==================== player_ctrl_flat
Figure 1. Signal wires on met3 (player_ctrl_flat).
The bar under the picture is 20 um long.
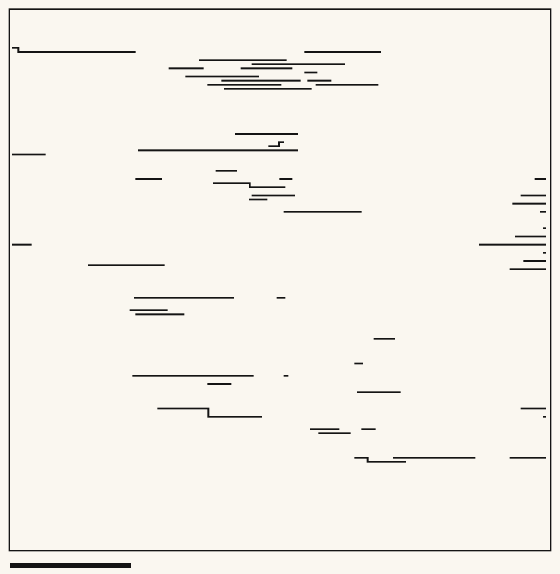
Figure 2. Cell placement (player_ctrl_flat).
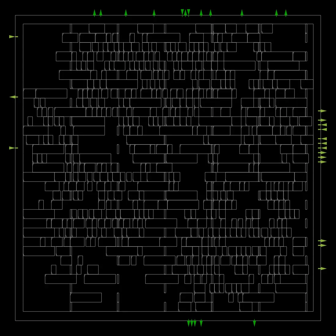
[src/rtl/player_ctrl_pkg.sv]
// Shared definitions for the player controller slice.
//   - Key bit positions of the keyboard level vector (shared with keyboard/objectbank).
//   - Game state encoding.
//   - Opposing-key resolution helper used by the position datapath.
package player_ctrl_pkg;

    localparam int unsigned KEY_W     = 5;
    localparam int unsigned KEY_UP    = 0;
    localparam int unsigned KEY_LEFT  = 1;
    localparam int unsigned KEY_DOWN  = 2;
    localparam int unsigned KEY_RIGHT = 3;
    localparam int unsigned KEY_FIRE  = 4;

    typedef enum logic [1:0] {
        ST_RUN      = 2'd0,
        ST_OVER     = 2'd1,
        ST_WAIT_REL = 2'd2
    } state_t;

    // One flag per direction that is actually applied on a motion tick.
    typedef struct packed {
        logic up;
        logic down;
        logic left;
        logic right;
    } move_t;

    // Opposing keys on one axis cancel each other. Without diagonal motion
    // only the highest-priority surviving key (up>down>left>right) is kept.
    function automatic move_t resolve_keys(input logic [KEY_W-1:0] keys,
                                           input logic             diag);
        move_t m;
        logic  up_ok;
        logic  dn_ok;
        logic  lf_ok;
        logic  rt_ok;
        m     = '0;
        up_ok = keys[KEY_UP]    & ~keys[KEY_DOWN];
        dn_ok = keys[KEY_DOWN]  & ~keys[KEY_UP];
        lf_ok = keys[KEY_LEFT]  & ~keys[KEY_RIGHT];
        rt_ok = keys[KEY_RIGHT] & ~keys[KEY_LEFT];
        if (diag) begin
            m.up    = up_ok;
            m.down  = dn_ok;
            m.left  = lf_ok;
            m.right = rt_ok;
        end else if (up_ok) begin
            m.up = 1'b1;
        end else if (dn_ok) begin
            m.down = 1'b1;
        end else if (lf_ok) begin
            m.left = 1'b1;
        end else if (rt_ok) begin
            m.right = 1'b1;
        end
        return m;
    endfunction

endpackage

[src/rtl/player_ctrl_if.sv]
// Player controller signal bundle.
//   master: keyboard / collision side (drives keys_pressed, game_over_in, restart)
//   slave : player_ctrl (drives hpos, vpos, shift_left, shift_right, move_tick, game_over)
interface player_ctrl_if #(
    parameter int unsigned POS_W = 10
);
    import player_ctrl_pkg::*;

    logic [KEY_W-1:0] keys_pressed;
    logic             game_over_in;
    logic             restart;
    logic [POS_W-1:0] hpos;
    logic [POS_W-1:0] vpos;
    logic             shift_left;
    logic             shift_right;
    logic             move_tick;
    logic             game_over;

    modport master (
        output keys_pressed, game_over_in, restart,
        input  hpos, vpos, shift_left, shift_right, move_tick, game_over
    );

    modport slave (
        input  keys_pressed, game_over_in, restart,
        output hpos, vpos, shift_left, shift_right, move_tick, game_over
    );

endinterface

[src/rtl/player_ctrl_tick_gen.sv]
// tick_gen: free-running divider producing a registered one-cycle pulse.
//   clk  in  system clock
//   rst  in  asynchronous reset, active high
//   tick out high for one cycle every DIV cycles; first pulse DIV cycles
//            after reset release
module tick_gen #(
    parameter int unsigned DIV = 416667
) (
    input  logic clk,
    input  logic rst,
    output logic tick
);

    localparam int unsigned CNT_W = (DIV > 1) ? $clog2(DIV) : 1;
    localparam logic [CNT_W-1:0] LAST = CNT_W'(DIV - 1);

    logic [CNT_W-1:0] cnt;

    always_ff @(posedge clk or posedge rst) begin
        if (rst) begin
            cnt  <= '0;
            tick <= 1'b0;
        end else begin
            tick <= (cnt == LAST);
            if (cnt == LAST) begin
                cnt <= '0;
            end else begin
                cnt <= cnt + CNT_W'(1);
            end
        end
    end

endmodule

[src/rtl/player_ctrl.sv]
// player_ctrl: player motion and game-state controller.
// Turns keyboard levels into rate-limited, bounded (clamp or wrap) position
// updates plus scroll pulses, and owns the RUN / OVER / WAIT_RELEASE state.
//   clk  in   system clock
//   rst  in   asynchronous reset, active high
//   bus  slave modport of player_ctrl_if:
//        keys_pressed/game_over_in/restart in;
//        hpos/vpos/shift_left/shift_right/move_tick/game_over out
module player_ctrl
    import player_ctrl_pkg::*;
#(
    parameter int unsigned POS_W    = 10,
    parameter int unsigned H_MIN    = 0,
    parameter int unsigned H_MAX    = 639,
    parameter int unsigned V_MIN    = 0,
    parameter int unsigned V_MAX    = 479,
    parameter int unsigned H_INIT   = 200,
    parameter int unsigned V_INIT   = 200,
    parameter int unsigned STEP     = 1,
    parameter int unsigned TICK_DIV = 416667,
    parameter int unsigned WRAP_H   = 0,
    parameter int unsigned DIAG     = 0
) (
    input logic         clk,
    input logic         rst,
    player_ctrl_if.slave bus
);

    // Bound arithmetic is one bit wider than the position so that
    // pos+STEP can never overflow before the limit compare.
    localparam int unsigned EW = POS_W + 1;
    typedef logic [EW-1:0]    ext_t;
    typedef logic [POS_W-1:0] pos_t;

    localparam ext_t STEP_E = ext_t'(STEP);
    localparam ext_t H_MIN_E = ext_t'(H_MIN);
    localparam ext_t H_MAX_E = ext_t'(H_MAX);
    localparam ext_t V_MIN_E = ext_t'(V_MIN);
    localparam ext_t V_MAX_E = ext_t'(V_MAX);
    localparam ext_t H_LO    = ext_t'(H_MIN + STEP);
    localparam ext_t H_HI    = ext_t'(H_MAX - STEP);
    localparam ext_t V_LO    = ext_t'(V_MIN + STEP);
    localparam ext_t V_HI    = ext_t'(V_MAX - STEP);
    localparam pos_t H_INIT_P = pos_t'(H_INIT);
    localparam pos_t V_INIT_P = pos_t'(V_INIT);
    localparam logic WRAP = (WRAP_H != 0);
    localparam logic DIAG_EN = (DIAG != 0);

    state_t state_q, state_d;
    pos_t   hpos_q, hpos_d;
    pos_t   vpos_q, vpos_d;
    logic   shl_q, shl_d;
    logic   shr_q, shr_d;
    logic   tick;
    move_t  mv;
    ext_t   h_e, v_e, h_mv, v_mv;

    tick_gen #(
        .DIV (TICK_DIV)
    ) u_tick (
        .clk  (clk),
        .rst  (rst),
        .tick (tick)
    );

    // Candidate positions if a tick were applied now.
    always_comb begin
        mv   = resolve_keys(bus.keys_pressed, DIAG_EN);
        h_e  = {1'b0, hpos_q};
        v_e  = {1'b0, vpos_q};
        h_mv = h_e;
        v_mv = v_e;
        if (mv.up) begin
            v_mv = (v_e < V_LO) ? V_MIN_E : v_e - STEP_E;
        end
        if (mv.down) begin
            v_mv = (v_e > V_HI) ? V_MAX_E : v_e + STEP_E;
        end
        if (mv.left) begin
            h_mv = (h_e < H_LO) ? (WRAP ? H_MAX_E : H_MIN_E) : h_e - STEP_E;
        end
        if (mv.right) begin
            h_mv = (h_e > H_HI) ? (WRAP ? H_MIN_E : H_MAX_E) : h_e + STEP_E;
        end
    end

    // Next state, positions and shift pulses.
    always_comb begin
        state_d = state_q;
        hpos_d  = hpos_q;
        vpos_d  = vpos_q;
        shl_d   = 1'b0;
        shr_d   = 1'b0;
        case (state_q)
            ST_RUN: begin
                // A tick coinciding with a collision still moves the player.
                if (tick) begin
                    hpos_d = pos_t'(h_mv);
                    vpos_d = pos_t'(v_mv);
                    shl_d  = mv.left;
                    shr_d  = mv.right;
                end
                if (bus.game_over_in) begin
                    state_d = ST_OVER;
                end
            end
            ST_OVER: begin
                if (bus.restart) begin
                    hpos_d  = H_INIT_P;
                    vpos_d  = V_INIT_P;
                    state_d = ST_WAIT_REL;
                end
            end
            ST_WAIT_REL: begin
                // Keys held across restart must be released before play.
                if (bus.keys_pressed == '0) begin
                    state_d = ST_RUN;
                end
            end
            default: begin
                state_d = ST_RUN;
            end
        endcase
    end

    always_ff @(posedge clk or posedge rst) begin
        if (rst) begin
            state_q <= ST_RUN;
            hpos_q  <= H_INIT_P;
            vpos_q  <= V_INIT_P;
            shl_q   <= 1'b0;
            shr_q   <= 1'b0;
        end else begin
            state_q <= state_d;
            hpos_q  <= hpos_d;
            vpos_q  <= vpos_d;
            shl_q   <= shl_d;
            shr_q   <= shr_d;
        end
    end

    assign bus.hpos        = hpos_q;
    assign bus.vpos        = vpos_q;
    assign bus.shift_left  = shl_q;
    assign bus.shift_right = shr_q;
    assign bus.move_tick   = tick;
    assign bus.game_over   = (state_q == ST_OVER);

endmodule

[src/flat_wrapper.sv]
// flat-port wrapper written by rule: the top's interface ports become plain ports
module player_ctrl_flat import player_ctrl_pkg::*;
#(
    parameter int unsigned POS_W    = 10,
    parameter int unsigned H_MIN    = 0,
    parameter int unsigned H_MAX    = 639,
    parameter int unsigned V_MIN    = 0,
    parameter int unsigned V_MAX    = 479,
    parameter int unsigned H_INIT   = 200,
    parameter int unsigned V_INIT   = 200,
    parameter int unsigned STEP     = 1,
    parameter int unsigned TICK_DIV = 416667,
    parameter int unsigned WRAP_H   = 0,
    parameter int unsigned DIAG     = 0
)
  (clk, rst, bus_keys_pressed, bus_game_over_in, bus_restart, bus_hpos, bus_vpos, bus_shift_left, bus_shift_right, bus_move_tick, bus_game_over);
  player_ctrl_if #(.POS_W(POS_W)) bus_i ();
  input logic clk;
  input logic rst;
  input wire logic [$bits(bus_i.keys_pressed)-1:0] bus_keys_pressed;
  input wire logic [$bits(bus_i.game_over_in)-1:0] bus_game_over_in;
  input wire logic [$bits(bus_i.restart)-1:0] bus_restart;
  output wire logic [$bits(bus_i.hpos)-1:0] bus_hpos;
  output wire logic [$bits(bus_i.vpos)-1:0] bus_vpos;
  output wire logic [$bits(bus_i.shift_left)-1:0] bus_shift_left;
  output wire logic [$bits(bus_i.shift_right)-1:0] bus_shift_right;
  output wire logic [$bits(bus_i.move_tick)-1:0] bus_move_tick;
  output wire logic [$bits(bus_i.game_over)-1:0] bus_game_over;
  assign bus_i.keys_pressed = bus_keys_pressed;
  assign bus_i.game_over_in = bus_game_over_in;
  assign bus_i.restart = bus_restart;
  assign bus_hpos = bus_i.hpos;
  assign bus_vpos = bus_i.vpos;
  assign bus_shift_left = bus_i.shift_left;
  assign bus_shift_right = bus_i.shift_right;
  assign bus_move_tick = bus_i.move_tick;
  assign bus_game_over = bus_i.game_over;
  player_ctrl #(.POS_W(POS_W), .H_MIN(H_MIN), .H_MAX(H_MAX), .V_MIN(V_MIN), .V_MAX(V_MAX), .H_INIT(H_INIT), .V_INIT(V_INIT), .STEP(STEP), .TICK_DIV(TICK_DIV), .WRAP_H(WRAP_H), .DIAG(DIAG)) u_core (.clk(clk), .rst(rst), .bus(bus_i));
endmodule
[config.mk]
export PLATFORM = sky130hd
export DESIGN_NAME = player_ctrl_flat
export DESIGN_NICKNAME = d
export VERILOG_FILES = /design/src/rtl/player_ctrl_pkg.sv /design/src/rtl/player_ctrl_if.sv /design/src/rtl/player_ctrl_tick_gen.sv /design/src/rtl/player_ctrl.sv /design/src/flat_wrapper.sv
export SDC_FILE = /design/constraint.sdc
export NUM_CORES = 1
export LEC_CHECK = 0
export ABC_AREA = 1
export CAP_MARGIN = 30
export CORE_MARGIN = 2
export CORE_UTILIZATION = 45
export CTS_BUF_LIST = sky130_fd_sc_hd__clkbuf_8
export CTS_CLUSTER_DIAMETER = 80
export DETAILED_ROUTE_END_ITERATION = 16
export PLACE_DENSITY = 0.65
export SYNTH_ARGS = -nofsm -noshare
export SYNTH_HDL_FRONTEND = slang
export SYNTH_SLANG_ARGS = --single-unit
[constraint.sdc]
create_clock -name clk -period 1.9 [get_ports clk]
set_clock_uncertainty 0.05 [all_clocks]
set_input_delay 0.38 -clock clk [delete_from_list [all_inputs] [get_ports clk]]
set_output_delay 0.38 -clock clk [all_outputs]
set_load 0.02 [all_outputs]
==> results.txt <==
fresh numbers from the pnr run: Worst EP arrival=1.40 ns, number of sequential cells=44, Non-clk bufs=53, Initial DRT Pass Iterations=5, DRC viols=0, Comb gates=372, Max Transition Viols Final=0, Pwr top=combinational logic, Place WS=-0.308 ns, Placed Cells incl. Taps=639, clk buf depth=2, FMAX=547 MHz, cell count of the worst reg-to-reg path=9, delay-heaviest family, CP=buffers and inverters, Ys Warns=0, outcome=completed, Clock-cell share=0.0277, final critical-path required period=1.83 ns, tap cells=99, syn_nets=518, number of cells in Yosys stat=498, CP max stage cell=clkdlybuf4s50_1, CP endpoint kind=primary output, Antenna Cells=0, comb pwr=1.53 mW, end of the critical path=bus_vpos[2], vias per inst=5.11, Comb area=0.00189 mm^2, Comb pwr share=0.429, Clk network pwr share=0.206, clock buf count=5, CP startpoint=u_core.bus.vpos[2]$_DFFE_PP0P_
About Figure 1:
The wires run mostly horizontal. The longest straight run is 26.2 um.
Post-Route WL: 8.29 mm
via count: 3,310

About Figure 2:
flop share of the area: 0.277
final core occ: 0.559

registers in the layout (all words and copies together), names as in the netlist:
register / count
u_core.u_tick.cnt: 19
u_core.state_q: 2
u_core.bus.shift_right: 1
u_core.bus.hpos: 10
u_core.bus.shift_left: 1
u_core.u_tick.tick: 1
u_core.bus.vpos: 10
synth_stat cells (all sizes together):
master / number / share of area
nand2: 119 / 0.14
nor2: 97 / 0.13
inv: 72 / 0.082
nand3: 54 / 0.082
dfrtp: 38 / 0.29
o21ai: 27 / 0.044
xor2: 16 / 0.043
nor3: 13 / 0.021
a21oi: 11 / 0.017
ha: 11 / 0.042
nand4: 11 / 0.021
buf: 8 / 0.013
dfstp: 6 / 0.048
nor4: 3 / 0.0057
xnor2: 3 / 0.0080
clkbuf: 2 / 0.0023
o211ai: 2 / 0.0046
o22ai: 2 / 0.0038
a211oi: 1 / 0.0023
nand3b: 1 / 0.0034
or2: 1 / 0.0019
routing by layer:
metal  wire length (um)  vias up
met2               3940       92
met4                 93        0
met3                412       10
li1                   -     1682
met5                  0        -
met1               3840     1526
cell families after synthesis:
family	share of synthesized area
compound gates	0.0718
simple gates	0.402
buf+inv	0.0972
xor+xnor	0.0505
fa+ha+maj	0.0418
flops	0.336

==================== alu_share_arbiter
File: src/rtl/alu_share_arbiter.sv
// alu_share_arbiter
//   Time-shares one purely combinational ALU (ADD/SUB/AND/OR with NZCV flags)
//   between two requesters. Requests are arbitrated round-robin. The accepted
//   operands are registered and drive the ALU for one EXEC cycle. The ALU
//   result and flags are then captured and held on a single response channel,
//   tagged with the requester ID, until the consumer takes them.
//
// Ports
//   clk, reset                      clock, synchronous active-high reset
//   req{0,1}_valid/_ready           request handshake per requester
//   req{0,1}_a/_b/_ctrl             operands and ALUControl (00 ADD, 01 SUB, 10 AND, 11 OR)
//   alu_a/alu_b/alu_ctrl            registered operands to the external ALU
//   alu_result/alu_flags            ALU outputs; flags are {N,Z,C,V}
//   rsp_valid/rsp_ready             response handshake
//   rsp_id/rsp_result/rsp_flags     captured requester ID, result and flags
//   busy                            high whenever an operation is in flight
module alu_share_arbiter #(
  parameter int WIDTH = 32
) (
  input  logic             clk,
  input  logic             reset,
  input  logic             req0_valid,
  output logic             req0_ready,
  input  logic [WIDTH-1:0] req0_a,
  input  logic [WIDTH-1:0] req0_b,
  input  logic [1:0]       req0_ctrl,
  input  logic             req1_valid,
  output logic             req1_ready,
  input  logic [WIDTH-1:0] req1_a,
  input  logic [WIDTH-1:0] req1_b,
  input  logic [1:0]       req1_ctrl,
  output logic [WIDTH-1:0] alu_a,
  output logic [WIDTH-1:0] alu_b,
  output logic [1:0]       alu_ctrl,
  input  logic [WIDTH-1:0] alu_result,
  input  logic [3:0]       alu_flags,
  output logic             rsp_valid,
  input  logic             rsp_ready,
  output logic             rsp_id,
  output logic [WIDTH-1:0] rsp_result,
  output logic [3:0]       rsp_flags,
  output logic             busy
);

  typedef enum logic [1:0] {
    IDLE = 2'd0,
    EXEC = 2'd1,
    RESP = 2'd2
  } state_t;

  state_t           state, state_next;
  logic             last_grant;
  logic             grant0, grant1, accept;

  logic [WIDTH-1:0] op_a_p0, op_b_p0;
  logic [1:0]       op_ctrl_p0;
  logic             op_id_p0;

  // Grants are only offered in IDLE and never while reset is asserted. On a
  // collision the requester that did not win last time gets the slot, which
  // makes continuous contention alternate 0,1,0,1.
  always_comb begin
    state_next = state;
    grant0     = 1'b0;
    grant1     = 1'b0;
    case (state)
      IDLE: begin
        if (!reset) begin
          grant0 = req0_valid & (~req1_valid | last_grant);
          grant1 = req1_valid & (~req0_valid | ~last_grant);
        end
        if (grant0 | grant1) state_next = EXEC;
      end
      EXEC:    state_next = RESP;
      RESP:    if (rsp_ready) state_next = IDLE;
      default: state_next = IDLE;
    endcase
  end

  assign accept     = grant0 | grant1;
  assign req0_ready = grant0;
  assign req1_ready = grant1;
  assign busy       = (state != IDLE);

  always_ff @(posedge clk) begin
    if (reset) begin
      state      <= IDLE;
      last_grant <= 1'b1;
      op_a_p0    <= '0;
      op_b_p0    <= '0;
      op_ctrl_p0 <= '0;
      op_id_p0   <= 1'b0;
      rsp_valid  <= 1'b0;
      rsp_id     <= 1'b0;
      rsp_result <= '0;
      rsp_flags  <= '0;
    end else begin
      state <= state_next;

      // Stage p0: capture the granted request into the operand registers
      if (accept) begin
        op_a_p0    <= grant1 ? req1_a    : req0_a;
        op_b_p0    <= grant1 ? req1_b    : req0_b;
        op_ctrl_p0 <= grant1 ? req1_ctrl : req0_ctrl;
        op_id_p0   <= grant1;
        last_grant <= grant1;
      end

      // Stage p1: capture the ALU output at the end of EXEC
      if (state == EXEC) begin
        rsp_result <= alu_result;
        rsp_flags  <= alu_flags;
        rsp_id     <= op_id_p0;
        rsp_valid  <= 1'b1;
      end else if (state == RESP && rsp_ready) begin
        rsp_valid  <= 1'b0;
      end
    end
  end

  // The ALU always sees the operand registers, whatever the state.
  assign alu_a    = op_a_p0;
  assign alu_b    = op_b_p0;
  assign alu_ctrl = op_ctrl_p0;

endmodule
File: config.mk
export PLATFORM = sky130hd
export DESIGN_NAME = alu_share_arbiter
export DESIGN_NICKNAME = d
export VERILOG_FILES = /design/src/rtl/alu_share_arbiter.sv
export SDC_FILE = /design/constraint.sdc
export NUM_CORES = 1
export LEC_CHECK = 0
export CELL_PAD_IN_SITES_DETAIL_PLACEMENT = 2
export CELL_PAD_IN_SITES_GLOBAL_PLACEMENT = 2
export CORE_ASPECT_RATIO = 0.5
export CORE_MARGIN = 4
export CORE_UTILIZATION = 20
export DETAILED_ROUTE_END_ITERATION = 8
export GPL_TIMING_DRIVEN = 1
export PLACE_DENSITY_LB_ADDON = 0.1
export SLEW_MARGIN = 20
export SYNTH_ARGS = -nofsm -noshare
export SYNTH_HDL_FRONTEND = slang
export SYNTH_SLANG_ARGS = --single-unit
File: constraint.sdc
create_clock -name clk -period 1.8 [get_ports clk]
set_input_delay 0.36 -clock clk [delete_from_list [all_inputs] [get_ports clk]]
set_output_delay 0.36 -clock clk [all_outputs]
set_load 0.005 [all_outputs]
==> results.txt <==
fresh numbers from the pnr run: Max Transition Viols Final=0, Place WS=-0.330 ns, Hold Path End=rsp_result[22]$_SDFFE_PP0P_, setup repair bufs after CTS=1, worst slew pin tran=0.781 ns, vias in the first global route=6,183, Post-Route WL=23.9 mm, largest net degree at the start of global routing=66, final setup vio count=1, Root Buffer=clkbuf_16, fa+ha+maj area frac=0, cell type with the largest total area=dfxtp_1, and-or/or-and share of the synthesized area=0.345, Syn Area/Cell=8.42 um^2, Slew HR=0.479, Post-Syn Instances=579, violated checks=setup timing, I/O Buffers=279, htree depth=3, pwr/cell area=789 mW/mm^2, Post-synth EDFFs=0, Worst Setup Path Type=register to primary output, tool warning count=28, CTS resizes=14, setup TNS=-0.0174 ns, RR Endpoint=alu_a[2]$_SDFFE_PP0P_, setup ws final=-0.0174 ns, peak supply drop=0.000479 V, HP Class=register to register, CTS Buf Count=9, Initial DRC Count=164, outcome=finished, violations left, die width=229 um, cell count of the worst reg-to-reg path=5, Worst EP arrival=1.46 ns, reg2reg start=state[0]$_SDFFE_PP0P_
[critical path, stage by stage (launching register included)]
cell and delay (ns):
dfxtp_2 0.33, or3_4 0.43, a211oi_4 0.19, buf_2 0.15
[routing by layer]
| metal | GRT usage | up-vias | routed length, um |
|---|---|---|---|
| met1 | 0.205 | 2794 | 10300 |
| li1 | - | 2627 | - |
| met5 | 0 | - | 0 |
| met2 | 0.315 | 94 | 12500 |
| met4 | 0.0349 | 0 | 279 |
| met3 | 0.0434 | 12 | 784 |
[cells by family after synthesis]
| group | Yosys count |
|---|---|
| compound gates | 244 |
| simple gates | 151 |
| flops | 108 |
| buf+inv | 76 |
[power by group]
part / internal (mW) / total [mW] / leakage, nW / switching, mW
combinational: 1.02 / 1.89 / 1.71 / 0.870
clock: 0.965 / 2.01 / 0.135 / 1.05
sequential: 2.60 / 2.71 / 0.889 / 0.110
[final cells by class]
type | count | area [um^2]
fillers | 2727 | 15600
repair buffers | 311 | 3140
multi-input cells | 395 | 2390
flip-flops and latches | 108 | 2160
well taps | 315 | 394
clock buffers | 9 | 225
clock inverters | 7 | 57.6
inverters | 4 | 15.0
diodes | 1 | 2.50
Figure 3. Cell placement (alu_share_arbiter).
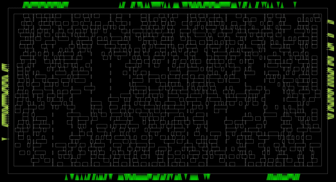
flop share of the area: 0.258
fillers: 2,727
final core occ: 0.350
area of the core: 0.0240 mm^2
num rows: 40


==================== intersection_scheduler_flat
Figure 4. Gate families picked out (intersection_scheduler_flat).
The bar under the picture is 20 um long.
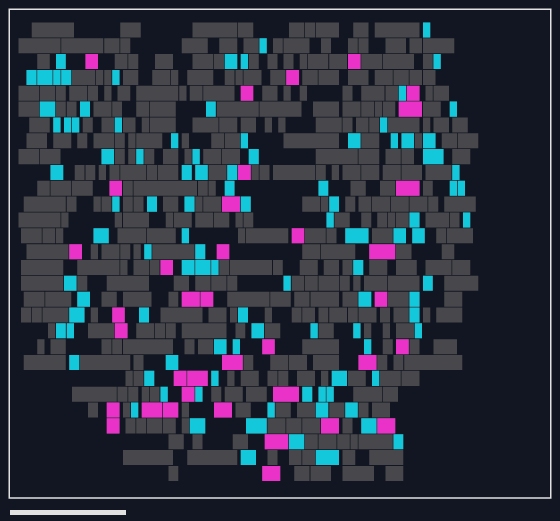
Figure 5. Cell placement (intersection_scheduler_flat).
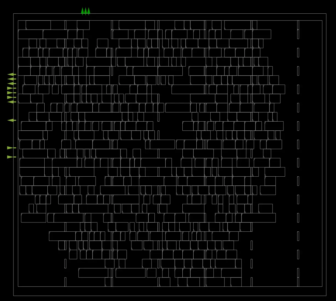
`src/rtl/intersection_scheduler_if.sv`:
```
// Signal bundle between the phase scheduler and its environment.
// Handshake: there is no valid/ready pair. req_y and emg_req are levels, and
// ped_req is a pulse of any length. All three are sampled on every rising clk
// edge. The lamp outputs and phase are valid on every cycle. They decode the
// scheduler's registered state only.
interface intersection_scheduler_if;
    logic       req_y;
    logic       ped_req;
    logic       emg_req;
    logic       Gx;
    logic       Rx;
    logic       Gy;
    logic       Ry;
    logic       ped_walk;
    logic [2:0] phase;

    modport master (
        output req_y, ped_req, emg_req,
        input  Gx, Rx, Gy, Ry, ped_walk, phase
    );

    modport slave (
        input  req_y, ped_req, emg_req,
        output Gx, Rx, Gy, Ry, ped_walk, phase
    );
endinterface

```
`src/rtl/intersection_scheduler.sv`:
```
// Actuated two-road phase scheduler (X = main road, Y = side road).
// Time is measured in ticks of TICK_DIV clocks. pc is the prescaler. tcnt counts
// the ticks completed in the current state. Both counters clear whenever the
// state changes. The phase output exposes the FSM state directly.
module intersection_scheduler #(
    parameter int TICK_DIV   = 10,
    parameter int X_MIN      = 250,
    parameter int Y_MIN      = 100,
    parameter int Y_MAX      = 150,
    parameter int PED_T      = 120,
    parameter int FLASH_T    = 50,
    parameter int FLASH_HALF = 5,
    parameter int ALLRED_T   = 20
) (
    input  logic                      clk,
    input  logic                      rst_n,
    intersection_scheduler_if.slave   bus
);

    typedef enum logic [2:0] {
        XG   = 3'd0,
        XF   = 3'd1,
        ARXY = 3'd2,
        YG   = 3'd3,
        YF   = 3'd4,
        ARYX = 3'd5,
        PRE  = 3'd6
    } state_t;

    localparam int TW = 16;
    localparam int PW = (TICK_DIV > 1) ? $clog2(TICK_DIV) : 1;

    // Thresholds are widened to n's width so that every comparison is unsigned and width-matched.
    localparam logic [TW:0]   X_MIN_N    = (TW+1)'(X_MIN);
    localparam logic [TW:0]   Y_MIN_N    = (TW+1)'(Y_MIN);
    localparam logic [TW:0]   Y_WALK_N   = (TW+1)'((PED_T > Y_MIN) ? PED_T : Y_MIN);
    localparam logic [TW:0]   Y_MAX_N    = (TW+1)'(Y_MAX);
    localparam logic [TW:0]   FLASH_N    = (TW+1)'(FLASH_T);
    localparam logic [TW:0]   ALLRED_N   = (TW+1)'(ALLRED_T);
    localparam logic [TW-1:0] FH         = TW'(FLASH_HALF);
    localparam logic [PW-1:0] PC_LAST    = PW'(TICK_DIV - 1);

    state_t        state;
    logic [PW-1:0] pc;
    logic [TW-1:0] tcnt;
    logic          y_pend;
    logic          ped_pend;
    logic          walk;

    logic          tick;
    logic [TW:0]   n;
    logic          exit_now;
    state_t        next_state;
    logic          enter_yg;
    logic          flash_on;

    // Tick-gated exit decision for the current state, using n = tcnt + 1.
    always_comb begin
        tick       = (pc == PC_LAST);
        n          = {1'b0, tcnt} + (TW+1)'(1);
        exit_now   = 1'b0;
        next_state = state;
        case (state)
            XG: if (n >= X_MIN_N &&
                    (y_pend || ped_pend || bus.req_y || bus.ped_req)) begin
                exit_now   = 1'b1;
                next_state = XF;
            end
            XF: if (n == FLASH_N) begin
                exit_now   = 1'b1;
                next_state = ARXY;
            end
            ARXY: if (n == ALLRED_N) begin
                exit_now   = 1'b1;
                next_state = YG;
            end
            YG: if (n == Y_MAX_N ||
                    (n >= (walk ? Y_WALK_N : Y_MIN_N) && !bus.req_y)) begin
                exit_now   = 1'b1;
                next_state = YF;
            end
            YF: if (n == FLASH_N) begin
                exit_now   = 1'b1;
                next_state = ARYX;
            end
            ARYX: if (n == ALLRED_N) begin
                exit_now   = 1'b1;
                next_state = XG;
            end
            default: ;
        endcase
        // Pre-emption wins over a tick exit on the same cycle. In that case YG is not entered.
        enter_yg = tick && exit_now && (next_state == YG) && !bus.emg_req;
    end

    // FSM, prescaler, tick counter and demand latches.
    always_ff @(posedge clk) begin
        if (!rst_n) begin
            state    <= ARYX;
            pc       <= '0;
            tcnt     <= '0;
            y_pend   <= 1'b0;
            ped_pend <= 1'b0;
            walk     <= 1'b0;
        end else begin
            // Requests that arrive on the cycle YG is entered are consumed by that entry.
            if (enter_yg) begin
                y_pend   <= 1'b0;
                ped_pend <= 1'b0;
                walk     <= ped_pend | bus.ped_req;
            end else begin
                y_pend   <= y_pend | bus.req_y;
                ped_pend <= ped_pend | bus.ped_req;
            end

            if (bus.emg_req && state != PRE) begin
                state <= PRE;
                pc    <= '0;
                tcnt  <= '0;
            end else if (state == PRE) begin
                // Leaving PRE always passes through a full ARYX before X gets green again.
                if (!bus.emg_req) state <= ARYX;
                pc   <= '0;
                tcnt <= '0;
            end else if (tick) begin
                pc <= '0;
                if (exit_now) begin
                    state <= next_state;
                    tcnt  <= '0;
                end else if (tcnt != '1) begin
                    // Saturate so that a long rest in XG cannot wrap below X_MIN.
                    tcnt <= tcnt + TW'(1);
                end
            end else begin
                pc <= pc + PW'(1);
            end
        end
    end

    // Lamp decode from the registered state. A flash starts with the green off.
    always_comb begin
        flash_on     = ((tcnt / FH) & TW'(1)) != '0;
        bus.Gx       = 1'b0;
        bus.Rx       = 1'b0;
        bus.Gy       = 1'b0;
        bus.Ry       = 1'b0;
        bus.phase    = state;
        bus.ped_walk = walk && (state == YG);
        case (state)
            XG: begin
                bus.Gx = 1'b1;
                bus.Ry = 1'b1;
            end
            XF: begin
                bus.Gx = flash_on;
                bus.Ry = 1'b1;
            end
            YG: begin
                bus.Gy = 1'b1;
                bus.Rx = 1'b1;
            end
            YF: begin
                bus.Gy = flash_on;
                bus.Rx = 1'b1;
            end
            default: begin
                bus.Rx = 1'b1;
                bus.Ry = 1'b1;
            end
        endcase
    end

endmodule
```
`src/flat_wrapper.sv`:
```
// flat-port wrapper written by rule: the top's interface ports become plain ports
module intersection_scheduler_flat 
#(
    parameter int TICK_DIV   = 10,
    parameter int X_MIN      = 250,
    parameter int Y_MIN      = 100,
    parameter int Y_MAX      = 150,
    parameter int PED_T      = 120,
    parameter int FLASH_T    = 50,
    parameter int FLASH_HALF = 5,
    parameter int ALLRED_T   = 20
)
  (clk, rst_n, bus_req_y, bus_ped_req, bus_emg_req, bus_Gx, bus_Rx, bus_Gy, bus_Ry, bus_ped_walk, bus_phase);
  intersection_scheduler_if bus_i ();
  input  logic clk;
  input  logic rst_n;
  input wire logic [$bits(bus_i.req_y)-1:0] bus_req_y;
  input wire logic [$bits(bus_i.ped_req)-1:0] bus_ped_req;
  input wire logic [$bits(bus_i.emg_req)-1:0] bus_emg_req;
  output wire logic [$bits(bus_i.Gx)-1:0] bus_Gx;
  output wire logic [$bits(bus_i.Rx)-1:0] bus_Rx;
  output wire logic [$bits(bus_i.Gy)-1:0] bus_Gy;
  output wire logic [$bits(bus_i.Ry)-1:0] bus_Ry;
  output wire logic [$bits(bus_i.ped_walk)-1:0] bus_ped_walk;
  output wire logic [$bits(bus_i.phase)-1:0] bus_phase;
  assign bus_i.req_y = bus_req_y;
  assign bus_i.ped_req = bus_ped_req;
  assign bus_i.emg_req = bus_emg_req;
  assign bus_Gx = bus_i.Gx;
  assign bus_Rx = bus_i.Rx;
  assign bus_Gy = bus_i.Gy;
  assign bus_Ry = bus_i.Ry;
  assign bus_ped_walk = bus_i.ped_walk;
  assign bus_phase = bus_i.phase;
  intersection_scheduler #(.TICK_DIV(TICK_DIV), .X_MIN(X_MIN), .Y_MIN(Y_MIN), .Y_MAX(Y_MAX), .PED_T(PED_T), .FLASH_T(FLASH_T), .FLASH_HALF(FLASH_HALF), .ALLRED_T(ALLRED_T)) u_core (.clk(clk), .rst_n(rst_n), .bus(bus_i));
endmodule
```
`config.mk`:
```
export PLATFORM = sky130hd
export DESIGN_NAME = intersection_scheduler_flat
export DESIGN_NICKNAME = d
export VERILOG_FILES = /design/src/rtl/intersection_scheduler_if.sv /design/src/rtl/intersection_scheduler.sv /design/src/flat_wrapper.sv
export SDC_FILE = /design/constraint.sdc
export NUM_CORES = 1
export LEC_CHECK = 0
export CAP_MARGIN = 20
export CORE_ASPECT_RATIO = 0.9
export CORE_UTILIZATION = 50
export CTS_CLUSTER_SIZE = 8
export DETAILED_ROUTE_END_ITERATION = 8
export MAX_ROUTING_LAYER = met4
export PLACE_DENSITY = 0.74
export SETUP_SLACK_MARGIN = 0.5
export SLEW_MARGIN = 20
export SYNTH_ARGS = -nofsm -noshare
export SYNTH_HDL_FRONTEND = slang
export SYNTH_SLANG_ARGS = --single-unit
export TNS_END_PERCENT = 5
```
`constraint.sdc`:
```
create_clock -name clk -period 7.7 [get_ports clk]
set_clock_uncertainty 0.2 [all_clocks]
set_input_delay 1.54 -clock clk [delete_from_list [all_inputs] [get_ports clk]]
set_output_delay 1.54 -clock clk [all_outputs]
set_load 0.02 [all_outputs]
```
==> results.txt <==
fresh numbers from the pnr run: via count=4,084, final critical-path required period=6.95 ns, tap cells=93, Initial DRC Count=410, worst slew pin tran=0.887 ns, initial antenna violation count=0, delay-heaviest family, CP=AND-OR/OR-AND gates, fillers=650, peak supply drop=0.000129 V, outcome=completed, Flops after synth=26, crit-path max FO=13, global-route usage over all layers=0.252, post-synth cell types=90, worst path bufs/invs=2, RSZ-0062 raised after global routing=no, TritonCTS Sinks=26, CP Cell Sequence=nor2b_1, o311ai_2, a211oi_2, buf_4, mux2_2, a211oi_2, o211ai_1, a21oi_2, o22a_2, xnor2_1, o211a_1, nand2_1, o21ai_2, ha_2, or2_2, a21oi_2, o31ai_4, mux2i_1, o21ai_2, a31oi_1, buf_2, CTS Buf Count=3, Syn Area/Cell=7.10 um^2, clock-pin slew on the worst setup and hold paths=0.10 ns, Initial Util=0.521, # IOs=13, reg2reg start=u_core.tcnt[7]$_SDFFE_PP0P_, Ys Warns=0, Place WS=-0.00988 ns, Non-clock buffers, area share=0.0610, Fin. Hold Viols=0, share of layout cells above drive strength 1=0.181
About Figure 4:
AND and OR gates: shown in magenta, cells 37, most used or3_1. NAND gates: shown in cyan, cells 101, most used nand2_1, where spread over the die.
Comb/total area: 0.747
Cell Count, Final, Fillers Out: 607
Top cell excl fill/tap: nand2_1

About Figure 5:
flop share of the area: 0.131
num rows: 29

[power groups by stage]
stage	Clock (mW)	Combinational (mW)	Sequential, mW
2_1_floorplan	0	0.0103	0.142
3_3_place_gp	0	0.0160	0.142
3_5_place_dp	0	0.0162	0.142
4_1_cts	0.117	0.0163	0.139
5_1_grt	0.122	0.0179	0.138
6_report	0.115	0.0163	0.138
[cell families after synthesis]
group | after synthesis | share of synthesized area
flip-flops | 26 | 0.140
AND-OR/OR-AND | 174 | 0.339
adder cells (fa/ha/maj) | 11 | 0.0371
buffers and inverters | 59 | 0.0729
AND/OR/NAND/NOR | 224 | 0.338
multiplexers | 11 | 0.0317
XOR/XNOR | 17 | 0.0402
[repair_timing]
item                       in CTS  in global routing
hold buffers                    0                  0
pin swaps                       1                  6
setup endpoints to repair       2                  2
gates resized                  22                 38
buffers inserted                1                  5
[flip-flops by register name, summed over array words and instances, names as in the netlist]
name and count:
u_core.tcnt 16, u_core.bus.phase 3, u_core.y_pend 1, u_core.pc 4, u_core.walk 1, u_core.ped_pend 1

==================== celda_tipica
Figure 6. Gate families picked out (celda_tipica).
The bar under the picture is 10 um long.
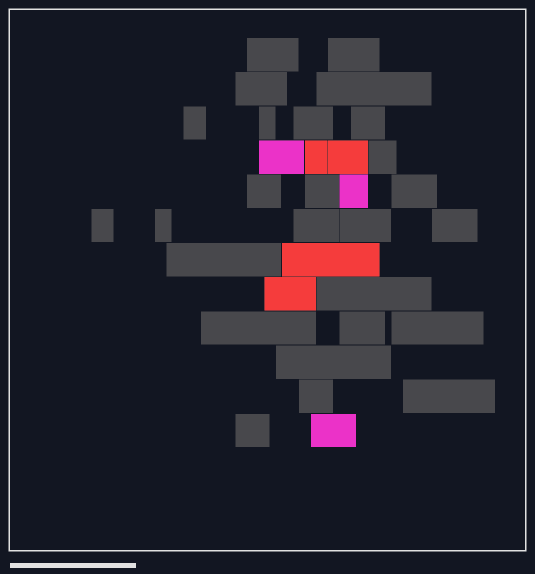
$ cat config.mk
export PLATFORM = sky130hd
export DESIGN_NAME = celda_tipica
export DESIGN_NICKNAME = d
export VERILOG_FILES = /design/src/rtl/celda_tipica.sv
export SDC_FILE = /design/constraint.sdc
export NUM_CORES = 1
export LEC_CHECK = 0
export CORE_AREA = 2 2 39 41
export DETAILED_ROUTE_END_ITERATION = 10
export DIE_AREA = 0 0 41 43
export HOLD_SLACK_MARGIN = 0.03
export PLACE_DENSITY = 0.49
export SYNTH_ARGS = -nofsm -noshare
export SYNTH_HDL_FRONTEND = slang
export SYNTH_SLANG_ARGS = --single-unit
$ cat constraint.sdc
create_clock -name clk -period 0.8 [get_ports clk]
set_input_delay 0.16 -clock clk [delete_from_list [all_inputs] [get_ports clk]]
set_output_delay 0.16 -clock clk [all_outputs]
set_load 0.05 [all_outputs]
$ cat src/rtl/celda_tipica.sv
// ---------------------------------------------------------------------------
// celda_tipica
//   One cell of an MSB-first iterative comparator chain. The cell compares
//   its unsigned digit pair A/B under the mode {z,y}. The result only counts
//   when every more-significant digit was equal (g_in=1). Both outputs are
//   registered, so a long chain pipelines one stage per cell.
//
// Ports
//   clk     in   1   system clock, rising edge
//   rst_n   in   1   asynchronous active-low reset
//   z, y    in   1   mode select {z,y}: 00 gt, 01 lt, 10 eq, 11 ne
//   g_in    in   1   chain enable from the left cell (higher digits equal)
//   A, B    in   W   unsigned digit operands
//   f_mid   out  1   registered relation result for this cell
//   g_mid   out  1   registered chain enable for the right cell
// ---------------------------------------------------------------------------
module celda_tipica #(
    parameter int W = 3
) (
    input  logic         clk,
    input  logic         rst_n,
    input  logic         z,
    input  logic         y,
    input  logic         g_in,
    input  logic [W-1:0] A,
    input  logic [W-1:0] B,
    output logic         f_mid,
    output logic         g_mid
);

    logic eq;
    logic gt;
    logic lt;
    logic rel;

    always_comb begin
        eq  = (A == B);
        gt  = (A > B);
        lt  = (A < B);
        rel = 1'b0;
        case ({z, y})
            2'b00: rel = gt;
            2'b01: rel = lt;
            2'b10: rel = eq;
            2'b11: rel = ~eq;
            default: rel = 1'b0;
        endcase
    end

    // g_mid only propagates while this digit is also equal, so the chain
    // enable dies at the first differing digit.
    always_ff @(posedge clk or negedge rst_n) begin
        if (!rst_n) begin
            f_mid <= 1'b0;
            g_mid <= 1'b0;
        end else begin
            f_mid <= g_in & rel;
            g_mid <= g_in & eq;
        end
    end

endmodule

==> results.txt <==
fresh numbers from the pnr run: met1 GRT Util=0.0446, sequential cell area fraction in the yosys report=0.301, outcome=finished, violations left, setup ws final=-0.216 ns, clk buf depth=2, # IOs=13, Max stage delay on crit path=0.33 ns, Fin. Hold Viols=0, violated checks=setup timing, Synth Flop Type=dfrtp_1, final setup vio count=3, Switching Fraction=0.293, comb pwr=227 uW, TritonCTS Sinks=2, HP Class=primary input to async pin, Internal=405 uW, Top cell excl fill/tap=buf_6, critical path depth=6, cell type with the largest total area=dfrtp_1
About Figure 6:
inverting AOI/OAI gates: shown in red, cells 4. AND and OR gates: shown in magenta, cells 3, most used and4_2.
Cell Count, Final, Fillers Out: 49
Comb/total area: 0.400

## how the worst max path moves through the flow
| stage | startpoint | to | slack (ns) |
|---|---|---|---|
| global placement | A[0] | f_mid$_DFF_PN0_ | -0.82 |
| finish | B[2] | f_mid$_DFF_PN0_ | -0.22 |
| floorplan | B[2] | f_mid$_DFF_PN0_ | -0.31 |
| CTS | B[2] | f_mid$_DFF_PN0_ | -0.20 |
| detailed placement | B[2] | f_mid$_DFF_PN0_ | -0.85 |
| global route | B[2] | f_mid$_DFF_PN0_ | -0.22 |
## sequential cells by signal (all words and copies together) (netlist names)
signal,cells
g_mid,1
f_mid,1
## cell type report
cell class                 instances  area [um^2]
tap                               16         20.0
fill                             155          971
clock buffer                       3         22.5
timing repair buffer              13          141
sequential                         2         50.0
multi-input combinational         12          165
inverter                           3         13.8
## logic make-up after synthesis
family | after synthesis
flops | 2
buf+inv | 3
compound gates | 5
fa+ha+maj | 3
simple gates | 4
## stage by stage
stage / setup TNS (ns) / util
floorplan: -0.306 / -
global placement: -1.31 / 0.257
detailed placement: -1.35 / 0.257
CTS: -0.474 / 0.297
global route: -0.532 / 0.298
finish: -0.464 / 0.298

==================== slave_fifo_stream_out
$ cat config.mk
export PLATFORM = sky130hd
export DESIGN_NAME = slave_fifo_stream_out
export DESIGN_NICKNAME = d
export VERILOG_FILES = /design/src/rtl/slave_fifo_stream_out.sv
export SDC_FILE = /design/constraint.sdc
export NUM_CORES = 1
export LEC_CHECK = 0
export ABC_AREA = 1
export CAP_MARGIN = 15
export CORE_MARGIN = 2
export CORE_UTILIZATION = 50
export CTS_CLUSTER_SIZE = 28
export DETAILED_ROUTE_END_ITERATION = 8
export PLACE_DENSITY = 0.9
export SYNTH_ARGS = -nofsm -noshare
export SYNTH_HDL_FRONTEND = slang
export SYNTH_SLANG_ARGS = --single-unit
$ cat constraint.sdc
create_clock -name clk_100 -period 2.1 [get_ports clk_100]
set_input_delay 0.315 -clock clk_100 [delete_from_list [all_inputs] [get_ports clk_100]]
set_output_delay 0.315 -clock clk_100 [all_outputs]
set_load 0.01 [all_outputs]
$ cat src/rtl/slave_fifo_stream_out.sv
// FX3 slave-FIFO stream-OUT reader: drains the consumer socket and realigns read data to the FX3 read latency.
// Optional sequence checker is compiled in when STREAM_OUT_CHECK_EN is defined.
module slave_fifo_stream_out #(
  parameter int RD_LATENCY = 2,
  parameter int RD_DRAIN   = 2
) (
  input  logic        clk_100,
  input  logic        reset_,
  input  logic        stream_out_mode_selected,
  input  logic        flagc_d,
  input  logic        flagd_d,
  input  logic [31:0] data_in_stream_out,
  output logic        slrd_streamOUT_,
  output logic        sloe_streamOUT_,
  output logic [31:0] data_out_stream_out,
  output logic        data_valid_out,
  output logic [31:0] word_count,
  output logic        check_error,
  output logic [15:0] error_count
);

  localparam int DW = (RD_DRAIN > 1) ? $clog2(RD_DRAIN) : 1;
  localparam int LW = (RD_LATENCY > 1) ? $clog2(RD_LATENCY) : 1;

  typedef enum logic [2:0] {
    IDLE,
    FLAGC_RCVD,
    WAIT_FLAGD,
    READ,
    RD_OE_DELAY,
    OE_DELAY
  } state_t;

  state_t                  state;
  logic [DW-1:0]           drain_cnt;
  logic [LW-1:0]           lat_cnt;
  logic [RD_LATENCY-1:0]   rd_pipe;
  logic                    capture;

  // SLRD#/SLOE# are registered alongside the state so they always equal its decode.
  always_ff @(posedge clk_100 or negedge reset_) begin
    if (!reset_) begin
      state           <= IDLE;
      slrd_streamOUT_ <= 1'b1;
      sloe_streamOUT_ <= 1'b1;
      drain_cnt       <= '0;
      lat_cnt         <= '0;
    end else if (!stream_out_mode_selected) begin
      state           <= IDLE;
      slrd_streamOUT_ <= 1'b1;
      sloe_streamOUT_ <= 1'b1;
      drain_cnt       <= '0;
      lat_cnt         <= '0;
    end else begin
      case (state)
        IDLE: begin
          if (flagc_d) begin
            state <= FLAGC_RCVD;
          end
        end
        FLAGC_RCVD: begin
          state <= WAIT_FLAGD;
        end
        WAIT_FLAGD: begin
          if (flagd_d) begin
            state           <= READ;
            slrd_streamOUT_ <= 1'b0;
            sloe_streamOUT_ <= 1'b0;
          end
        end
        READ: begin
          if (!flagd_d) begin
            state     <= RD_OE_DELAY;
            drain_cnt <= DW'(RD_DRAIN - 1);
          end
        end
        RD_OE_DELAY: begin
          if (drain_cnt == '0) begin
            state           <= OE_DELAY;
            slrd_streamOUT_ <= 1'b1;
            lat_cnt         <= LW'(RD_LATENCY - 1);
          end else begin
            drain_cnt <= drain_cnt - 1'b1;
          end
        end
        OE_DELAY: begin
          if (lat_cnt == '0) begin
            state           <= IDLE;
            sloe_streamOUT_ <= 1'b1;
          end else begin
            lat_cnt <= lat_cnt - 1'b1;
          end
        end
        default: begin
          state           <= IDLE;
          slrd_streamOUT_ <= 1'b1;
          sloe_streamOUT_ <= 1'b1;
        end
      endcase
    end
  end

  // Tracks each issued SLRD# through the FX3 read latency; the last stage marks a live word on the bus.
  always_ff @(posedge clk_100 or negedge reset_) begin
    if (!reset_) begin
      rd_pipe <= '0;
    end else if (!stream_out_mode_selected) begin
      rd_pipe <= '0;
    end else begin
      rd_pipe <= (rd_pipe << 1) | RD_LATENCY'(!slrd_streamOUT_);
    end
  end

  assign capture = rd_pipe[RD_LATENCY-1] & ~sloe_streamOUT_;

  always_ff @(posedge clk_100 or negedge reset_) begin
    if (!reset_) begin
      data_out_stream_out <= '0;
      data_valid_out      <= 1'b0;
      word_count          <= '0;
    end else if (!stream_out_mode_selected) begin
      data_valid_out <= 1'b0;
      word_count     <= '0;
    end else begin
      data_valid_out <= capture;
      if (capture) begin
        data_out_stream_out <= data_in_stream_out;
        word_count          <= word_count + 32'd1;
      end
    end
  end

`ifdef STREAM_OUT_CHECK_EN
  logic [31:0] expected_word;

  // On a mismatch the expectation resyncs to the received word so a single skip counts once.
  always_ff @(posedge clk_100 or negedge reset_) begin
    if (!reset_) begin
      expected_word <= '0;
      check_error   <= 1'b0;
      error_count   <= '0;
    end else if (!stream_out_mode_selected) begin
      expected_word <= '0;
      check_error   <= 1'b0;
      error_count   <= '0;
    end else if (capture) begin
      if (data_in_stream_out != expected_word) begin
        check_error   <= 1'b1;
        expected_word <= data_in_stream_out + 32'd1;
        if (error_count != 16'hFFFF) begin
          error_count <= error_count + 16'd1;
        end
      end else begin
        expected_word <= expected_word + 32'd1;
      end
    end
  end
`else
  assign check_error = 1'b0;
  assign error_count = '0;
`endif

endmodule

Figure 7. Cell area per tile (slave_fifo_stream_out).
9 x 9 tiles, from black (low) to pale yellow (high), 0 to 100% covered.
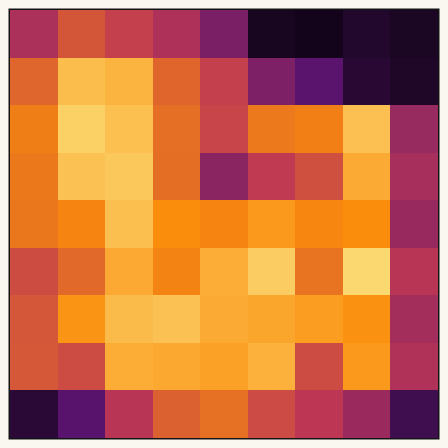
The emptiest ninth of the die: north-east. The fullest tile reaches 91%. The mean over all tiles is 60%. 35% of the tiles are over 75% full.
final core occ: 0.700
area of the core: 0.00725 mm^2
Initial Util: 0.518

Figure 8. Signal wires on met3 (slave_fifo_stream_out).
The bar under the picture is 20 um long.
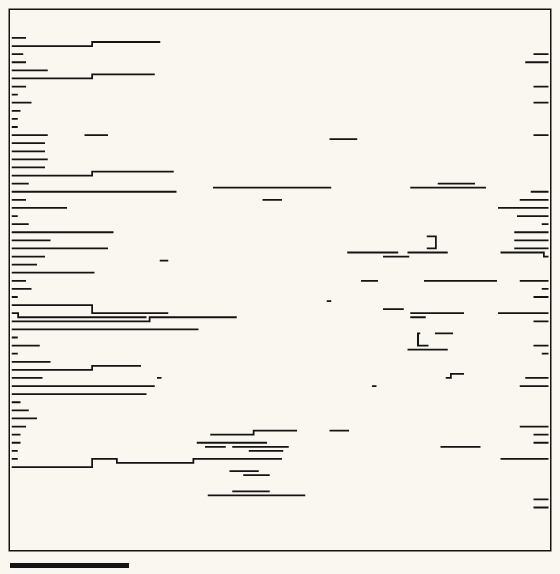
108 nets have wire on it. The longest straight run is 31.1 um.
met3 Track Usage GR: 0.0701
via count: 3,522
Post-Route WL: 9.30 mm

==> results.txt <==
fresh numbers from the pnr run: Post-Syn Instances=500, cell count of the worst reg-to-reg path=9, Netlist Area Pre-Place=0.00376 mm^2, num rows=31, Switching Fraction=0.287, Cell Count, Final, Fillers Out=712, CTS Buf Count=9, Top cells by area=dfrtp_1, nand2_1, nor2_1, delay-heaviest family, CP=flip-flops, CP startpoint=sloe_streamOUT_$_DFFE_PN1P_, global-route usage over all layers=0.232, Clk network pwr share=0.297, Slew HR=0.585, vias per inst=4.95, and-or/or-and share of the synthesized area=0.0619, Flops after synth=74, ys async rst share=1.00, RR Endpoint=word_count[16]$_DFFE_PN0P_, fa+ha+maj area frac=0.00333, CTS tree=yes, final RePlAce weighted congestion=0.939, largest net degree at the start of global routing=36, Top cell excl fill/tap=nand2_1, mux frac, synth=0, top cells by count=nand2_1, dfrtp_1, nor2_1, Seq group=1.84 mW, worst path bufs/invs=1, total power=4.04 mW, switching power total=1.16 mW, FMAX=572 MHz, clk buf depth=2, Pleak=2.40 nW, area grow syn2layout=34.9%, sequential cell area fraction in the yosys report=0.493, outcome=completed, r2r setup slk=0.56 ns, Max stage delay on crit path=0.56 ns, Synth Area in Simple Gates=0.352, RSZ-0062 raised after global routing=no, fin area=0.00507 mm^2, end of the critical path=sloe_streamOUT_
-- area by class of cell --
cell class | instances | area (um^2)
Clock buffer | 10 | 128
Tap cell | 99 | 124
Timing Repair Buffer | 108 | 1090
Inverter | 41 | 154
Multi-Input combinational cell | 374 | 1630
Clock inverter | 6 | 90.1
Fill cell | 568 | 2180
Sequential cell | 74 | 1850
-- timing repair --
| action | in CTS | in global routing |
|---|---|---|
| endpoints found under the hold margin | 19 | 0 |
| buffers inserted | 0 | 0 |
| hold buffers | 1 | 0 |
-- how the worst min path moves through the flow --
stage	to	slack, ns	depth (start not counted)
4_1_cts	rd_pipe[1]$_DFF_PN0_	0.47	2
5_1_grt	rd_pipe[1]$_DFF_PN0_	0.50	2
3_3_place_gp	word_count[9]$_DFFE_PN0P_	0.37	1
2_1_floorplan	data_out_stream_out[0]$_DFFE_PN0P_	0.02	0
6_report	rd_pipe[1]$_DFF_PN0_	0.46	2
3_5_place_dp	word_count[9]$_DFFE_PN0P_	0.36	1
-- per-layer routing --
layer / vias to the layer above / global-route usage / wire length (um)
met5: - / 0 / 0
met3: 10 / 0.0701 / 814
met1: 1640 / 0.280 / 3720
met4: 0 / 0.0859 / 129
li1: 1725 / - / -
met2: 147 / 0.393 / 4630

==================== pwm_generator_multi
## src/rtl/pwm_pkg.sv

```systemverilog
// Shared definitions for the multi-channel PWM generator: CI opcodes,
// command-word field positions and the wrap-count width.
// Optional feature macro used by this design: PWM_RAMP_EN.
package pwm_pkg;

  typedef enum logic [3:0] {
    OP_STATUS    = 4'd0,
    OP_WR_EN     = 4'd1,
    OP_WR_DUTY   = 4'd2,
    OP_WR_PERIOD = 4'd3,
    OP_RD_DUTY   = 4'd4,
    OP_RD_PERIOD = 4'd5,
    OP_WR_POL    = 4'd6,
    OP_RD_CNT    = 4'd7
  } pwm_op_e;

  // Command word layout in valueA
  localparam int OPC_LSB = 0;
  localparam int OPC_MSB = 3;
  localparam int CH_LSB  = 8;
  localparam int CH_MSB  = 11;

  // Width of the period wrap counter reported by STATUS
  localparam int WRAP_CNT_W = 16;

endpackage

```

## src/rtl/pwm_generator_multi_channel.sv

```systemverilog
// One PWM channel: shadow/active duty pair, pending flag, compare against
// the shared period counter, polarity and registered output.
// With PWM_RAMP_EN defined the active duty slews toward the shadow duty by
// at most RAMP_STEP per wrap; otherwise it jumps at the wrap.
module pwm_channel
  import pwm_pkg::*;
#(
  parameter int COUNTER_WIDTH = 20,
  parameter int RAMP_STEP     = 256
) (
  input  logic                     clk_i,
  input  logic                     rst_ni,
  input  logic                     wrap_i,
  input  logic                     wr_duty_i,
  input  logic [COUNTER_WIDTH-1:0] wdata_i,
  input  logic [COUNTER_WIDTH-1:0] counter_i,
  input  logic                     en_i,
  input  logic                     pol_i,
  output logic [COUNTER_WIDTH-1:0] duty_o,
  output logic                     pending_o,
  output logic                     pwm_o
);

  localparam int CW = COUNTER_WIDTH;

  logic [CW-1:0] shadow_q;
  logic [CW-1:0] active_q;
  logic [CW-1:0] active_d;
  logic          pending_q;
  logic          pending_d;
  logic          pwm_q;
  logic          raw;

`ifdef PWM_RAMP_EN
  localparam logic [CW:0] STEP = (CW + 1)'(RAMP_STEP);
  logic [CW-1:0] diff;

  // Next active duty: one bounded step toward the shadow value
  always_comb begin
    active_d = active_q;
    diff     = '0;
    if (shadow_q > active_q) begin
      diff     = shadow_q - active_q;
      active_d = ({1'b0, diff} > STEP) ? active_q + STEP[CW-1:0] : shadow_q;
    end else if (shadow_q < active_q) begin
      diff     = active_q - shadow_q;
      active_d = ({1'b0, diff} > STEP) ? active_q - STEP[CW-1:0] : shadow_q;
    end
  end

  // Pending stays up until the ramp has actually reached the shadow value
  always_comb begin
    pending_d = pending_q;
    if (wr_duty_i) begin
      pending_d = 1'b1;
    end else if (wrap_i && (active_d == shadow_q)) begin
      pending_d = 1'b0;
    end
  end
`else
  // Next active duty: the whole shadow value is taken at the wrap
  always_comb begin
    active_d = shadow_q;
  end

  // A write landing on the wrap cycle keeps pending set for the next wrap
  always_comb begin
    pending_d = pending_q;
    if (wr_duty_i) begin
      pending_d = 1'b1;
    end else if (wrap_i) begin
      pending_d = 1'b0;
    end
  end
`endif

  // Compare: duty 0 never fires, duty above the period always fires
  always_comb begin
    raw = en_i && (counter_i < active_q);
  end

  // Duty registers, pending flag and polarity-adjusted output register
  always_ff @(posedge clk_i or negedge rst_ni) begin
    if (!rst_ni) begin
      shadow_q  <= '0;
      active_q  <= '0;
      pending_q <= 1'b0;
      pwm_q     <= 1'b0;
    end else begin
      if (wr_duty_i) begin
        shadow_q <= wdata_i;
      end
      if (wrap_i) begin
        active_q <= active_d;
      end
      pending_q <= pending_d;
      pwm_q     <= raw ^ pol_i;
    end
  end

  assign duty_o    = active_q;
  assign pending_o = pending_q;
  assign pwm_o     = pwm_q;

endmodule

```

## src/rtl/pwm_generator_multi.sv

```systemverilog
// N-channel PWM generator on the CPU custom-instruction interface.
// Holds the shared period counter, double-buffered period, enable and
// polarity masks, command decode and readback mux. Duty handling lives in
// pwm_channel. Optional duty ramping is selected with PWM_RAMP_EN.
module pwm_generator_multi
  import pwm_pkg::*;
#(
  parameter logic [7:0]  customId       = 8'h00,
  parameter int          NUM_CHANNELS   = 4,
  parameter int          COUNTER_WIDTH  = 20,
  parameter logic [31:0] DEFAULT_PERIOD = 32'h000F_FFFF,
  parameter int          RAMP_STEP      = 256
) (
  input  logic                    clock,
  input  logic                    reset,
  input  logic                    start,
  input  logic [7:0]              ciN,
  input  logic [31:0]             valueA,
  input  logic [31:0]             valueB,
  output logic                    done,
  output logic [31:0]             result,
  output logic [NUM_CHANNELS-1:0] pwmPins
);

  localparam int            CW      = COUNTER_WIDTH;
  localparam logic [CW-1:0] DEF_PER = DEFAULT_PERIOD[CW-1:0];

  logic                  sel;
  logic [3:0]            opcode;
  logic [3:0]            ch_idx;
  logic                  wr_en;
  logic                  wr_pol;
  logic                  wr_duty;
  logic                  wr_period;
  logic                  wrap;

  logic [CW-1:0]         counter_q;
  logic [CW-1:0]         counter_d;
  logic [CW-1:0]         period_shadow_q;
  logic [CW-1:0]         period_active_q;
  logic [WRAP_CNT_W-1:0] wrap_cnt_q;
  logic [NUM_CHANNELS-1:0] en_q;
  logic [NUM_CHANNELS-1:0] pol_q;

  logic [CW-1:0]           duty_active [NUM_CHANNELS];
  logic [NUM_CHANNELS-1:0] pending;
  logic [15:0]             pending_mask;
  logic [CW-1:0]           duty_sel;
  logic                    unused_bits;

  assign sel       = start && (ciN == customId);
  assign done      = sel;
  assign opcode    = valueA[OPC_MSB:OPC_LSB];
  assign ch_idx    = valueA[CH_MSB:CH_LSB];
  assign wr_en     = sel && (opcode == OP_WR_EN);
  assign wr_pol    = sel && (opcode == OP_WR_POL);
  assign wr_duty   = sel && (opcode == OP_WR_DUTY);
  assign wr_period = sel && (opcode == OP_WR_PERIOD);
  assign wrap      = (counter_q == period_active_q);

  assign pending_mask = 16'(pending);
  assign unused_bits  = ^{valueA[31:12], valueA[7:4], valueB};

  // Counter next state: count up to the active period, then restart at 0
  always_comb begin
    counter_d = wrap ? '0 : counter_q + 1'b1;
  end

  // Counter, period double buffer, wrap count and the immediate masks
  always_ff @(posedge clock or negedge reset) begin
    if (!reset) begin
      counter_q       <= '0;
      period_shadow_q <= DEF_PER;
      period_active_q <= DEF_PER;
      wrap_cnt_q      <= '0;
      en_q            <= '0;
      pol_q           <= '0;
    end else begin
      counter_q <= counter_d;
      if (wrap) begin
        period_active_q <= period_shadow_q;
        wrap_cnt_q      <= wrap_cnt_q + 1'b1;
      end
      if (wr_period) begin
        period_shadow_q <= valueB[CW-1:0];
      end
      if (wr_en) begin
        en_q <= valueB[NUM_CHANNELS-1:0];
      end
      if (wr_pol) begin
        pol_q <= valueB[NUM_CHANNELS-1:0];
      end
    end
  end

  // One channel per output; out-of-range channel indices match no instance
  for (genvar gi = 0; gi < NUM_CHANNELS; gi++) begin : g_ch
    pwm_channel #(
      .COUNTER_WIDTH(CW),
      .RAMP_STEP    (RAMP_STEP)
    ) u_ch (
      .clk_i    (clock),
      .rst_ni   (reset),
      .wrap_i   (wrap),
      .wr_duty_i(wr_duty && (ch_idx == 4'(gi))),
      .wdata_i  (valueB[CW-1:0]),
      .counter_i(counter_q),
      .en_i     (en_q[gi]),
      .pol_i    (pol_q[gi]),
      .duty_o   (duty_active[gi]),
      .pending_o(pending[gi]),
      .pwm_o    (pwmPins[gi])
    );
  end

  // Readback mux; result is held at 0 whenever the command is not ours
  always_comb begin
    duty_sel = '0;
    for (int i = 0; i < NUM_CHANNELS; i++) begin
      if (ch_idx == 4'(i)) begin
        duty_sel = duty_active[i];
      end
    end
    result = '0;
    if (sel) begin
      case (opcode)
        OP_STATUS:    result = {wrap_cnt_q, pending_mask};
        OP_RD_DUTY:   result = 32'(duty_sel);
        OP_RD_PERIOD: result = 32'(period_active_q);
        OP_RD_CNT:    result = 32'(counter_q);
        default:      result = '0;
      endcase
    end
  end

endmodule

```

## config.mk

```make
export PLATFORM = sky130hd
export DESIGN_NAME = pwm_generator_multi
export DESIGN_NICKNAME = d
export VERILOG_FILES = /design/src/rtl/pwm_pkg.sv /design/src/rtl/pwm_generator_multi_channel.sv /design/src/rtl/pwm_generator_multi.sv
export SDC_FILE = /design/constraint.sdc
export NUM_CORES = 1
export LEC_CHECK = 0
export ABC_AREA = 0
export CORE_MARGIN = 4
export CORE_UTILIZATION = 51
export DETAILED_ROUTE_END_ITERATION = 7
export PLACE_DENSITY_LB_ADDON = 0.12
export SYNTH_ARGS = -nofsm -noshare
export SYNTH_HDL_FRONTEND = slang
export SYNTH_SLANG_ARGS = --single-unit
```

## constraint.sdc

```tcl
create_clock -name clock -period 3.9 [get_ports clock]
set_clock_uncertainty 0.05 [all_clocks]
set_input_delay 0.975 -clock clock [delete_from_list [all_inputs] [get_ports clock]]
set_output_delay 0.975 -clock clock [all_outputs]
set_load 0.01 [all_outputs]
```

Figure 9. Cell area per tile (pwm_generator_multi).
17 x 17 tiles, from black (low) to pale yellow (high), 0 to 100% covered.
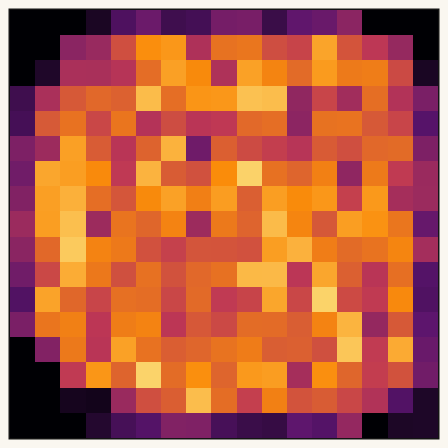
The fullest tile reaches 90%. 17% of the tiles are over 75% full. The mean over all tiles is 53%. 6.6% of the tiles are nearly empty.
Initial Util: 0.522
area of the core: 0.0253 mm^2
final core occ: 0.612

==> results.txt <==
fresh numbers from the pnr run: critical path depth=7, end of the critical path=result[9], Max Used Layer=met4, gr ovfl total=0, crit start category=primary input, Slew HR=0.437, clk buf depth=3, RR Endpoint=g_ch[1].u_ch.duty_o[7]$_DFFE_PN0N_, TritonCTS Sinks=252, Clk network pwr share=0.396, YS chip area=0.0132 mm^2, Pleak=7.58 nW, vias in the first global route=8,984, outcome=completed, Fin. Hold Viols=0, Switching Fraction=0.288, clk ins delay skew pair=0.55 ns, htree depth=1, FMAX=260 MHz, Area leader share=0.401, syn_nets=1,272, CP Cell Sequence=clkdlybuf4s50_1, nor4_1, nand3_1, or3_4, buf_12, nor2_1, dlygate4sd2_1, Reg area=0.00636 mm^2, Post-synth EDFFs=0, I/O Buffers=75, fin crit share=0.985, Synth Area in Simple Gates=0.0948, reg2reg start=counter_q[7]$_DFF_PN0_, Comb area=0.00625 mm^2, met1 GRT Util=0.341, Initial DRT Pass Iterations=5, number of sequential cells=252, xor/xnor share=0.0378, Comb/total area=0.404, flop share of the area=0.410
==> worst register-to-register path, delay by kind of cell (launching register included) <==
| kind | cells | cell delay, ns |
|---|---|---|
| simple gates | 3 | 1.24 |
| buf+inv | 1 | 0.30 |
| xor+xnor | 1 | 0.25 |
| flops | 1 | 0.53 |
| mux | 1 | 0.43 |
==> power groups by stage <==
stage	Clock (mW)	Combinational (mW)	Sequential, mW
floorplan	0	1.06	2.78
global placement	0	1.26	2.83
detailed placement	0	1.27	2.83
CTS	2.73	1.27	2.79
global route	2.82	1.37	2.80
finish	2.66	1.26	2.79
==> through the flow <==
stage	total power [mW]	area (um^2)	setup TNS (ns)	utilization	setup WS, ns
floorplan	3.85	13200	0	-	0.625
global placement	4.09	14600	-5.42	0.576	-0.345
detailed placement	4.10	14600	-5.36	0.576	-0.341
CTS	6.79	15500	0	0.613	0.0114
global route	6.99	15500	0	0.612	0.00571
finish	6.71	15500	0	0.612	0.0577
==> flip-flops by register name (all words and copies together) (netlist names), 16 cells and up <==
name                flops
g_ch.u_ch.active_d     80
period_active_q        20
g_ch.u_ch.duty_o       80
counter_q              20
period_shadow_q        20
wrap_cnt_q             16

==================== mem_arbiter
Figure 10. Cell area per tile (mem_arbiter).
9 x 9 tiles, from black (low) to pale yellow (high), 0 to 100% covered.
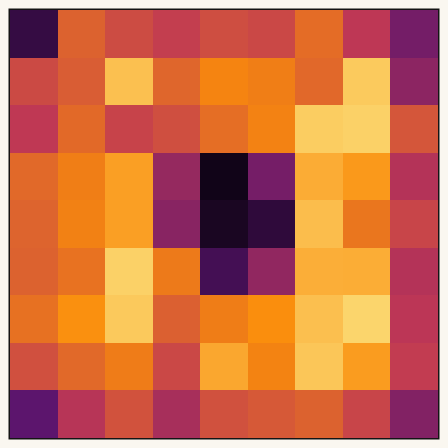
Figure 11. Wires at chosen ports, followed through buffers (mem_arbiter).
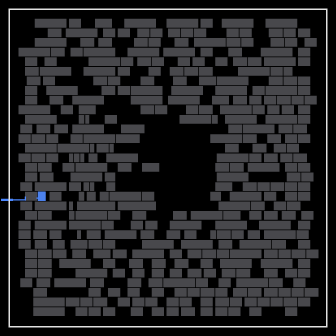
Figure 12. Cell placement (mem_arbiter).
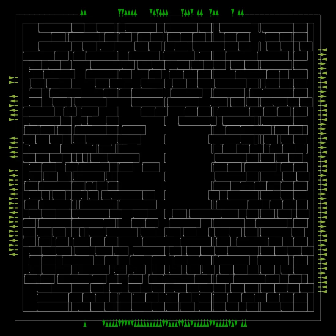
**src/rtl/mem_arbiter.sv**
```systemverilog
// Two-port SRAM arbiter/sequencer: core (A) and debug (B) share one SRAM port; 2-cycle request-to-ack, one access per 3 cycles.
// Requests are held until ack; loser stays pending. Define MEM_ARB_RR_EN for round-robin, otherwise fixed B-over-A priority.
module mem_arbiter #(
    parameter int ADDR_W = 16,
    parameter int DATA_W = 16
) (
    input  logic              i_clk,
    input  logic              i_rstn,
    input  logic              i_aReq,
    input  logic              i_aWr,
    input  logic [ADDR_W-1:0] i_aAddr,
    input  logic [DATA_W-1:0] i_aData,
    output logic              o_aAck,
    output logic [DATA_W-1:0] o_aData,
    input  logic              i_bReq,
    input  logic              i_bWr,
    input  logic [ADDR_W-1:0] i_bAddr,
    input  logic [DATA_W-1:0] i_bData,
    output logic              o_bAck,
    output logic [DATA_W-1:0] o_bData,
    input  logic              i_bHold,
    output logic [ADDR_W-1:0] o_memAddr,
    output logic [DATA_W-1:0] o_memData,
    input  logic [DATA_W-1:0] i_memData,
    output logic              o_memOe,
    output logic              o_memWr,
    output logic              o_memEn,
    output logic              o_busy
);

    typedef enum logic [1:0] {IDLE, ACCESS, ACK} state_t;

    state_t            state;
    logic              lat_id;      // 0 = port A, 1 = port B
    logic              lat_wr;
    logic [ADDR_W-1:0] lat_addr;
    logic [DATA_W-1:0] lat_data;
    logic [DATA_W-1:0] a_rd;
    logic [DATA_W-1:0] b_rd;
    logic              mem_en;
    logic              mem_wr;
    logic              a_ack;
    logic              b_ack;
    logic              busy;

    logic              a_elig;
    logic              b_elig;
    logic              grant_b;
    logic              sel_wr;
    logic [ADDR_W-1:0] sel_addr;
    logic [DATA_W-1:0] sel_data;

`ifdef MEM_ARB_RR_EN
    logic              last_b;
`endif

    always_comb begin
        a_elig = i_aReq & ~i_bHold;
        b_elig = i_bReq;
`ifdef MEM_ARB_RR_EN
        // On contention the port that was not granted last wins.
        grant_b = b_elig & (~a_elig | ~last_b);
`else
        grant_b = b_elig;
`endif
        sel_wr   = grant_b ? i_bWr   : i_aWr;
        sel_addr = grant_b ? i_bAddr : i_aAddr;
        sel_data = grant_b ? i_bData : i_aData;
    end

    always_ff @(posedge i_clk or negedge i_rstn) begin
        if (!i_rstn) begin
            state    <= IDLE;
            lat_id   <= 1'b0;
            lat_wr   <= 1'b0;
            lat_addr <= '0;
            lat_data <= '0;
            a_rd     <= '0;
            b_rd     <= '0;
            mem_en   <= 1'b0;
            mem_wr   <= 1'b0;
            a_ack    <= 1'b0;
            b_ack    <= 1'b0;
            busy     <= 1'b0;
`ifdef MEM_ARB_RR_EN
            last_b   <= 1'b0;
`endif
        end else begin
            case (state)
                IDLE: begin
                    if (a_elig || b_elig) begin
                        state    <= ACCESS;
                        lat_id   <= grant_b;
                        lat_wr   <= sel_wr;
                        lat_addr <= sel_addr;
                        lat_data <= sel_data;
                        mem_en   <= 1'b1;
                        mem_wr   <= sel_wr;
                        busy     <= 1'b1;
`ifdef MEM_ARB_RR_EN
                        last_b   <= grant_b;
`endif
                    end
                end
                ACCESS: begin
                    state  <= ACK;
                    mem_en <= 1'b0;
                    mem_wr <= 1'b0;
                    a_ack  <= ~lat_id;
                    b_ack  <= lat_id;
                    if (!lat_wr) begin
                        if (lat_id) b_rd <= i_memData;
                        else        a_rd <= i_memData;
                    end
                end
                ACK: begin
                    state <= IDLE;
                    a_ack <= 1'b0;
                    b_ack <= 1'b0;
                    busy  <= 1'b0;
                end
                default: begin
                    state  <= IDLE;
                    mem_en <= 1'b0;
                    mem_wr <= 1'b0;
                    a_ack  <= 1'b0;
                    b_ack  <= 1'b0;
                    busy   <= 1'b0;
                end
            endcase
        end
    end

    assign o_memAddr = lat_addr;
    assign o_memData = lat_data;
    assign o_memEn   = mem_en;
    assign o_memWr   = mem_wr;
    assign o_memOe   = mem_wr;
    assign o_aAck    = a_ack;
    assign o_bAck    = b_ack;
    assign o_aData   = a_rd;
    assign o_bData   = b_rd;
    assign o_busy    = busy;

endmodule

```
**config.mk**
```make
export PLATFORM = sky130hd
export DESIGN_NAME = mem_arbiter
export DESIGN_NICKNAME = d
export VERILOG_FILES = /design/src/rtl/mem_arbiter.sv
export SDC_FILE = /design/constraint.sdc
export NUM_CORES = 1
export LEC_CHECK = 0
export CAP_MARGIN = 20
export CORE_MARGIN = 2
export CORE_UTILIZATION = 43
export CTS_CLUSTER_DIAMETER = 200
export DETAILED_ROUTE_END_ITERATION = 7
export PLACE_DENSITY = 0.9
export SETUP_SLACK_MARGIN = 0.02
export SLEW_MARGIN = 20
export SYNTH_ARGS = -nofsm -noshare
export SYNTH_HDL_FRONTEND = slang
export SYNTH_SLANG_ARGS = --single-unit
export TNS_END_PERCENT = 100
```
**constraint.sdc**
```tcl
create_clock -name i_clk -period 4.1 [get_ports i_clk]
set_input_delay 0.82 -clock i_clk [delete_from_list [all_inputs] [get_ports i_clk]]
set_output_delay 0.82 -clock i_clk [all_outputs]
set_load 0.005 [all_outputs]
```
==> results.txt <==
fresh numbers from the pnr run: Comb gates=115, CTS tree=yes, YS chip area=0.00314 mm^2, cell type with the largest total area=dfrtp_1, setup ws final=1.77 ns, Reg area=0.00183 mm^2, Max Transition Viols Final=0, ys async rst share=1.00, Die Span Y=89.4 um, Cell Count, Final, Fillers Out=463, via count=2,243, Comb pwr share=0.438, global-route usage over all layers=0.188, quantity of hold-fixing buffers added after cts=0, Initial DRT Pass Iterations=4, Comb/total area=0.248, outcome=completed, Top cell excl fill/tap=clkdlybuf4s50_1, clk buf depth=2, crit start category=primary input, reg2reg start=state[1]$_DFFE_PN0P_, Largest cell class=flip-flops and latches, CTS Buf Count=9, fin nets=447, Post-Syn Instances=202, Syn Area/Cell=15.5 um^2, share of layout cells above drive strength 1=0.324, htree depth=3, Post-Route WL=7.37 mm, pwr/cell area=677 mW/mm^2, comb pwr=1.48 mW, cell count of the worst reg-to-reg path=3, Clk network pwr share=0.176, top cells by count=mux2_2, dfrtp_1, buf_2, CP endpoint kind=register, dpl hpwl=5.51 mm
## Picture notes: Figure 10
The mean over all tiles is 61%. 25% of the tiles are over 75% full. The fullest tile reaches 91%.
area of the core: 0.00718 mm^2
final core occ: 0.693

## Picture notes: Figure 11
i_aReq: shown in blue, direction input, end cells 1, buffers 1, wire 5.20 um.
# IOs: 157
I/O Buffers: 156

## Picture notes: Figure 12
tap cells: 99
fillers: 537
flop share of the area: 0.367

[kinds of logic after synthesis]
family          Yosys count  synth area share
compound gates            6            0.0116
buf+inv                  14            0.0247
flops                    73             0.582
mux                     100             0.358
simple gates              9            0.0235
[worst max path at each step]
stage / start / slack [ns] / to
finish: i_aReq / 1.77 / o_memAddr[5]$_DFFE_PN0P_
global route: i_aReq / 1.63 / o_memAddr[5]$_DFFE_PN0P_
CTS: i_aReq / 1.76 / o_memAddr[5]$_DFFE_PN0P_
detailed placement: i_aReq / 1.41 / o_memAddr[10]$_DFFE_PN0P_
global placement: i_aReq / 1.45 / o_memAddr[15]$_DFFE_PN0P_
floorplan: i_bReq / 2.03 / o_memAddr[10]$_DFFE_PN0P_
[worst max-delay path, stage by stage]
cell and delay (ns):
clkdlybuf4s50_1 0.44, nor2b_1 0.16, o21ai_0 0.14, inv_2 0.56, mux2_2 0.41
[state kept, by name (all words and copies together), names as in the netlist]
signal,cells
state,2
lat_id,1
o_busy,1
o_bData,16
o_memData,16
o_memAddr,16
lat_wr,1
o_memOe,1
o_bAck,1
o_aData,16
o_memEn,1
o_aAck,1

==================== sort4_ctrl
Figure 13. Gate families picked out (sort4_ctrl).
The bar under the picture is 20 um long.
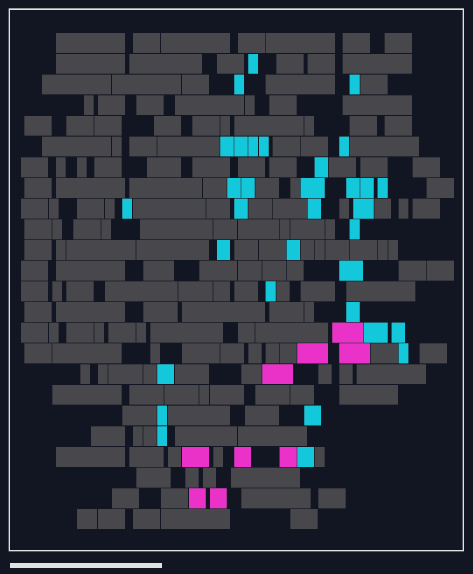
Figure 14. Cell placement (sort4_ctrl).
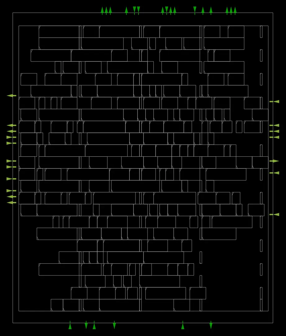
Figure 15. Signal wires on met3 (sort4_ctrl).
The bar under the picture is 20 um long.
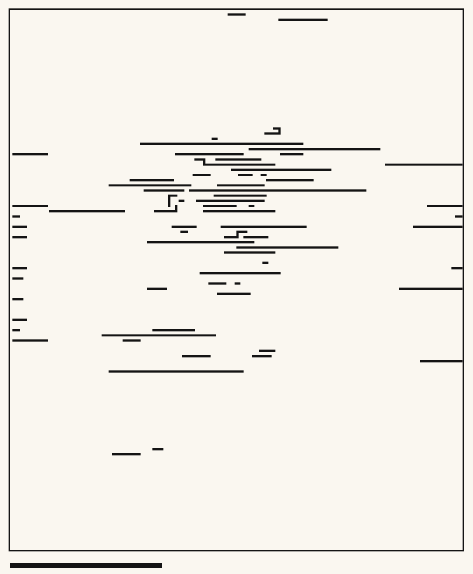
--- src/rtl/sort4_ctrl.sv ---
// Sequenced four-entry sorter: a fixed six-step compare-exchange schedule
// run through one shared magnitude comparator, one comparison per clock.
module sort4_ctrl #(
    parameter int WIDTH   = 4,
    parameter bit DESCEND = 1'b0
) (
    input  logic                 clk,
    input  logic                 rst_n,
    input  logic                 start,
    input  logic [4*WIDTH-1:0]   din,
    output logic [4*WIDTH-1:0]   dout,
    output logic                 busy,
    output logic                 done,
    output logic [2:0]           swap_cnt
);

    typedef enum logic [1:0] {
        IDLE = 2'd0,
        CMP  = 2'd1,
        DONE = 2'd2
    } state_t;

    state_t              state_r, state_next_s;
    logic [2:0]          step_r, step_next_s;
    logic [2:0]          cnt_r, cnt_next_s;
    logic [WIDTH-1:0]    elem_r      [4];
    logic [WIDTH-1:0]    elem_next_s [4];
    logic                busy_r, done_r;
    logic [1:0]          pair_s;
    logic [WIDTH-1:0]    a_s, b_s;
    logic [1:0]          cmp_s;
    logic                swap_s;

    // Schedule (0,1),(1,2),(2,3),(0,1),(1,2),(0,1): lower index of each pair.
    function automatic logic [1:0] pair_of(input logic [2:0] step);
        case (step)
            3'd0:    pair_of = 2'd0;
            3'd1:    pair_of = 2'd1;
            3'd2:    pair_of = 2'd2;
            3'd3:    pair_of = 2'd0;
            3'd4:    pair_of = 2'd1;
            3'd5:    pair_of = 2'd0;
            default: pair_of = 2'd0;
        endcase
    endfunction

    // The single shared unsigned comparator: {greater, lesser}.
    function automatic logic [1:0] mag_cmp(input logic [WIDTH-1:0] a,
                                           input logic [WIDTH-1:0] b);
        mag_cmp = {(a > b), (a < b)};
    endfunction

    assign pair_s = pair_of(step_r);
    assign a_s    = elem_r[pair_s];
    assign b_s    = elem_r[pair_s + 2'd1];
    assign cmp_s  = mag_cmp(a_s, b_s);
    // Equal operands give neither flag, so equal values never move.
    assign swap_s = DESCEND ? cmp_s[0] : cmp_s[1];

    // Next-state, working-register and swap-count logic.
    always_comb begin
        state_next_s = state_r;
        step_next_s  = step_r;
        cnt_next_s   = cnt_r;
        for (int i = 0; i < 4; i++) begin
            elem_next_s[i] = elem_r[i];
        end
        case (state_r)
            IDLE: begin
                if (start) begin
                    for (int i = 0; i < 4; i++) begin
                        elem_next_s[i] = din[i*WIDTH +: WIDTH];
                    end
                    step_next_s  = 3'd0;
                    cnt_next_s   = 3'd0;
                    state_next_s = CMP;
                end else begin
                    state_next_s = IDLE;
                end
            end
            CMP: begin
                if (swap_s) begin
                    elem_next_s[pair_s]        = b_s;
                    elem_next_s[pair_s + 2'd1] = a_s;
                    cnt_next_s                 = cnt_r + 3'd1;
                end else begin
                    cnt_next_s = cnt_r;
                end
                if (step_r == 3'd5) begin
                    state_next_s = DONE;
                end else begin
                    step_next_s = step_r + 3'd1;
                end
            end
            DONE: begin
                state_next_s = IDLE;
            end
            default: begin
                state_next_s = IDLE;
            end
        endcase
    end

    // State, working registers and registered status flags.
    always_ff @(posedge clk or negedge rst_n) begin
        if (!rst_n) begin
            state_r <= IDLE;
            step_r  <= 3'd0;
            cnt_r   <= 3'd0;
            busy_r  <= 1'b0;
            done_r  <= 1'b0;
            for (int i = 0; i < 4; i++) begin
                elem_r[i] <= {WIDTH{1'b0}};
            end
        end else begin
            state_r <= state_next_s;
            step_r  <= step_next_s;
            cnt_r   <= cnt_next_s;
            busy_r  <= (state_next_s != IDLE);
            done_r  <= (state_next_s == DONE);
            for (int i = 0; i < 4; i++) begin
                elem_r[i] <= elem_next_s[i];
            end
        end
    end

    assign dout     = {elem_r[3], elem_r[2], elem_r[1], elem_r[0]};
    assign busy     = busy_r;
    assign done     = done_r;
    assign swap_cnt = cnt_r;

endmodule

--- config.mk ---
export PLATFORM = sky130hd
export DESIGN_NAME = sort4_ctrl
export DESIGN_NICKNAME = d
export VERILOG_FILES = /design/src/rtl/sort4_ctrl.sv
export SDC_FILE = /design/constraint.sdc
export NUM_CORES = 1
export LEC_CHECK = 0
export CAP_MARGIN = 20
export CORE_ASPECT_RATIO = 1.2
export CORE_UTILIZATION = 50
export CTS_CLUSTER_DIAMETER = 100
export DETAILED_ROUTE_END_ITERATION = 10
export PLACE_DENSITY = 0.87
export SKIP_CTS_REPAIR_TIMING = 1
export SLEW_MARGIN = 20
export SYNTH_ARGS = -nofsm -noshare
export SYNTH_HDL_FRONTEND = slang
export SYNTH_SLANG_ARGS = --single-unit
--- constraint.sdc ---
create_clock -name clk -period 4.85 [get_ports clk]
set_input_delay 0.97 -clock clk [delete_from_list [all_inputs] [get_ports clk]]
set_output_delay 0.97 -clock clk [all_outputs]
set_load 0.02 [all_outputs]
==> results.txt <==
fresh numbers from the pnr run: Max Used Layer=met4, outcome=completed, Fin. Hold Viols=0, CP endpoint kind=register, Slew HR=0.434, Antenna Cells=0, Hold Crit Start=swap_cnt[2]$_DFFE_PN0P_, FMAX=232 MHz, first-pass GRT wire length=8.07 mm, met2 GRT Util=0.431, sequential cell area fraction in the yosys report=0.328, WHS Path Cells=1, CTS Buf Count=3, CP max stage cell=mux4_1, Top cell excl fill/tap=clkdlybuf4s50_1, clock-pin slew on the worst setup and hold paths=0.09 ns, Initial DRC Count=165, I/O Buffers=39, CP startpoint=step_r[1]$_DFFE_PN0P_, cell count of the worst reg-to-reg path=12, fin crit share=0.887, reg2reg start=step_r[1]$_DFFE_PN0P_, gr ovfl total=0, Post-Syn Instances=186, die width=59.5 um, crit-path max FO=18, CTS tree=yes, Netlist Area Pre-Place=0.00198 mm^2, largest net degree at the start of global routing=27, most frequent cells in the layout=clkdlybuf4s50_1, dfrtp_1, nor2_1, a32o_1, ha_1, r2r setup slk=0.55 ns, TritonCTS Sinks=26, Post-synth EDFFs=0, initial antenna violation count=0, Initial Util=0.533
About Figure 13:
AND and OR gates: shown in magenta, cells 9, most used or3_4. NAND gates: shown in cyan, cells 33.
Comb/total area: 0.506
Cell Count, Final, Fillers Out: 275

About Figure 14:
final core occ: 0.666
flop share of the area: 0.262
fillers: 297

About Figure 15:
The layer carries 380 um of wire. The longest straight run is 23.0 um. The wires run mostly horizontal. 49 nets have wire on it.
met3 Track Usage GR: 0.0293
Post-Route WL: 5.12 mm
via count: 1,753

## critical path: cells and delay by family, from the launching register on
family,cells,cell delay [ns]
muxes,3,1.22
and+or+nand+nor,2,0.58
adders and majority gates,3,0.96
AOI/OAI and AO/OA,3,0.88
DFF,1,0.41
buffers and inverters,1,0.14
## per-stage QoR
stage               hold WS, ns  std cells  instance area [um^2]
floorplan                 0.589        186                  1980
global placement          0.465        271                  2410
finish                    0.505        275                  2480
detailed placement        0.482        271                  2410
CTS                       0.495        275                  2480
global route              0.535        275                  2480
## cell type report
class / count / share of cell area
Clock buffer: 3 / 0.0166
Clock inverter: 1 / 0.0121
Inverter: 9 / 0.0136
Multi-Input combinational cell: 143 / 0.506
Sequential cell: 26 / 0.262
Tap cell: 52 / 0.0262
Timing Repair Buffer: 41 / 0.163
## logic make-up after synthesis
kind of cell,count (synthesis),synth area share
buf+inv,17,0.0404
mux,14,0.150
compound gates,38,0.175
fa+ha+maj,16,0.101
flops,26,0.328
xor+xnor,1,0.00442
simple gates,74,0.201
## sequential cells by signal, indices dropped and copies added, names as in the netlist
name      count
done          1
swap_cnt      3
busy          1
state_r       2
dout         16
step_r        3

==================== layer1_maxpool_flat
Figure 16. Gate families picked out (layer1_maxpool_flat).
The bar under the picture is 20 um long.
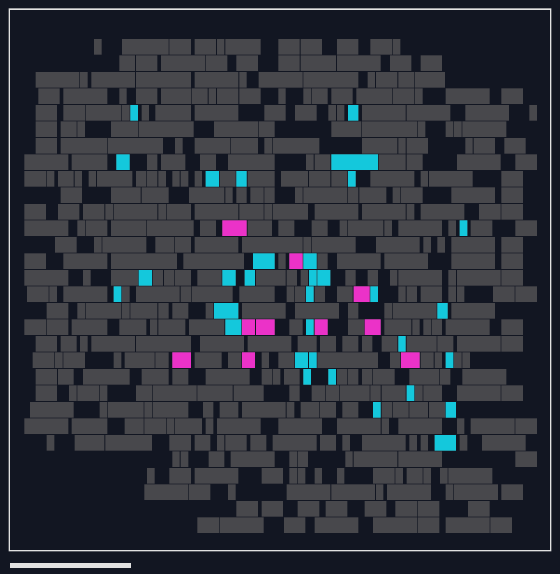
Figure 17. Signal wires on met3 (layer1_maxpool_flat).
The bar under the picture is 20 um long.
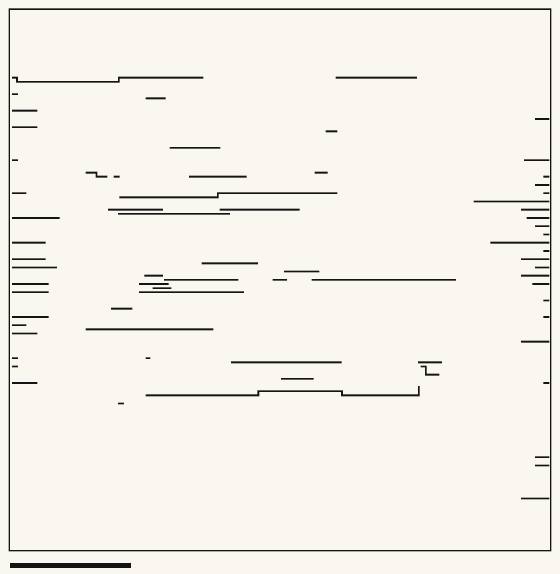
Figure 18. Cell placement (layer1_maxpool_flat).
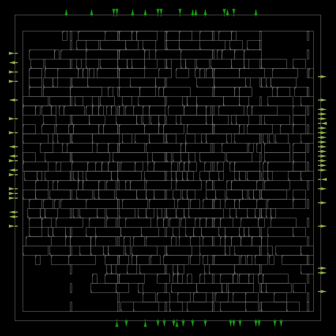
<file path="src/rtl/conv_pkg.sv">
// Shared constants and types for the layer-0 convolution and layer-1 max-pool stages.
package conv_pkg;

    localparam int DATA_W = 20;
    localparam int IMG_W  = 64;
    localparam int ADDR_W = 12;

    localparam logic [2:0] CSEL_NONE = 3'b000;
    localparam logic [2:0] CSEL_L0   = 3'b001;
    localparam logic [2:0] CSEL_L1   = 3'b011;

    typedef enum logic [2:0] {
        ST_IDLE = 3'd0,
        ST_RD0  = 3'd1,
        ST_RD1  = 3'd2,
        ST_RD2  = 3'd3,
        ST_RD3  = 3'd4,
        ST_CMP  = 3'd5,
        ST_WR   = 3'd6
    } state_e;

endpackage

</file>
<file path="src/rtl/layer1_maxpool_if.sv">
// Control handshake and shared layer-0/layer-1 memory bus of the max-pool stage.
interface layer1_maxpool_if #(
    parameter int DATA_W = conv_pkg::DATA_W
);
    logic                        start;
    logic                        busy;
    logic                        done;
    logic                        crd;
    logic [conv_pkg::ADDR_W-1:0] caddr_rd;
    logic [DATA_W-1:0]           cdata_rd;
    logic                        cwr;
    logic [conv_pkg::ADDR_W-1:0] caddr_wr;
    logic [DATA_W-1:0]           cdata_wr;
    logic [2:0]                  csel;

    modport master (
        output start, cdata_rd,
        input  busy, done, crd, caddr_rd, cwr, caddr_wr, cdata_wr, csel
    );

    modport slave (
        input  start, cdata_rd,
        output busy, done, crd, caddr_rd, cwr, caddr_wr, cdata_wr, csel
    );

endinterface

</file>
<file path="src/rtl/smax2.sv">
// Signed two-input maximum; on a tie the a_i operand (the earlier sample) wins.
module smax2 #(
    parameter int W = conv_pkg::DATA_W
) (
    input  logic signed [W-1:0] a_i,
    input  logic signed [W-1:0] b_i,
    output logic signed [W-1:0] y_o
);
    import conv_pkg::*;

    // Strict greater-than so equal values keep the earlier operand.
    always_comb begin
        if (b_i > a_i) begin
            y_o = b_i;
        end else begin
            y_o = a_i;
        end
    end

endmodule

</file>
<file path="src/rtl/layer1_maxpool.sv">
// 2x2 max-pool of the layer-0 map into layer 1: four reads, one compare cycle and
// one write per output pixel over the shared memory bus.
module layer1_maxpool #(
    parameter int IMG_W  = 64,
    parameter int DATA_W = 20
) (
    input  logic            clk,
    input  logic            reset,
    layer1_maxpool_if.slave bus
);
    import conv_pkg::*;

    localparam int HW = $clog2(IMG_W) - 1;
    localparam int OW = 2 * HW;
    localparam int PW = OW + 2;
    localparam logic [OW-1:0] O_LAST = {OW{1'b1}};

    state_e                   st_q, st_d;
    logic [OW-1:0]            o_q, o_d;
    logic signed [DATA_W-1:0] max_q, max_d, cmp_s;
    logic                     busy_q, busy_d;
    logic                     done_q, done_d;
    logic                     crd_q, crd_d;
    logic                     cwr_q, cwr_d;
    logic [ADDR_W-1:0]        caddr_rd_q, caddr_rd_d;
    logic [ADDR_W-1:0]        caddr_wr_q, caddr_wr_d;
    logic [DATA_W-1:0]        cdata_wr_q, cdata_wr_d;
    logic [2:0]               csel_q, csel_d;

    // {row, dy, col, dx} is 2r*IMG_W + dy*IMG_W + 2c + dx because IMG_W is a power of two.
    function automatic logic [ADDR_W-1:0] win_addr(input logic [OW-1:0] o,
                                                   input logic dy, input logic dx);
        logic [PW-1:0] a;
        a = {o[OW-1:HW], dy, o[HW-1:0], dx};
        return ADDR_W'(a);
    endfunction

    smax2 #(.W(DATA_W)) u_smax (
        .a_i (max_q),
        .b_i (bus.cdata_rd),
        .y_o (cmp_s)
    );

    // Sequencer: read data arrives one cycle after each read, so RD1..CMP fold it in.
    always_comb begin
        st_d  = st_q;
        o_d   = o_q;
        max_d = max_q;
        case (st_q)
            ST_IDLE: begin
                if (bus.start) begin
                    st_d = ST_RD0;
                end else begin
                    st_d = ST_IDLE;
                end
            end
            ST_RD0: st_d = ST_RD1;
            ST_RD1: begin
                st_d  = ST_RD2;
                max_d = bus.cdata_rd;
            end
            ST_RD2: begin
                st_d  = ST_RD3;
                max_d = cmp_s;
            end
            ST_RD3: begin
                st_d  = ST_CMP;
                max_d = cmp_s;
            end
            ST_CMP: begin
                st_d  = ST_WR;
                max_d = cmp_s;
            end
            ST_WR: begin
                if (o_q == O_LAST) begin
                    st_d = ST_IDLE;
                    o_d  = {OW{1'b0}};
                end else begin
                    st_d = ST_RD0;
                    o_d  = o_q + OW'(1);
                end
            end
            default: begin
                st_d  = ST_IDLE;
                o_d   = {OW{1'b0}};
                max_d = {DATA_W{1'b0}};
            end
        endcase
    end

    // Bus outputs are decoded from the next state so they register alongside it.
    always_comb begin
        busy_d     = (st_d != ST_IDLE);
        done_d     = 1'b0;
        crd_d      = 1'b0;
        cwr_d      = 1'b0;
        csel_d     = CSEL_NONE;
        caddr_rd_d = {ADDR_W{1'b0}};
        caddr_wr_d = {ADDR_W{1'b0}};
        cdata_wr_d = {DATA_W{1'b0}};
        case (st_d)
            ST_RD0: begin
                crd_d      = 1'b1;
                csel_d     = CSEL_L0;
                caddr_rd_d = win_addr(o_d, 1'b0, 1'b0);
            end
            ST_RD1: begin
                crd_d      = 1'b1;
                csel_d     = CSEL_L0;
                caddr_rd_d = win_addr(o_d, 1'b0, 1'b1);
            end
            ST_RD2: begin
                crd_d      = 1'b1;
                csel_d     = CSEL_L0;
                caddr_rd_d = win_addr(o_d, 1'b1, 1'b0);
            end
            ST_RD3: begin
                crd_d      = 1'b1;
                csel_d     = CSEL_L0;
                caddr_rd_d = win_addr(o_d, 1'b1, 1'b1);
            end
            ST_WR: begin
                cwr_d      = 1'b1;
                csel_d     = CSEL_L1;
                caddr_wr_d = ADDR_W'(o_d);
                cdata_wr_d = max_d;
                done_d     = (o_d == O_LAST);
            end
            default: begin
                csel_d = CSEL_NONE;
            end
        endcase
    end

    // State, index, running maximum and every bus output share one register stage.
    always_ff @(posedge clk) begin
        if (reset) begin
            st_q       <= ST_IDLE;
            o_q        <= {OW{1'b0}};
            max_q      <= {DATA_W{1'b0}};
            busy_q     <= 1'b0;
            done_q     <= 1'b0;
            crd_q      <= 1'b0;
            cwr_q      <= 1'b0;
            caddr_rd_q <= {ADDR_W{1'b0}};
            caddr_wr_q <= {ADDR_W{1'b0}};
            cdata_wr_q <= {DATA_W{1'b0}};
            csel_q     <= CSEL_NONE;
        end else begin
            st_q       <= st_d;
            o_q        <= o_d;
            max_q      <= max_d;
            busy_q     <= busy_d;
            done_q     <= done_d;
            crd_q      <= crd_d;
            cwr_q      <= cwr_d;
            caddr_rd_q <= caddr_rd_d;
            caddr_wr_q <= caddr_wr_d;
            cdata_wr_q <= cdata_wr_d;
            csel_q     <= csel_d;
        end
    end

    assign bus.busy     = busy_q;
    assign bus.done     = done_q;
    assign bus.crd      = crd_q;
    assign bus.cwr      = cwr_q;
    assign bus.caddr_rd = caddr_rd_q;
    assign bus.caddr_wr = caddr_wr_q;
    assign bus.cdata_wr = cdata_wr_q;
    assign bus.csel     = csel_q;

endmodule

</file>
<file path="src/flat_wrapper.sv">
// flat-port wrapper written by rule: the top's interface ports become plain ports
module layer1_maxpool_flat import conv_pkg::*;
#(
    parameter int IMG_W  = 64,
    parameter int DATA_W = 20
)
  (clk, reset, bus_start, bus_cdata_rd, bus_busy, bus_done, bus_crd, bus_caddr_rd, bus_cwr, bus_caddr_wr, bus_cdata_wr, bus_csel);
  layer1_maxpool_if #(.DATA_W(DATA_W)) bus_i ();
  input  logic clk;
  input  logic reset;
  input wire logic [$bits(bus_i.start)-1:0] bus_start;
  input wire logic [$bits(bus_i.cdata_rd)-1:0] bus_cdata_rd;
  output wire logic [$bits(bus_i.busy)-1:0] bus_busy;
  output wire logic [$bits(bus_i.done)-1:0] bus_done;
  output wire logic [$bits(bus_i.crd)-1:0] bus_crd;
  output wire logic [$bits(bus_i.caddr_rd)-1:0] bus_caddr_rd;
  output wire logic [$bits(bus_i.cwr)-1:0] bus_cwr;
  output wire logic [$bits(bus_i.caddr_wr)-1:0] bus_caddr_wr;
  output wire logic [$bits(bus_i.cdata_wr)-1:0] bus_cdata_wr;
  output wire logic [$bits(bus_i.csel)-1:0] bus_csel;
  assign bus_i.start = bus_start;
  assign bus_i.cdata_rd = bus_cdata_rd;
  assign bus_busy = bus_i.busy;
  assign bus_done = bus_i.done;
  assign bus_crd = bus_i.crd;
  assign bus_caddr_rd = bus_i.caddr_rd;
  assign bus_cwr = bus_i.cwr;
  assign bus_caddr_wr = bus_i.caddr_wr;
  assign bus_cdata_wr = bus_i.cdata_wr;
  assign bus_csel = bus_i.csel;
  layer1_maxpool #(.IMG_W(IMG_W), .DATA_W(DATA_W)) u_core (.clk(clk), .reset(reset), .bus(bus_i));
endmodule
</file>
<file path="config.mk">
export PLATFORM = sky130hd
export DESIGN_NAME = layer1_maxpool_flat
export DESIGN_NICKNAME = d
export VERILOG_FILES = /design/src/rtl/conv_pkg.sv /design/src/rtl/layer1_maxpool_if.sv /design/src/rtl/smax2.sv /design/src/rtl/layer1_maxpool.sv /design/src/flat_wrapper.sv
export SDC_FILE = /design/constraint.sdc
export NUM_CORES = 1
export LEC_CHECK = 0
export CAP_MARGIN = 30
export CORE_MARGIN = 2
export CORE_UTILIZATION = 50
export CTS_BUF_LIST = sky130_fd_sc_hd__clkbuf_8
export DETAILED_ROUTE_END_ITERATION = 12
export PLACE_DENSITY = 0.76
export SLEW_MARGIN = 5
export SYNTH_ARGS = -nofsm -noshare
export SYNTH_HDL_FRONTEND = slang
export SYNTH_SLANG_ARGS = --single-unit
</file>
<file path="constraint.sdc">
create_clock -name clk -period 2.6 [get_ports clk]
set_input_delay 0.26 -clock clk [delete_from_list [all_inputs] [get_ports clk]]
set_output_delay 0.26 -clock clk [all_outputs]
set_load 0.005 [all_outputs]
</file>
==> results.txt <==
fresh numbers from the pnr run: outcome=completed, quantity of hold-fixing buffers added after cts=0, Post-synth EDFFs=0, DRC viols=0, WHS Path Cells=2, crit start category=register, end of the critical path=u_core.max_q[14]$_SDFF_PP0_, Flops after synth=81, final critical-path required period=2.55 ns, share of layout cells above drive strength 1=0.205, htree depth=3, TritonCTS Sinks=81, setup ws final=0.0510 ns, die area=0.00793 mm^2, CTS tree=yes, Slew HR=0.571, critical path depth=10, Hold Crit Start=reset, Critical Path RT=2.83 ns, # IOs=74, GRT busiest layer=met2, dpl hpwl=5.43 mm, cell count of the worst reg-to-reg path=10, Synth Flop Type=dfxtp_1, final hold slack=0.312 ns, FMAX=392 MHz, YS chip area=0.00361 mm^2, clock-pin slew on the worst setup and hold paths=0.08 ns, Antenna Cells=0, met2 GRT Util=0.343, switching power total=760 uW, CP max stage cell=or4_4, first-pass GRT wire length=12.8 mm, Seq group=1.31 mW, fin nets=508, area grow syn2layout=37.5%, Switching Fraction=0.276, cell type with the largest total area=dfxtp_1, global-route usage over all layers=0.208, HP Class=primary input to register, clk ins delay skew pair=0.36 ns, final setup vio count=0, comb pwr=490 uW, final RePlAce weighted congestion=0.843
Notes on Figure 16 above:
NAND gates: shown in cyan, cells 32, most used nand2_1. AND and OR gates: shown in magenta, cells 10, where center.
Cell Count, Final, Fillers Out: 565
Comb/total area: 0.383

Notes on Figure 17 above:
The layer carries 468 um of wire. The wires run mostly horizontal.
via count: 3,013
Post-Route WL: 8.46 mm
met3 Track Usage GR: 0.0609

Notes on Figure 18 above:
flop share of the area: 0.328
fillers: 515

[timing repair]
action,in CTS,in global routing
buffers inserted,0,3
cloned,1,3
pin swaps,0,10
resized,2,28
hold endpoints to repair,0,0
setup endpoints to repair,20,38
[cell type report]
| cell class | instances | area, um^2 |
|---|---|---|
| flip-flops and latches | 81 | 1630 |
| multi-input cells | 227 | 1910 |
| well taps | 96 | 120 |
| clock inverters | 6 | 73.8 |
| repair buffers | 100 | 936 |
| inverters | 45 | 169 |
| fillers | 515 | 1940 |
| clock buffers | 10 | 138 |
[through the flow]
| stage | power, mW | instance area, um^2 | utilization |
|---|---|---|---|
| 3_5_place_dp | 1.74 | 4520 | 0.654 |
| 2_1_floorplan | 1.62 | 3620 | - |
| 4_1_cts | 2.70 | 4750 | 0.688 |
| 3_3_place_gp | 1.73 | 4520 | 0.654 |
| 5_1_grt | 2.86 | 4970 | 0.720 |
| 6_report | 2.76 | 4970 | 0.720 |
[layer usage]
metal  vias to the layer above  wire [um]
met2                        94       4270
li1                       1473          -
met3                        16        468
met1                      1430       3560
met5                         -          0
met4                         0        161

==================== lsu
==> src/rtl/lsu_pkg.sv <==
// rtl/lsu_pkg.sv - shared load/store unit encodings
package lsu_pkg;

  localparam int EXE_INST_OP_W      = 3;
  localparam int EXE_INFO_SEL_W     = 8;
  localparam int EXE_INFO_BUS_WIDTH = EXE_INFO_SEL_W + EXE_INST_OP_W;
  localparam int MEM_BE_W           = 4;

  localparam logic [EXE_INST_OP_W-1:0] EXE_INST_OP = 3'd0;
  localparam logic [EXE_INST_OP_W-1:0] EXE_INST_L  = 3'd1;
  localparam logic [EXE_INST_OP_W-1:0] EXE_INST_S  = 3'd2;

  // One-hot access-size bits in the low byte of the info bus
  localparam int EXE_INST_L_B  = 0;
  localparam int EXE_INST_L_H  = 1;
  localparam int EXE_INST_L_W  = 2;
  localparam int EXE_INST_L_BU = 3;
  localparam int EXE_INST_L_HU = 4;
  localparam int EXE_INST_S_B  = 5;
  localparam int EXE_INST_S_H  = 6;
  localparam int EXE_INST_S_W  = 7;

  typedef enum logic [1:0] {
    LSU_IDLE = 2'd0,
    LSU_REQ  = 2'd1,
    LSU_RESP = 2'd2,
    LSU_DONE = 2'd3
  } lsu_state_e;

endpackage

==> src/rtl/lsu_align.sv <==
// rtl/lsu_align.sv - byte-lane steering, alignment check and load formatting
module lsu_align
  import lsu_pkg::*;
(
  input  logic [1:0]                off,
  input  logic [EXE_INFO_SEL_W-1:0] info,
  input  logic [31:0]               st_data,
  input  logic [31:0]               rdata,
  output logic [MEM_BE_W-1:0]       be,
  output logic [31:0]               wdata,
  output logic                      misalign,
  output logic [31:0]               ld_data
);

  logic [7:0]  byte_sel;
  logic [15:0] half_sel;

  always_comb begin
    byte_sel = rdata[{off, 3'b000} +: 8];
    half_sel = off[1] ? rdata[31:16] : rdata[15:0];

    be    = 4'b1111;
    wdata = st_data;
    if (info[EXE_INST_S_B]) begin
      be    = 4'b0001 << off;
      wdata = {4{st_data[7:0]}};
    end else if (info[EXE_INST_S_H]) begin
      be    = 4'b0011 << {off[1], 1'b0};
      wdata = {2{st_data[15:0]}};
    end

    misalign = ((info[EXE_INST_L_H] | info[EXE_INST_L_HU] | info[EXE_INST_S_H]) & off[0])
             | ((info[EXE_INST_L_W] | info[EXE_INST_S_W]) & (off != 2'b00));

    ld_data = rdata;
    if (info[EXE_INST_L_B])       ld_data = {{24{byte_sel[7]}}, byte_sel};
    else if (info[EXE_INST_L_BU]) ld_data = {24'd0, byte_sel};
    else if (info[EXE_INST_L_H])  ld_data = {{16{half_sel[15]}}, half_sel};
    else if (info[EXE_INST_L_HU]) ld_data = {16'd0, half_sel};
  end

endmodule

==> src/rtl/lsu.sv <==
// rtl/lsu.sv - load/store unit: data-bus handshake and registered writeback
module lsu
  import lsu_pkg::*;
#(
  parameter int MEM_ADDR_W = 32,
  parameter int DATA_W     = 32
) (
  input  logic                          clk,
  input  logic                          rst_n,
  input  logic                          rd_we_i,
  input  logic [DATA_W-1:0]             rd_mem_data_i,
  input  logic [4:0]                    rd_addr_i,
  input  logic                          csr_we_i,
  input  logic [DATA_W-1:0]             csr_wdata_i,
  input  logic [11:0]                   csr_waddr_i,
  input  logic [MEM_ADDR_W-1:0]         mem_addr_i,
  input  logic [EXE_INFO_BUS_WIDTH-1:0] exe_info_bus_i,
  output logic                          mem_req_o,
  input  logic                          mem_gnt_i,
  output logic                          mem_we_o,
  output logic [MEM_BE_W-1:0]           mem_be_o,
  output logic [MEM_ADDR_W-1:0]         mem_addr_o,
  output logic [DATA_W-1:0]             mem_wdata_o,
  input  logic                          mem_rvalid_i,
  input  logic [DATA_W-1:0]             mem_rdata_i,
  output logic                          rd_we_o,
  output logic [DATA_W-1:0]             rd_data_o,
  output logic [4:0]                    rd_addr_o,
  output logic                          csr_we_o,
  output logic [DATA_W-1:0]             csr_wdata_o,
  output logic [11:0]                   csr_waddr_o,
  output logic                          misalign_o,
  output logic                          stallreq_o
);

  lsu_state_e                 state;
  logic [DATA_W-1:0]          ld_buf;
  logic [EXE_INST_OP_W-1:0]   op;
  logic                       is_load, is_store, is_mem, issue;
  logic [MEM_BE_W-1:0]        be;
  logic [DATA_W-1:0]          wdata, ld_data;
  logic                       misalign;

  lsu_align u_align (
    .off      (mem_addr_i[1:0]),
    .info     (exe_info_bus_i[EXE_INFO_SEL_W-1:0]),
    .st_data  (rd_mem_data_i),
    .rdata    (mem_rdata_i),
    .be       (be),
    .wdata    (wdata),
    .misalign (misalign),
    .ld_data  (ld_data)
  );

  // Bus outputs are forced to zero whenever no request is on the bus, so reset clears them at once.
  always_comb begin
    op         = exe_info_bus_i[EXE_INFO_BUS_WIDTH-1 -: EXE_INST_OP_W];
    is_load    = (op == EXE_INST_L);
    is_store   = (op == EXE_INST_S);
    is_mem     = is_load | is_store;
    issue      = is_mem & ~misalign;
    mem_req_o  = rst_n & (((state == LSU_IDLE) & issue) | (state == LSU_REQ));
    stallreq_o = mem_req_o | (rst_n & (state == LSU_RESP));
    mem_we_o   = mem_req_o & is_store;
    mem_be_o   = mem_req_o ? be : '0;
    mem_addr_o = mem_req_o ? {mem_addr_i[MEM_ADDR_W-1:2], 2'b00} : '0;
    mem_wdata_o = (mem_req_o & is_store) ? wdata : '0;
  end

  always_ff @(posedge clk or negedge rst_n) begin
    if (!rst_n) begin
      state       <= LSU_IDLE;
      ld_buf      <= '0;
      rd_we_o     <= 1'b0;
      rd_data_o   <= '0;
      rd_addr_o   <= '0;
      csr_we_o    <= 1'b0;
      csr_wdata_o <= '0;
      csr_waddr_o <= '0;
      misalign_o  <= 1'b0;
    end else begin
      case (state)
        LSU_IDLE: if (issue) state <= mem_gnt_i ? (is_store ? LSU_DONE : LSU_RESP) : LSU_REQ;
        LSU_REQ:  if (mem_gnt_i) state <= is_store ? LSU_DONE : LSU_RESP;
        LSU_RESP: if (mem_rvalid_i) begin
          ld_buf <= ld_data;
          state  <= LSU_DONE;
        end
        default:  state <= LSU_IDLE;
      endcase

      if (stallreq_o) begin
        rd_we_o     <= 1'b0;
        rd_data_o   <= '0;
        rd_addr_o   <= '0;
        csr_we_o    <= 1'b0;
        csr_wdata_o <= '0;
        csr_waddr_o <= '0;
        misalign_o  <= 1'b0;
      end else begin
        rd_we_o     <= rd_we_i;
        rd_data_o   <= rd_mem_data_i;
        rd_addr_o   <= rd_addr_i;
        csr_we_o    <= csr_we_i;
        csr_wdata_o <= csr_wdata_i;
        csr_waddr_o <= csr_waddr_i;
        misalign_o  <= 1'b0;
        // DONE retires the access still sitting on the inputs without re-issuing it
        if (state == LSU_DONE) begin
          if (is_load) rd_data_o <= ld_buf;
          else         rd_we_o   <= 1'b0;
        end else if (is_mem & misalign) begin
          misalign_o <= 1'b1;
          rd_we_o    <= 1'b0;
          csr_we_o   <= 1'b0;
        end
      end
    end
  end

endmodule

==> config.mk <==
export PLATFORM = sky130hd
export DESIGN_NAME = lsu
export DESIGN_NICKNAME = d
export VERILOG_FILES = /design/src/rtl/lsu_pkg.sv /design/src/rtl/lsu_align.sv /design/src/rtl/lsu.sv
export SDC_FILE = /design/constraint.sdc
export NUM_CORES = 1
export LEC_CHECK = 0
export CAP_MARGIN = 20
export CORE_ASPECT_RATIO = 1.2
export CORE_MARGIN = 10
export CORE_UTILIZATION = 36
export CTS_CLUSTER_SIZE = 20
export DETAILED_ROUTE_END_ITERATION = 8
export GPL_TIMING_DRIVEN = 0
export PLACE_DENSITY = 0.76
export SYNTH_ARGS = -nofsm -noshare
export SYNTH_HDL_FRONTEND = slang
export SYNTH_SLANG_ARGS = --single-unit
==> constraint.sdc <==
create_clock -name clk -period 1.72 [get_ports clk]
set_input_delay 0.344 -clock clk [delete_from_list [all_inputs] [get_ports clk]]
set_output_delay 0.344 -clock clk [all_outputs]
set_load 0.03 [all_outputs]
Figure 19. Signal wires on met3 (lsu).
The bar under the picture is 50 um long.
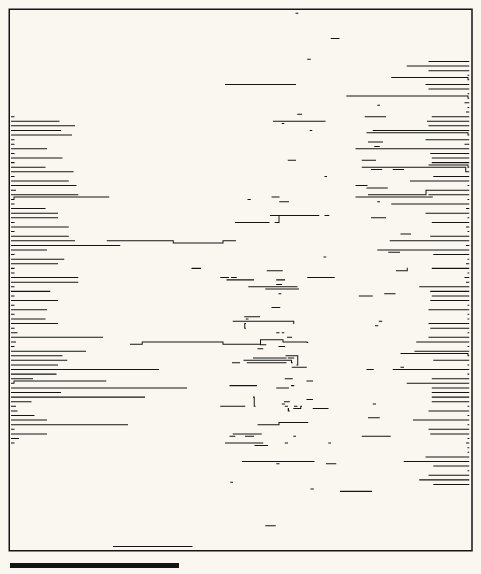
The longest straight run is 51.8 um. The wires run mostly horizontal. The layer carries 2,320 um of wire.
via count: 6,064
Post-Route WL: 25.5 mm

==> results.txt <==
fresh numbers from the pnr run: nonclk inv count=10, final hold slack=-0.154 ns, Root Buffer=clkbuf_16, share of layout cells above drive strength 1=0.332, Non-clk bufs=403, DRC viols=0, total length of routed met3 wires=2.32 mm, largest net degree at the start of global routing=57, met2 GRT Util=0.370, Seq group=4.11 mW, Avg WL per Cell=21.2 um, HP Class=primary input to async pin, gr ovfl total=0, Max stage delay on crit path=0.42 ns, comb pwr=6.83 mW, Worst EP arrival=2.06 ns, clock skew=0.00992 ns, final setup vio count=165, fin crit share=1.40, most used cell, CP=inv_2, violated checks=hold timing, setup timing, final critical-path required period=2.40 ns, Non-clock buffers, area share=0.355, reg2reg start=state[0]$_DFFE_PN0P_, CTS resizes=567, Fin. Hold Viols=54, setup ws final=-0.682 ns, clock buf count=20, tap cells=212, I/O Buffers=311, end of the critical path=stallreq_o, outcome=finished, violations left
Figure 20. Cell area per tile (lsu).
14 x 16 tiles, from black (low) to pale yellow (high), 0 to 100% covered.
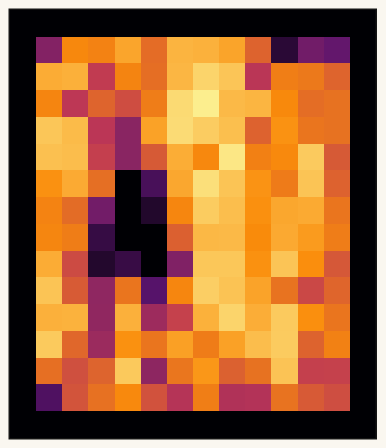
The fullest tile reaches 96%. 30% of the tiles are over 75% full. 27% of the tiles are nearly empty.
area of the core: 0.0161 mm^2
Initial Util: 0.364

-- sequential cells by signal, indices dropped and copies added, names as in the netlist --
name / cells
csr_we_o: 1
rd_data_o: 32
rd_addr_o: 5
ld_buf: 32
csr_wdata_o: 32
state: 2
rd_we_o: 1
csr_waddr_o: 12
misalign_o: 1
-- metrics by stage --
| stage | instances | power, mW | worst slack [ns] | setup TNS (ns) |
|---|---|---|---|---|
| 2_1_floorplan | 599 | 7.29 | -0.166 | -9.51 |
| 3_3_place_gp | 1122 | 9.60 | -6.30 | -1368.14 |
| 3_5_place_dp | 1123 | 9.71 | -1.51 | -170.49 |
| 4_1_cts | 1169 | 13.3 | -0.658 | -39.22 |
| 5_1_grt | 1201 | 15.2 | -0.744 | -58.67 |
| 6_report | 1202 | 14.6 | -0.682 | -48.17 |
-- cell families after synthesis --
logic type                 after synthesis  share of synthesized area
AOI/OAI and AO/OA                      126                      0.141
xor gates and xnor gates                 1                    0.00150
adders and majority gates                5                     0.0107
buffers and inverters                   57                     0.0461
DFF                                    118                      0.504
muxes                                   44                     0.0931
other                                    1                   0.000640
and+or+nand+nor                        246                      0.203

==================== lfsr_word_sequencer
$ cat config.mk
export PLATFORM = sky130hd
export DESIGN_NAME = lfsr_word_sequencer
export DESIGN_NICKNAME = d
export VERILOG_FILES = /design/src/rtl/lfsr_pkg.sv /design/src/rtl/lfsr_core.sv /design/src/rtl/lfsr_word_sequencer.sv
export SDC_FILE = /design/constraint.sdc
export NUM_CORES = 1
export LEC_CHECK = 0
export CAP_MARGIN = 20
export CELL_PAD_IN_SITES_DETAIL_PLACEMENT = 1
export CELL_PAD_IN_SITES_GLOBAL_PLACEMENT = 1
export CORE_MARGIN = 8
export CORE_UTILIZATION = 37
export DETAILED_ROUTE_END_ITERATION = 16
export GPL_TIMING_DRIVEN = 0
export PLACE_DENSITY = 0.78
export RECOVER_POWER = 100
export SYNTH_ARGS = -nofsm -noshare
export SYNTH_HDL_FRONTEND = slang
export SYNTH_SLANG_ARGS = --single-unit
$ cat constraint.sdc
create_clock -name CLK -period 2.6 [get_ports CLK]
set_clock_uncertainty 0.2 [all_clocks]
set_input_delay 0.52 -clock CLK [delete_from_list [all_inputs] [get_ports CLK]]
set_output_delay 0.52 -clock CLK [all_outputs]
set_load 0.01 [all_outputs]
$ cat src/rtl/lfsr_pkg.sv
// ---------------------------------------------------------------------------
// lfsr_pkg : shared FSM encoding, LFSR defaults and feedback helper
// Rev 1.0
// ---------------------------------------------------------------------------
`default_nettype none

package lfsr_pkg;

  typedef enum logic [1:0] {
    ST_IDLE    = 2'd0,
    ST_SHIFT   = 2'd1,
    ST_PRESENT = 2'd2,
    ST_FINISH  = 2'd3
  } seq_state_e;

  localparam logic [7:0] TAP_MASK_DEFAULT = 8'hB8;
  localparam logic [7:0] SEED_DEFAULT_VAL = 8'h01;

  // Callers zero-extend narrower states and masks; parity is unaffected.
  function automatic logic lfsr_feedback(input logic [31:0] state, input logic [31:0] mask);
    return ^(state & mask);
  endfunction

endpackage

`default_nettype wire

$ cat src/rtl/lfsr_core.sv
// ---------------------------------------------------------------------------
// lfsr_core : Fibonacci LFSR state register with seed load and shift enable
// Rev 1.0
// ---------------------------------------------------------------------------
`default_nettype none

module lfsr_core
  import lfsr_pkg::*;
#(
  parameter int               WIDTH        = 8,
  parameter logic [WIDTH-1:0] TAP_MASK     = WIDTH'(TAP_MASK_DEFAULT),
  parameter logic [WIDTH-1:0] SEED_DEFAULT = WIDTH'(SEED_DEFAULT_VAL)
) (
  input  logic             CLK,
  input  logic             RESET,
  input  logic             load,
  input  logic [WIDTH-1:0] load_data,
  input  logic             shift_en,
  output logic [WIDTH-1:0] state
);

  logic fb;

  assign fb = lfsr_feedback(32'(state), 32'(TAP_MASK));

  always_ff @(posedge CLK) begin
    if (RESET) begin
      state <= SEED_DEFAULT;
    end else if (load) begin
      state <= load_data;
    end else if (shift_en) begin
      state <= {state[WIDTH-2:0], fb};
    end
  end

endmodule

`default_nettype wire

$ cat src/rtl/lfsr_word_sequencer.sv
// ---------------------------------------------------------------------------
// lfsr_word_sequencer : seeds an LFSR and emits runs of words over valid/ready
// Rev 1.0
// ---------------------------------------------------------------------------
`default_nettype none

module lfsr_word_sequencer
  import lfsr_pkg::*;
#(
  parameter int               WIDTH           = 8,
  parameter logic [WIDTH-1:0] TAP_MASK        = WIDTH'(TAP_MASK_DEFAULT),
  parameter logic [WIDTH-1:0] SEED_DEFAULT    = WIDTH'(SEED_DEFAULT_VAL),
  parameter int               SHIFTS_PER_WORD = 8,
  parameter int               CNT_W           = 16
) (
  input  logic             CLK,
  input  logic             RESET,
  input  logic             seed_valid,
  input  logic [WIDTH-1:0] seed_data,
  output logic             seed_ack,
  output logic             seed_err,
  input  logic             start,
  input  logic [CNT_W-1:0] num_words,
  input  logic             abort,
  output logic             busy,
  output logic             done,
  output logic             out_valid,
  input  logic             out_ready,
  output logic [WIDTH-1:0] out_data,
  output logic [WIDTH-1:0] state_q
);

  localparam logic [7:0] SHIFT_LAST = 8'(SHIFTS_PER_WORD - 1);

  seq_state_e       st, st_nxt;
  logic [CNT_W-1:0] remaining, remaining_nxt;
  logic [7:0]       shift_cnt, shift_cnt_nxt;
  logic [WIDTH-1:0] out_data_nxt;
  logic [WIDTH-1:0] state_shifted;
  logic             load, shift_en;
  logic             seed_ack_nxt, seed_err_nxt;

  lfsr_core #(
    .WIDTH        (WIDTH),
    .TAP_MASK     (TAP_MASK),
    .SEED_DEFAULT (SEED_DEFAULT)
  ) u_core (
    .CLK       (CLK),
    .RESET     (RESET),
    .load      (load),
    .load_data (seed_data),
    .shift_en  (shift_en),
    .state     (state_q)
  );

  // Value the core will hold after this cycle's shift; snapshotted into out_data.
  assign state_shifted = {state_q[WIDTH-2:0], lfsr_feedback(32'(state_q), 32'(TAP_MASK))};

  assign busy      = (st != ST_IDLE);
  assign done      = (st == ST_FINISH);
  assign out_valid = (st == ST_PRESENT);

  always_comb begin
    st_nxt        = st;
    remaining_nxt = remaining;
    shift_cnt_nxt = shift_cnt;
    out_data_nxt  = out_data;
    load          = 1'b0;
    shift_en      = 1'b0;
    seed_ack_nxt  = 1'b0;
    seed_err_nxt  = 1'b0;

    if (seed_valid) begin
      if (st == ST_IDLE && seed_data != '0) begin
        load         = 1'b1;
        seed_ack_nxt = 1'b1;
      end else begin
        seed_err_nxt = 1'b1;
      end
    end

    case (st)
      ST_IDLE: begin
        // A seed request in the same cycle wins and the start is dropped.
        if (start && !seed_valid) begin
          if (num_words == '0) begin
            st_nxt = ST_FINISH;
          end else begin
            remaining_nxt = num_words;
            shift_cnt_nxt = 8'd0;
            st_nxt        = ST_SHIFT;
          end
        end
      end

      ST_SHIFT: begin
        shift_en      = 1'b1;
        shift_cnt_nxt = shift_cnt + 8'd1;
        if (abort) begin
          st_nxt = ST_FINISH;
        end else if (shift_cnt == SHIFT_LAST) begin
          out_data_nxt = state_shifted;
          st_nxt       = ST_PRESENT;
        end
      end

      ST_PRESENT: begin
        if (out_ready) begin
          if (remaining != '0) begin
            remaining_nxt = remaining - CNT_W'(1);
          end
          if (remaining <= CNT_W'(1)) begin
            st_nxt = ST_FINISH;
          end else begin
            shift_cnt_nxt = 8'd0;
            st_nxt        = ST_SHIFT;
          end
        end
        if (abort) begin
          st_nxt = ST_FINISH;
        end
      end

      ST_FINISH: begin
        st_nxt = ST_IDLE;
      end

      default: begin
        st_nxt = ST_IDLE;
      end
    endcase
  end

  always_ff @(posedge CLK) begin
    if (RESET) begin
      st        <= ST_IDLE;
      remaining <= '0;
      shift_cnt <= 8'd0;
      out_data  <= '0;
      seed_ack  <= 1'b0;
      seed_err  <= 1'b0;
    end else begin
      st        <= st_nxt;
      remaining <= remaining_nxt;
      shift_cnt <= shift_cnt_nxt;
      out_data  <= out_data_nxt;
      seed_ack  <= seed_ack_nxt;
      seed_err  <= seed_err_nxt;
    end
  end

endmodule

`default_nettype wire

Figure 21. Wires at chosen ports, followed through buffers (lfsr_word_sequencer).
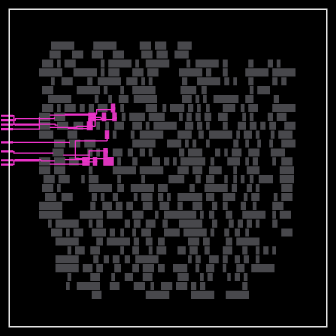
seed_data: shown in magenta, direction input, end cells 10, buffers 8, wire 248 um.
I/O Buffers: 50
# IOs: 51

==> results.txt <==
fresh numbers from the pnr run: outcome=completed, Seq pwr share=0.409, number of cells in Yosys stat=307, mux frac, synth=0.0375, RR Endpoint=remaining[9]$_SDFFE_PP0P_, clk buf depth=2, Post-synth EDFFs=0, Antenna Cells=0, via count=2,513, gr ovfl total=0, crit-path max FO=10, CP endpoint kind=primary output, Largest register FFs=16, Post-Syn Instances=307, register bank with the most flops=remaining, Netlist Area Pre-Place=0.00240 mm^2, Clk power=450 uW, syn_nets=341, switching power total=716 uW, htree depth=2, Max Transition Viols Final=0, Synth Flop Type=dfxtp_1, final RePlAce weighted congestion=0.834, Switching Fraction=0.365, Fin. Hold Viols=0
Figure 22. Gate families picked out (lfsr_word_sequencer).
The bar under the picture is 20 um long.
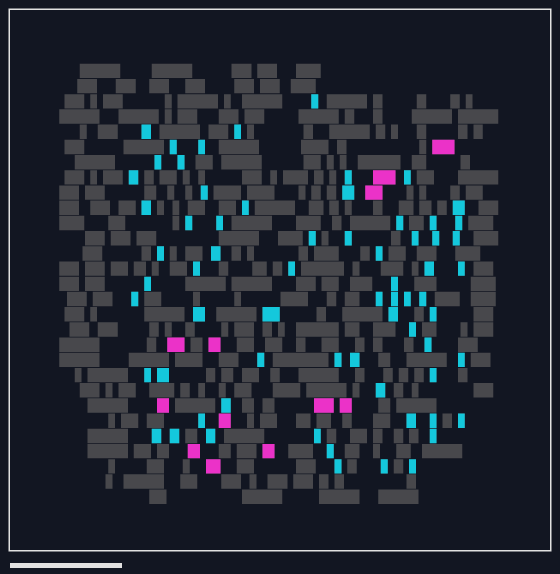
AND and OR gates: shown in magenta, cells 12, most used or3_1. NAND gates: shown in cyan, cells 67, most used nand2_1.
Cell Count, Final, Fillers Out: 447
Top cell excl fill/tap: nand2_1
Comb/total area: 0.456

## critical path, cell delays in order, from the launching register on
cell	delay [ns]
dfxtp_1	0.31
nand2b_2	0.30
inv_4	0.14
buf_4	0.19
clkdlybuf4s50_1	0.55
## worst min path at each step
stage                                from                         end  cells past startpoint
2_1_floorplan   remaining[6]$_SDFFE_PP0P_   remaining[6]$_SDFFE_PP0P_                      2
3_3_place_gp    remaining[6]$_SDFFE_PP0P_   remaining[6]$_SDFFE_PP0P_                      2
3_5_place_dp   remaining[11]$_SDFFE_PP0P_  remaining[11]$_SDFFE_PP0P_                      2
4_1_cts        remaining[11]$_SDFFE_PP0P_  remaining[11]$_SDFFE_PP0P_                      2
5_1_grt        remaining[11]$_SDFFE_PP0P_  remaining[11]$_SDFFE_PP0P_                      2
6_report       remaining[11]$_SDFFE_PP0P_  remaining[11]$_SDFFE_PP0P_                      2
## layout make-up
type	count	area [um^2]
fill	796	3100
tap	77	96.3
clock buffer	6	82.6
multi-input combinational	239	1470
buffer	17	83.8
inverter	6	25.0
sequential	44	881
timing repair buffer	56	569
clock inverter	2	10.0


==> screenshots <==
Wires at chosen ports, followed through buffers.
panel A
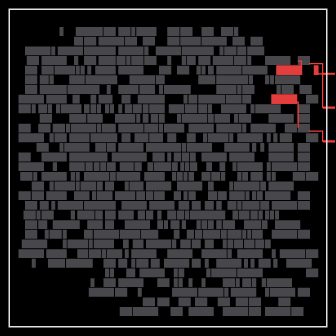
panel B
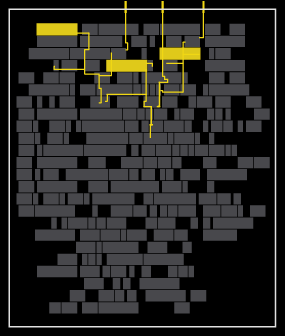
panel C
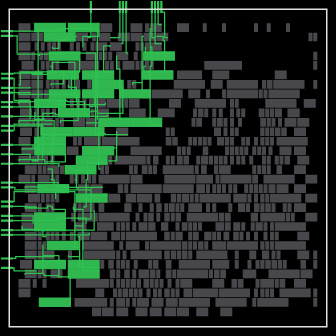
panel D
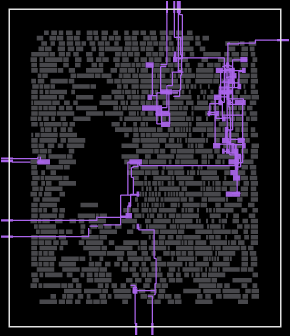
panel E
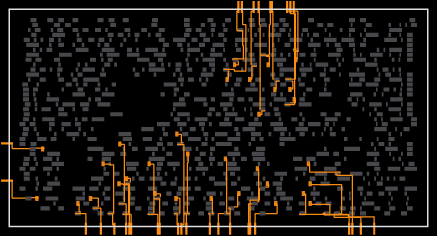
panel F
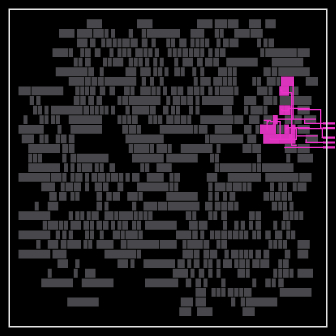
player_ctrl_flat: panel F
lsu: panel D
layer1_maxpool_flat: panel A
slave_fifo_stream_out: panel C
alu_share_arbiter: panel E
sort4_ctrl: panel B


## Gallery

Signal wires on met3.
picture 1
The bar under the picture is 50 um long.
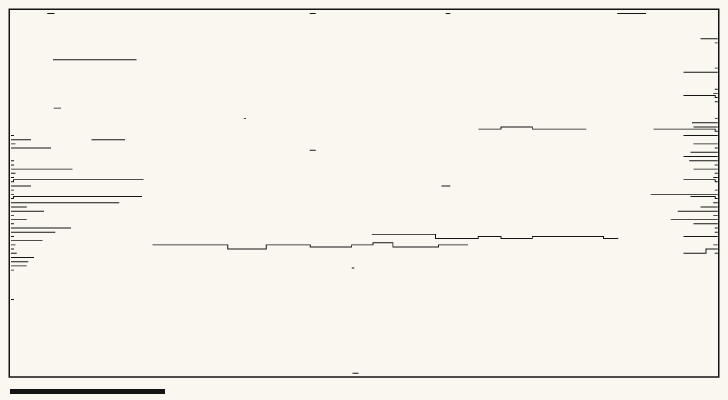
picture 2
The bar under the picture is 20 um long.
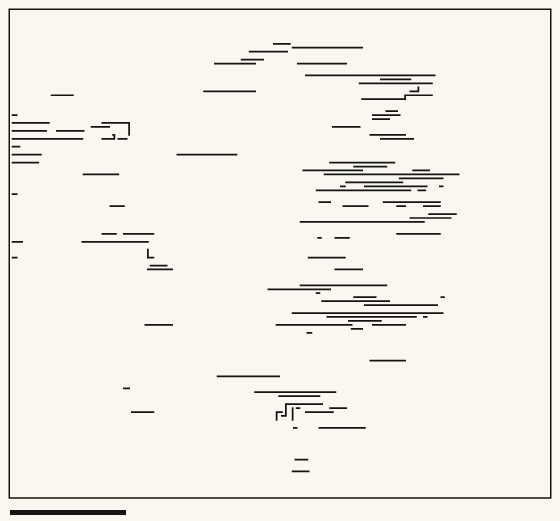
picture 3
The bar under the picture is 20 um long.
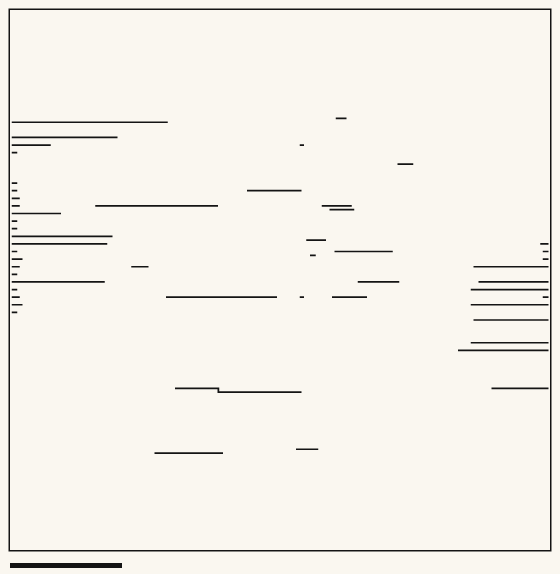
picture 4
The bar under the picture is 20 um long.
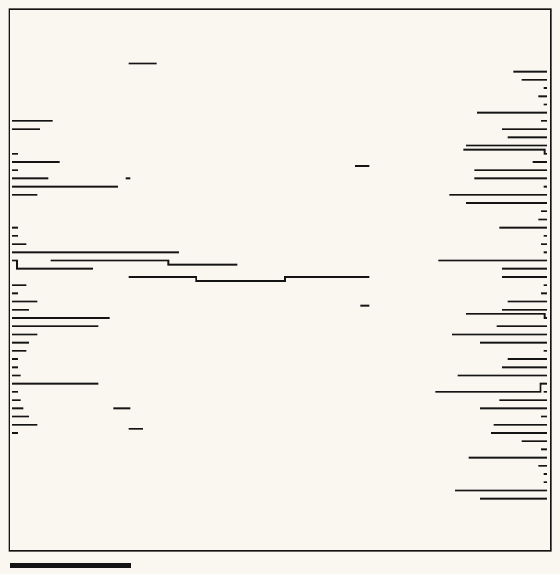
picture 5
The bar under the picture is 50 um long.
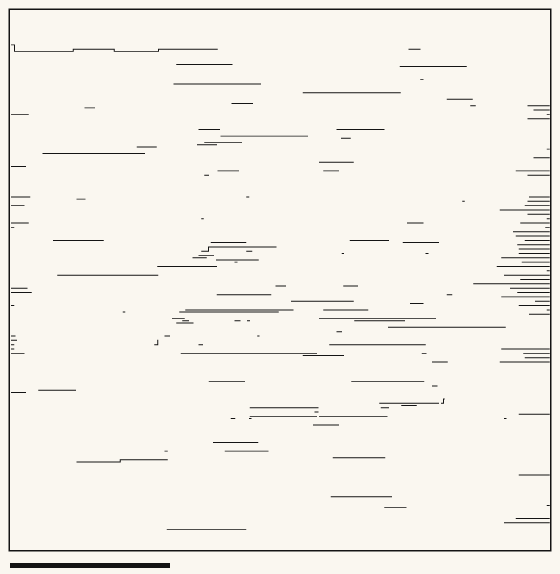
picture 6
The bar under the picture is 10 um long.
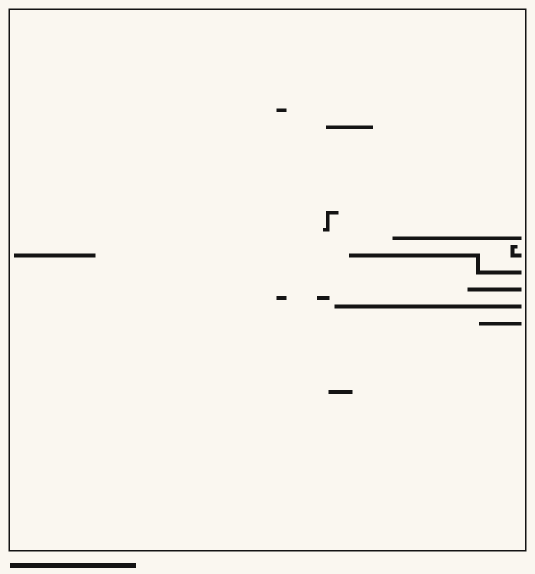
- picture 1 = alu_share_arbiter
- picture 2 = intersection_scheduler_flat
- picture 3 = lfsr_word_sequencer
- picture 5 = pwm_generator_multi
- picture 4 = mem_arbiter
- picture 6 = celda_tipica
Of these, smallest die: picture 6

Power figures rest on the tool's default switching activity, not on a simulated workload.
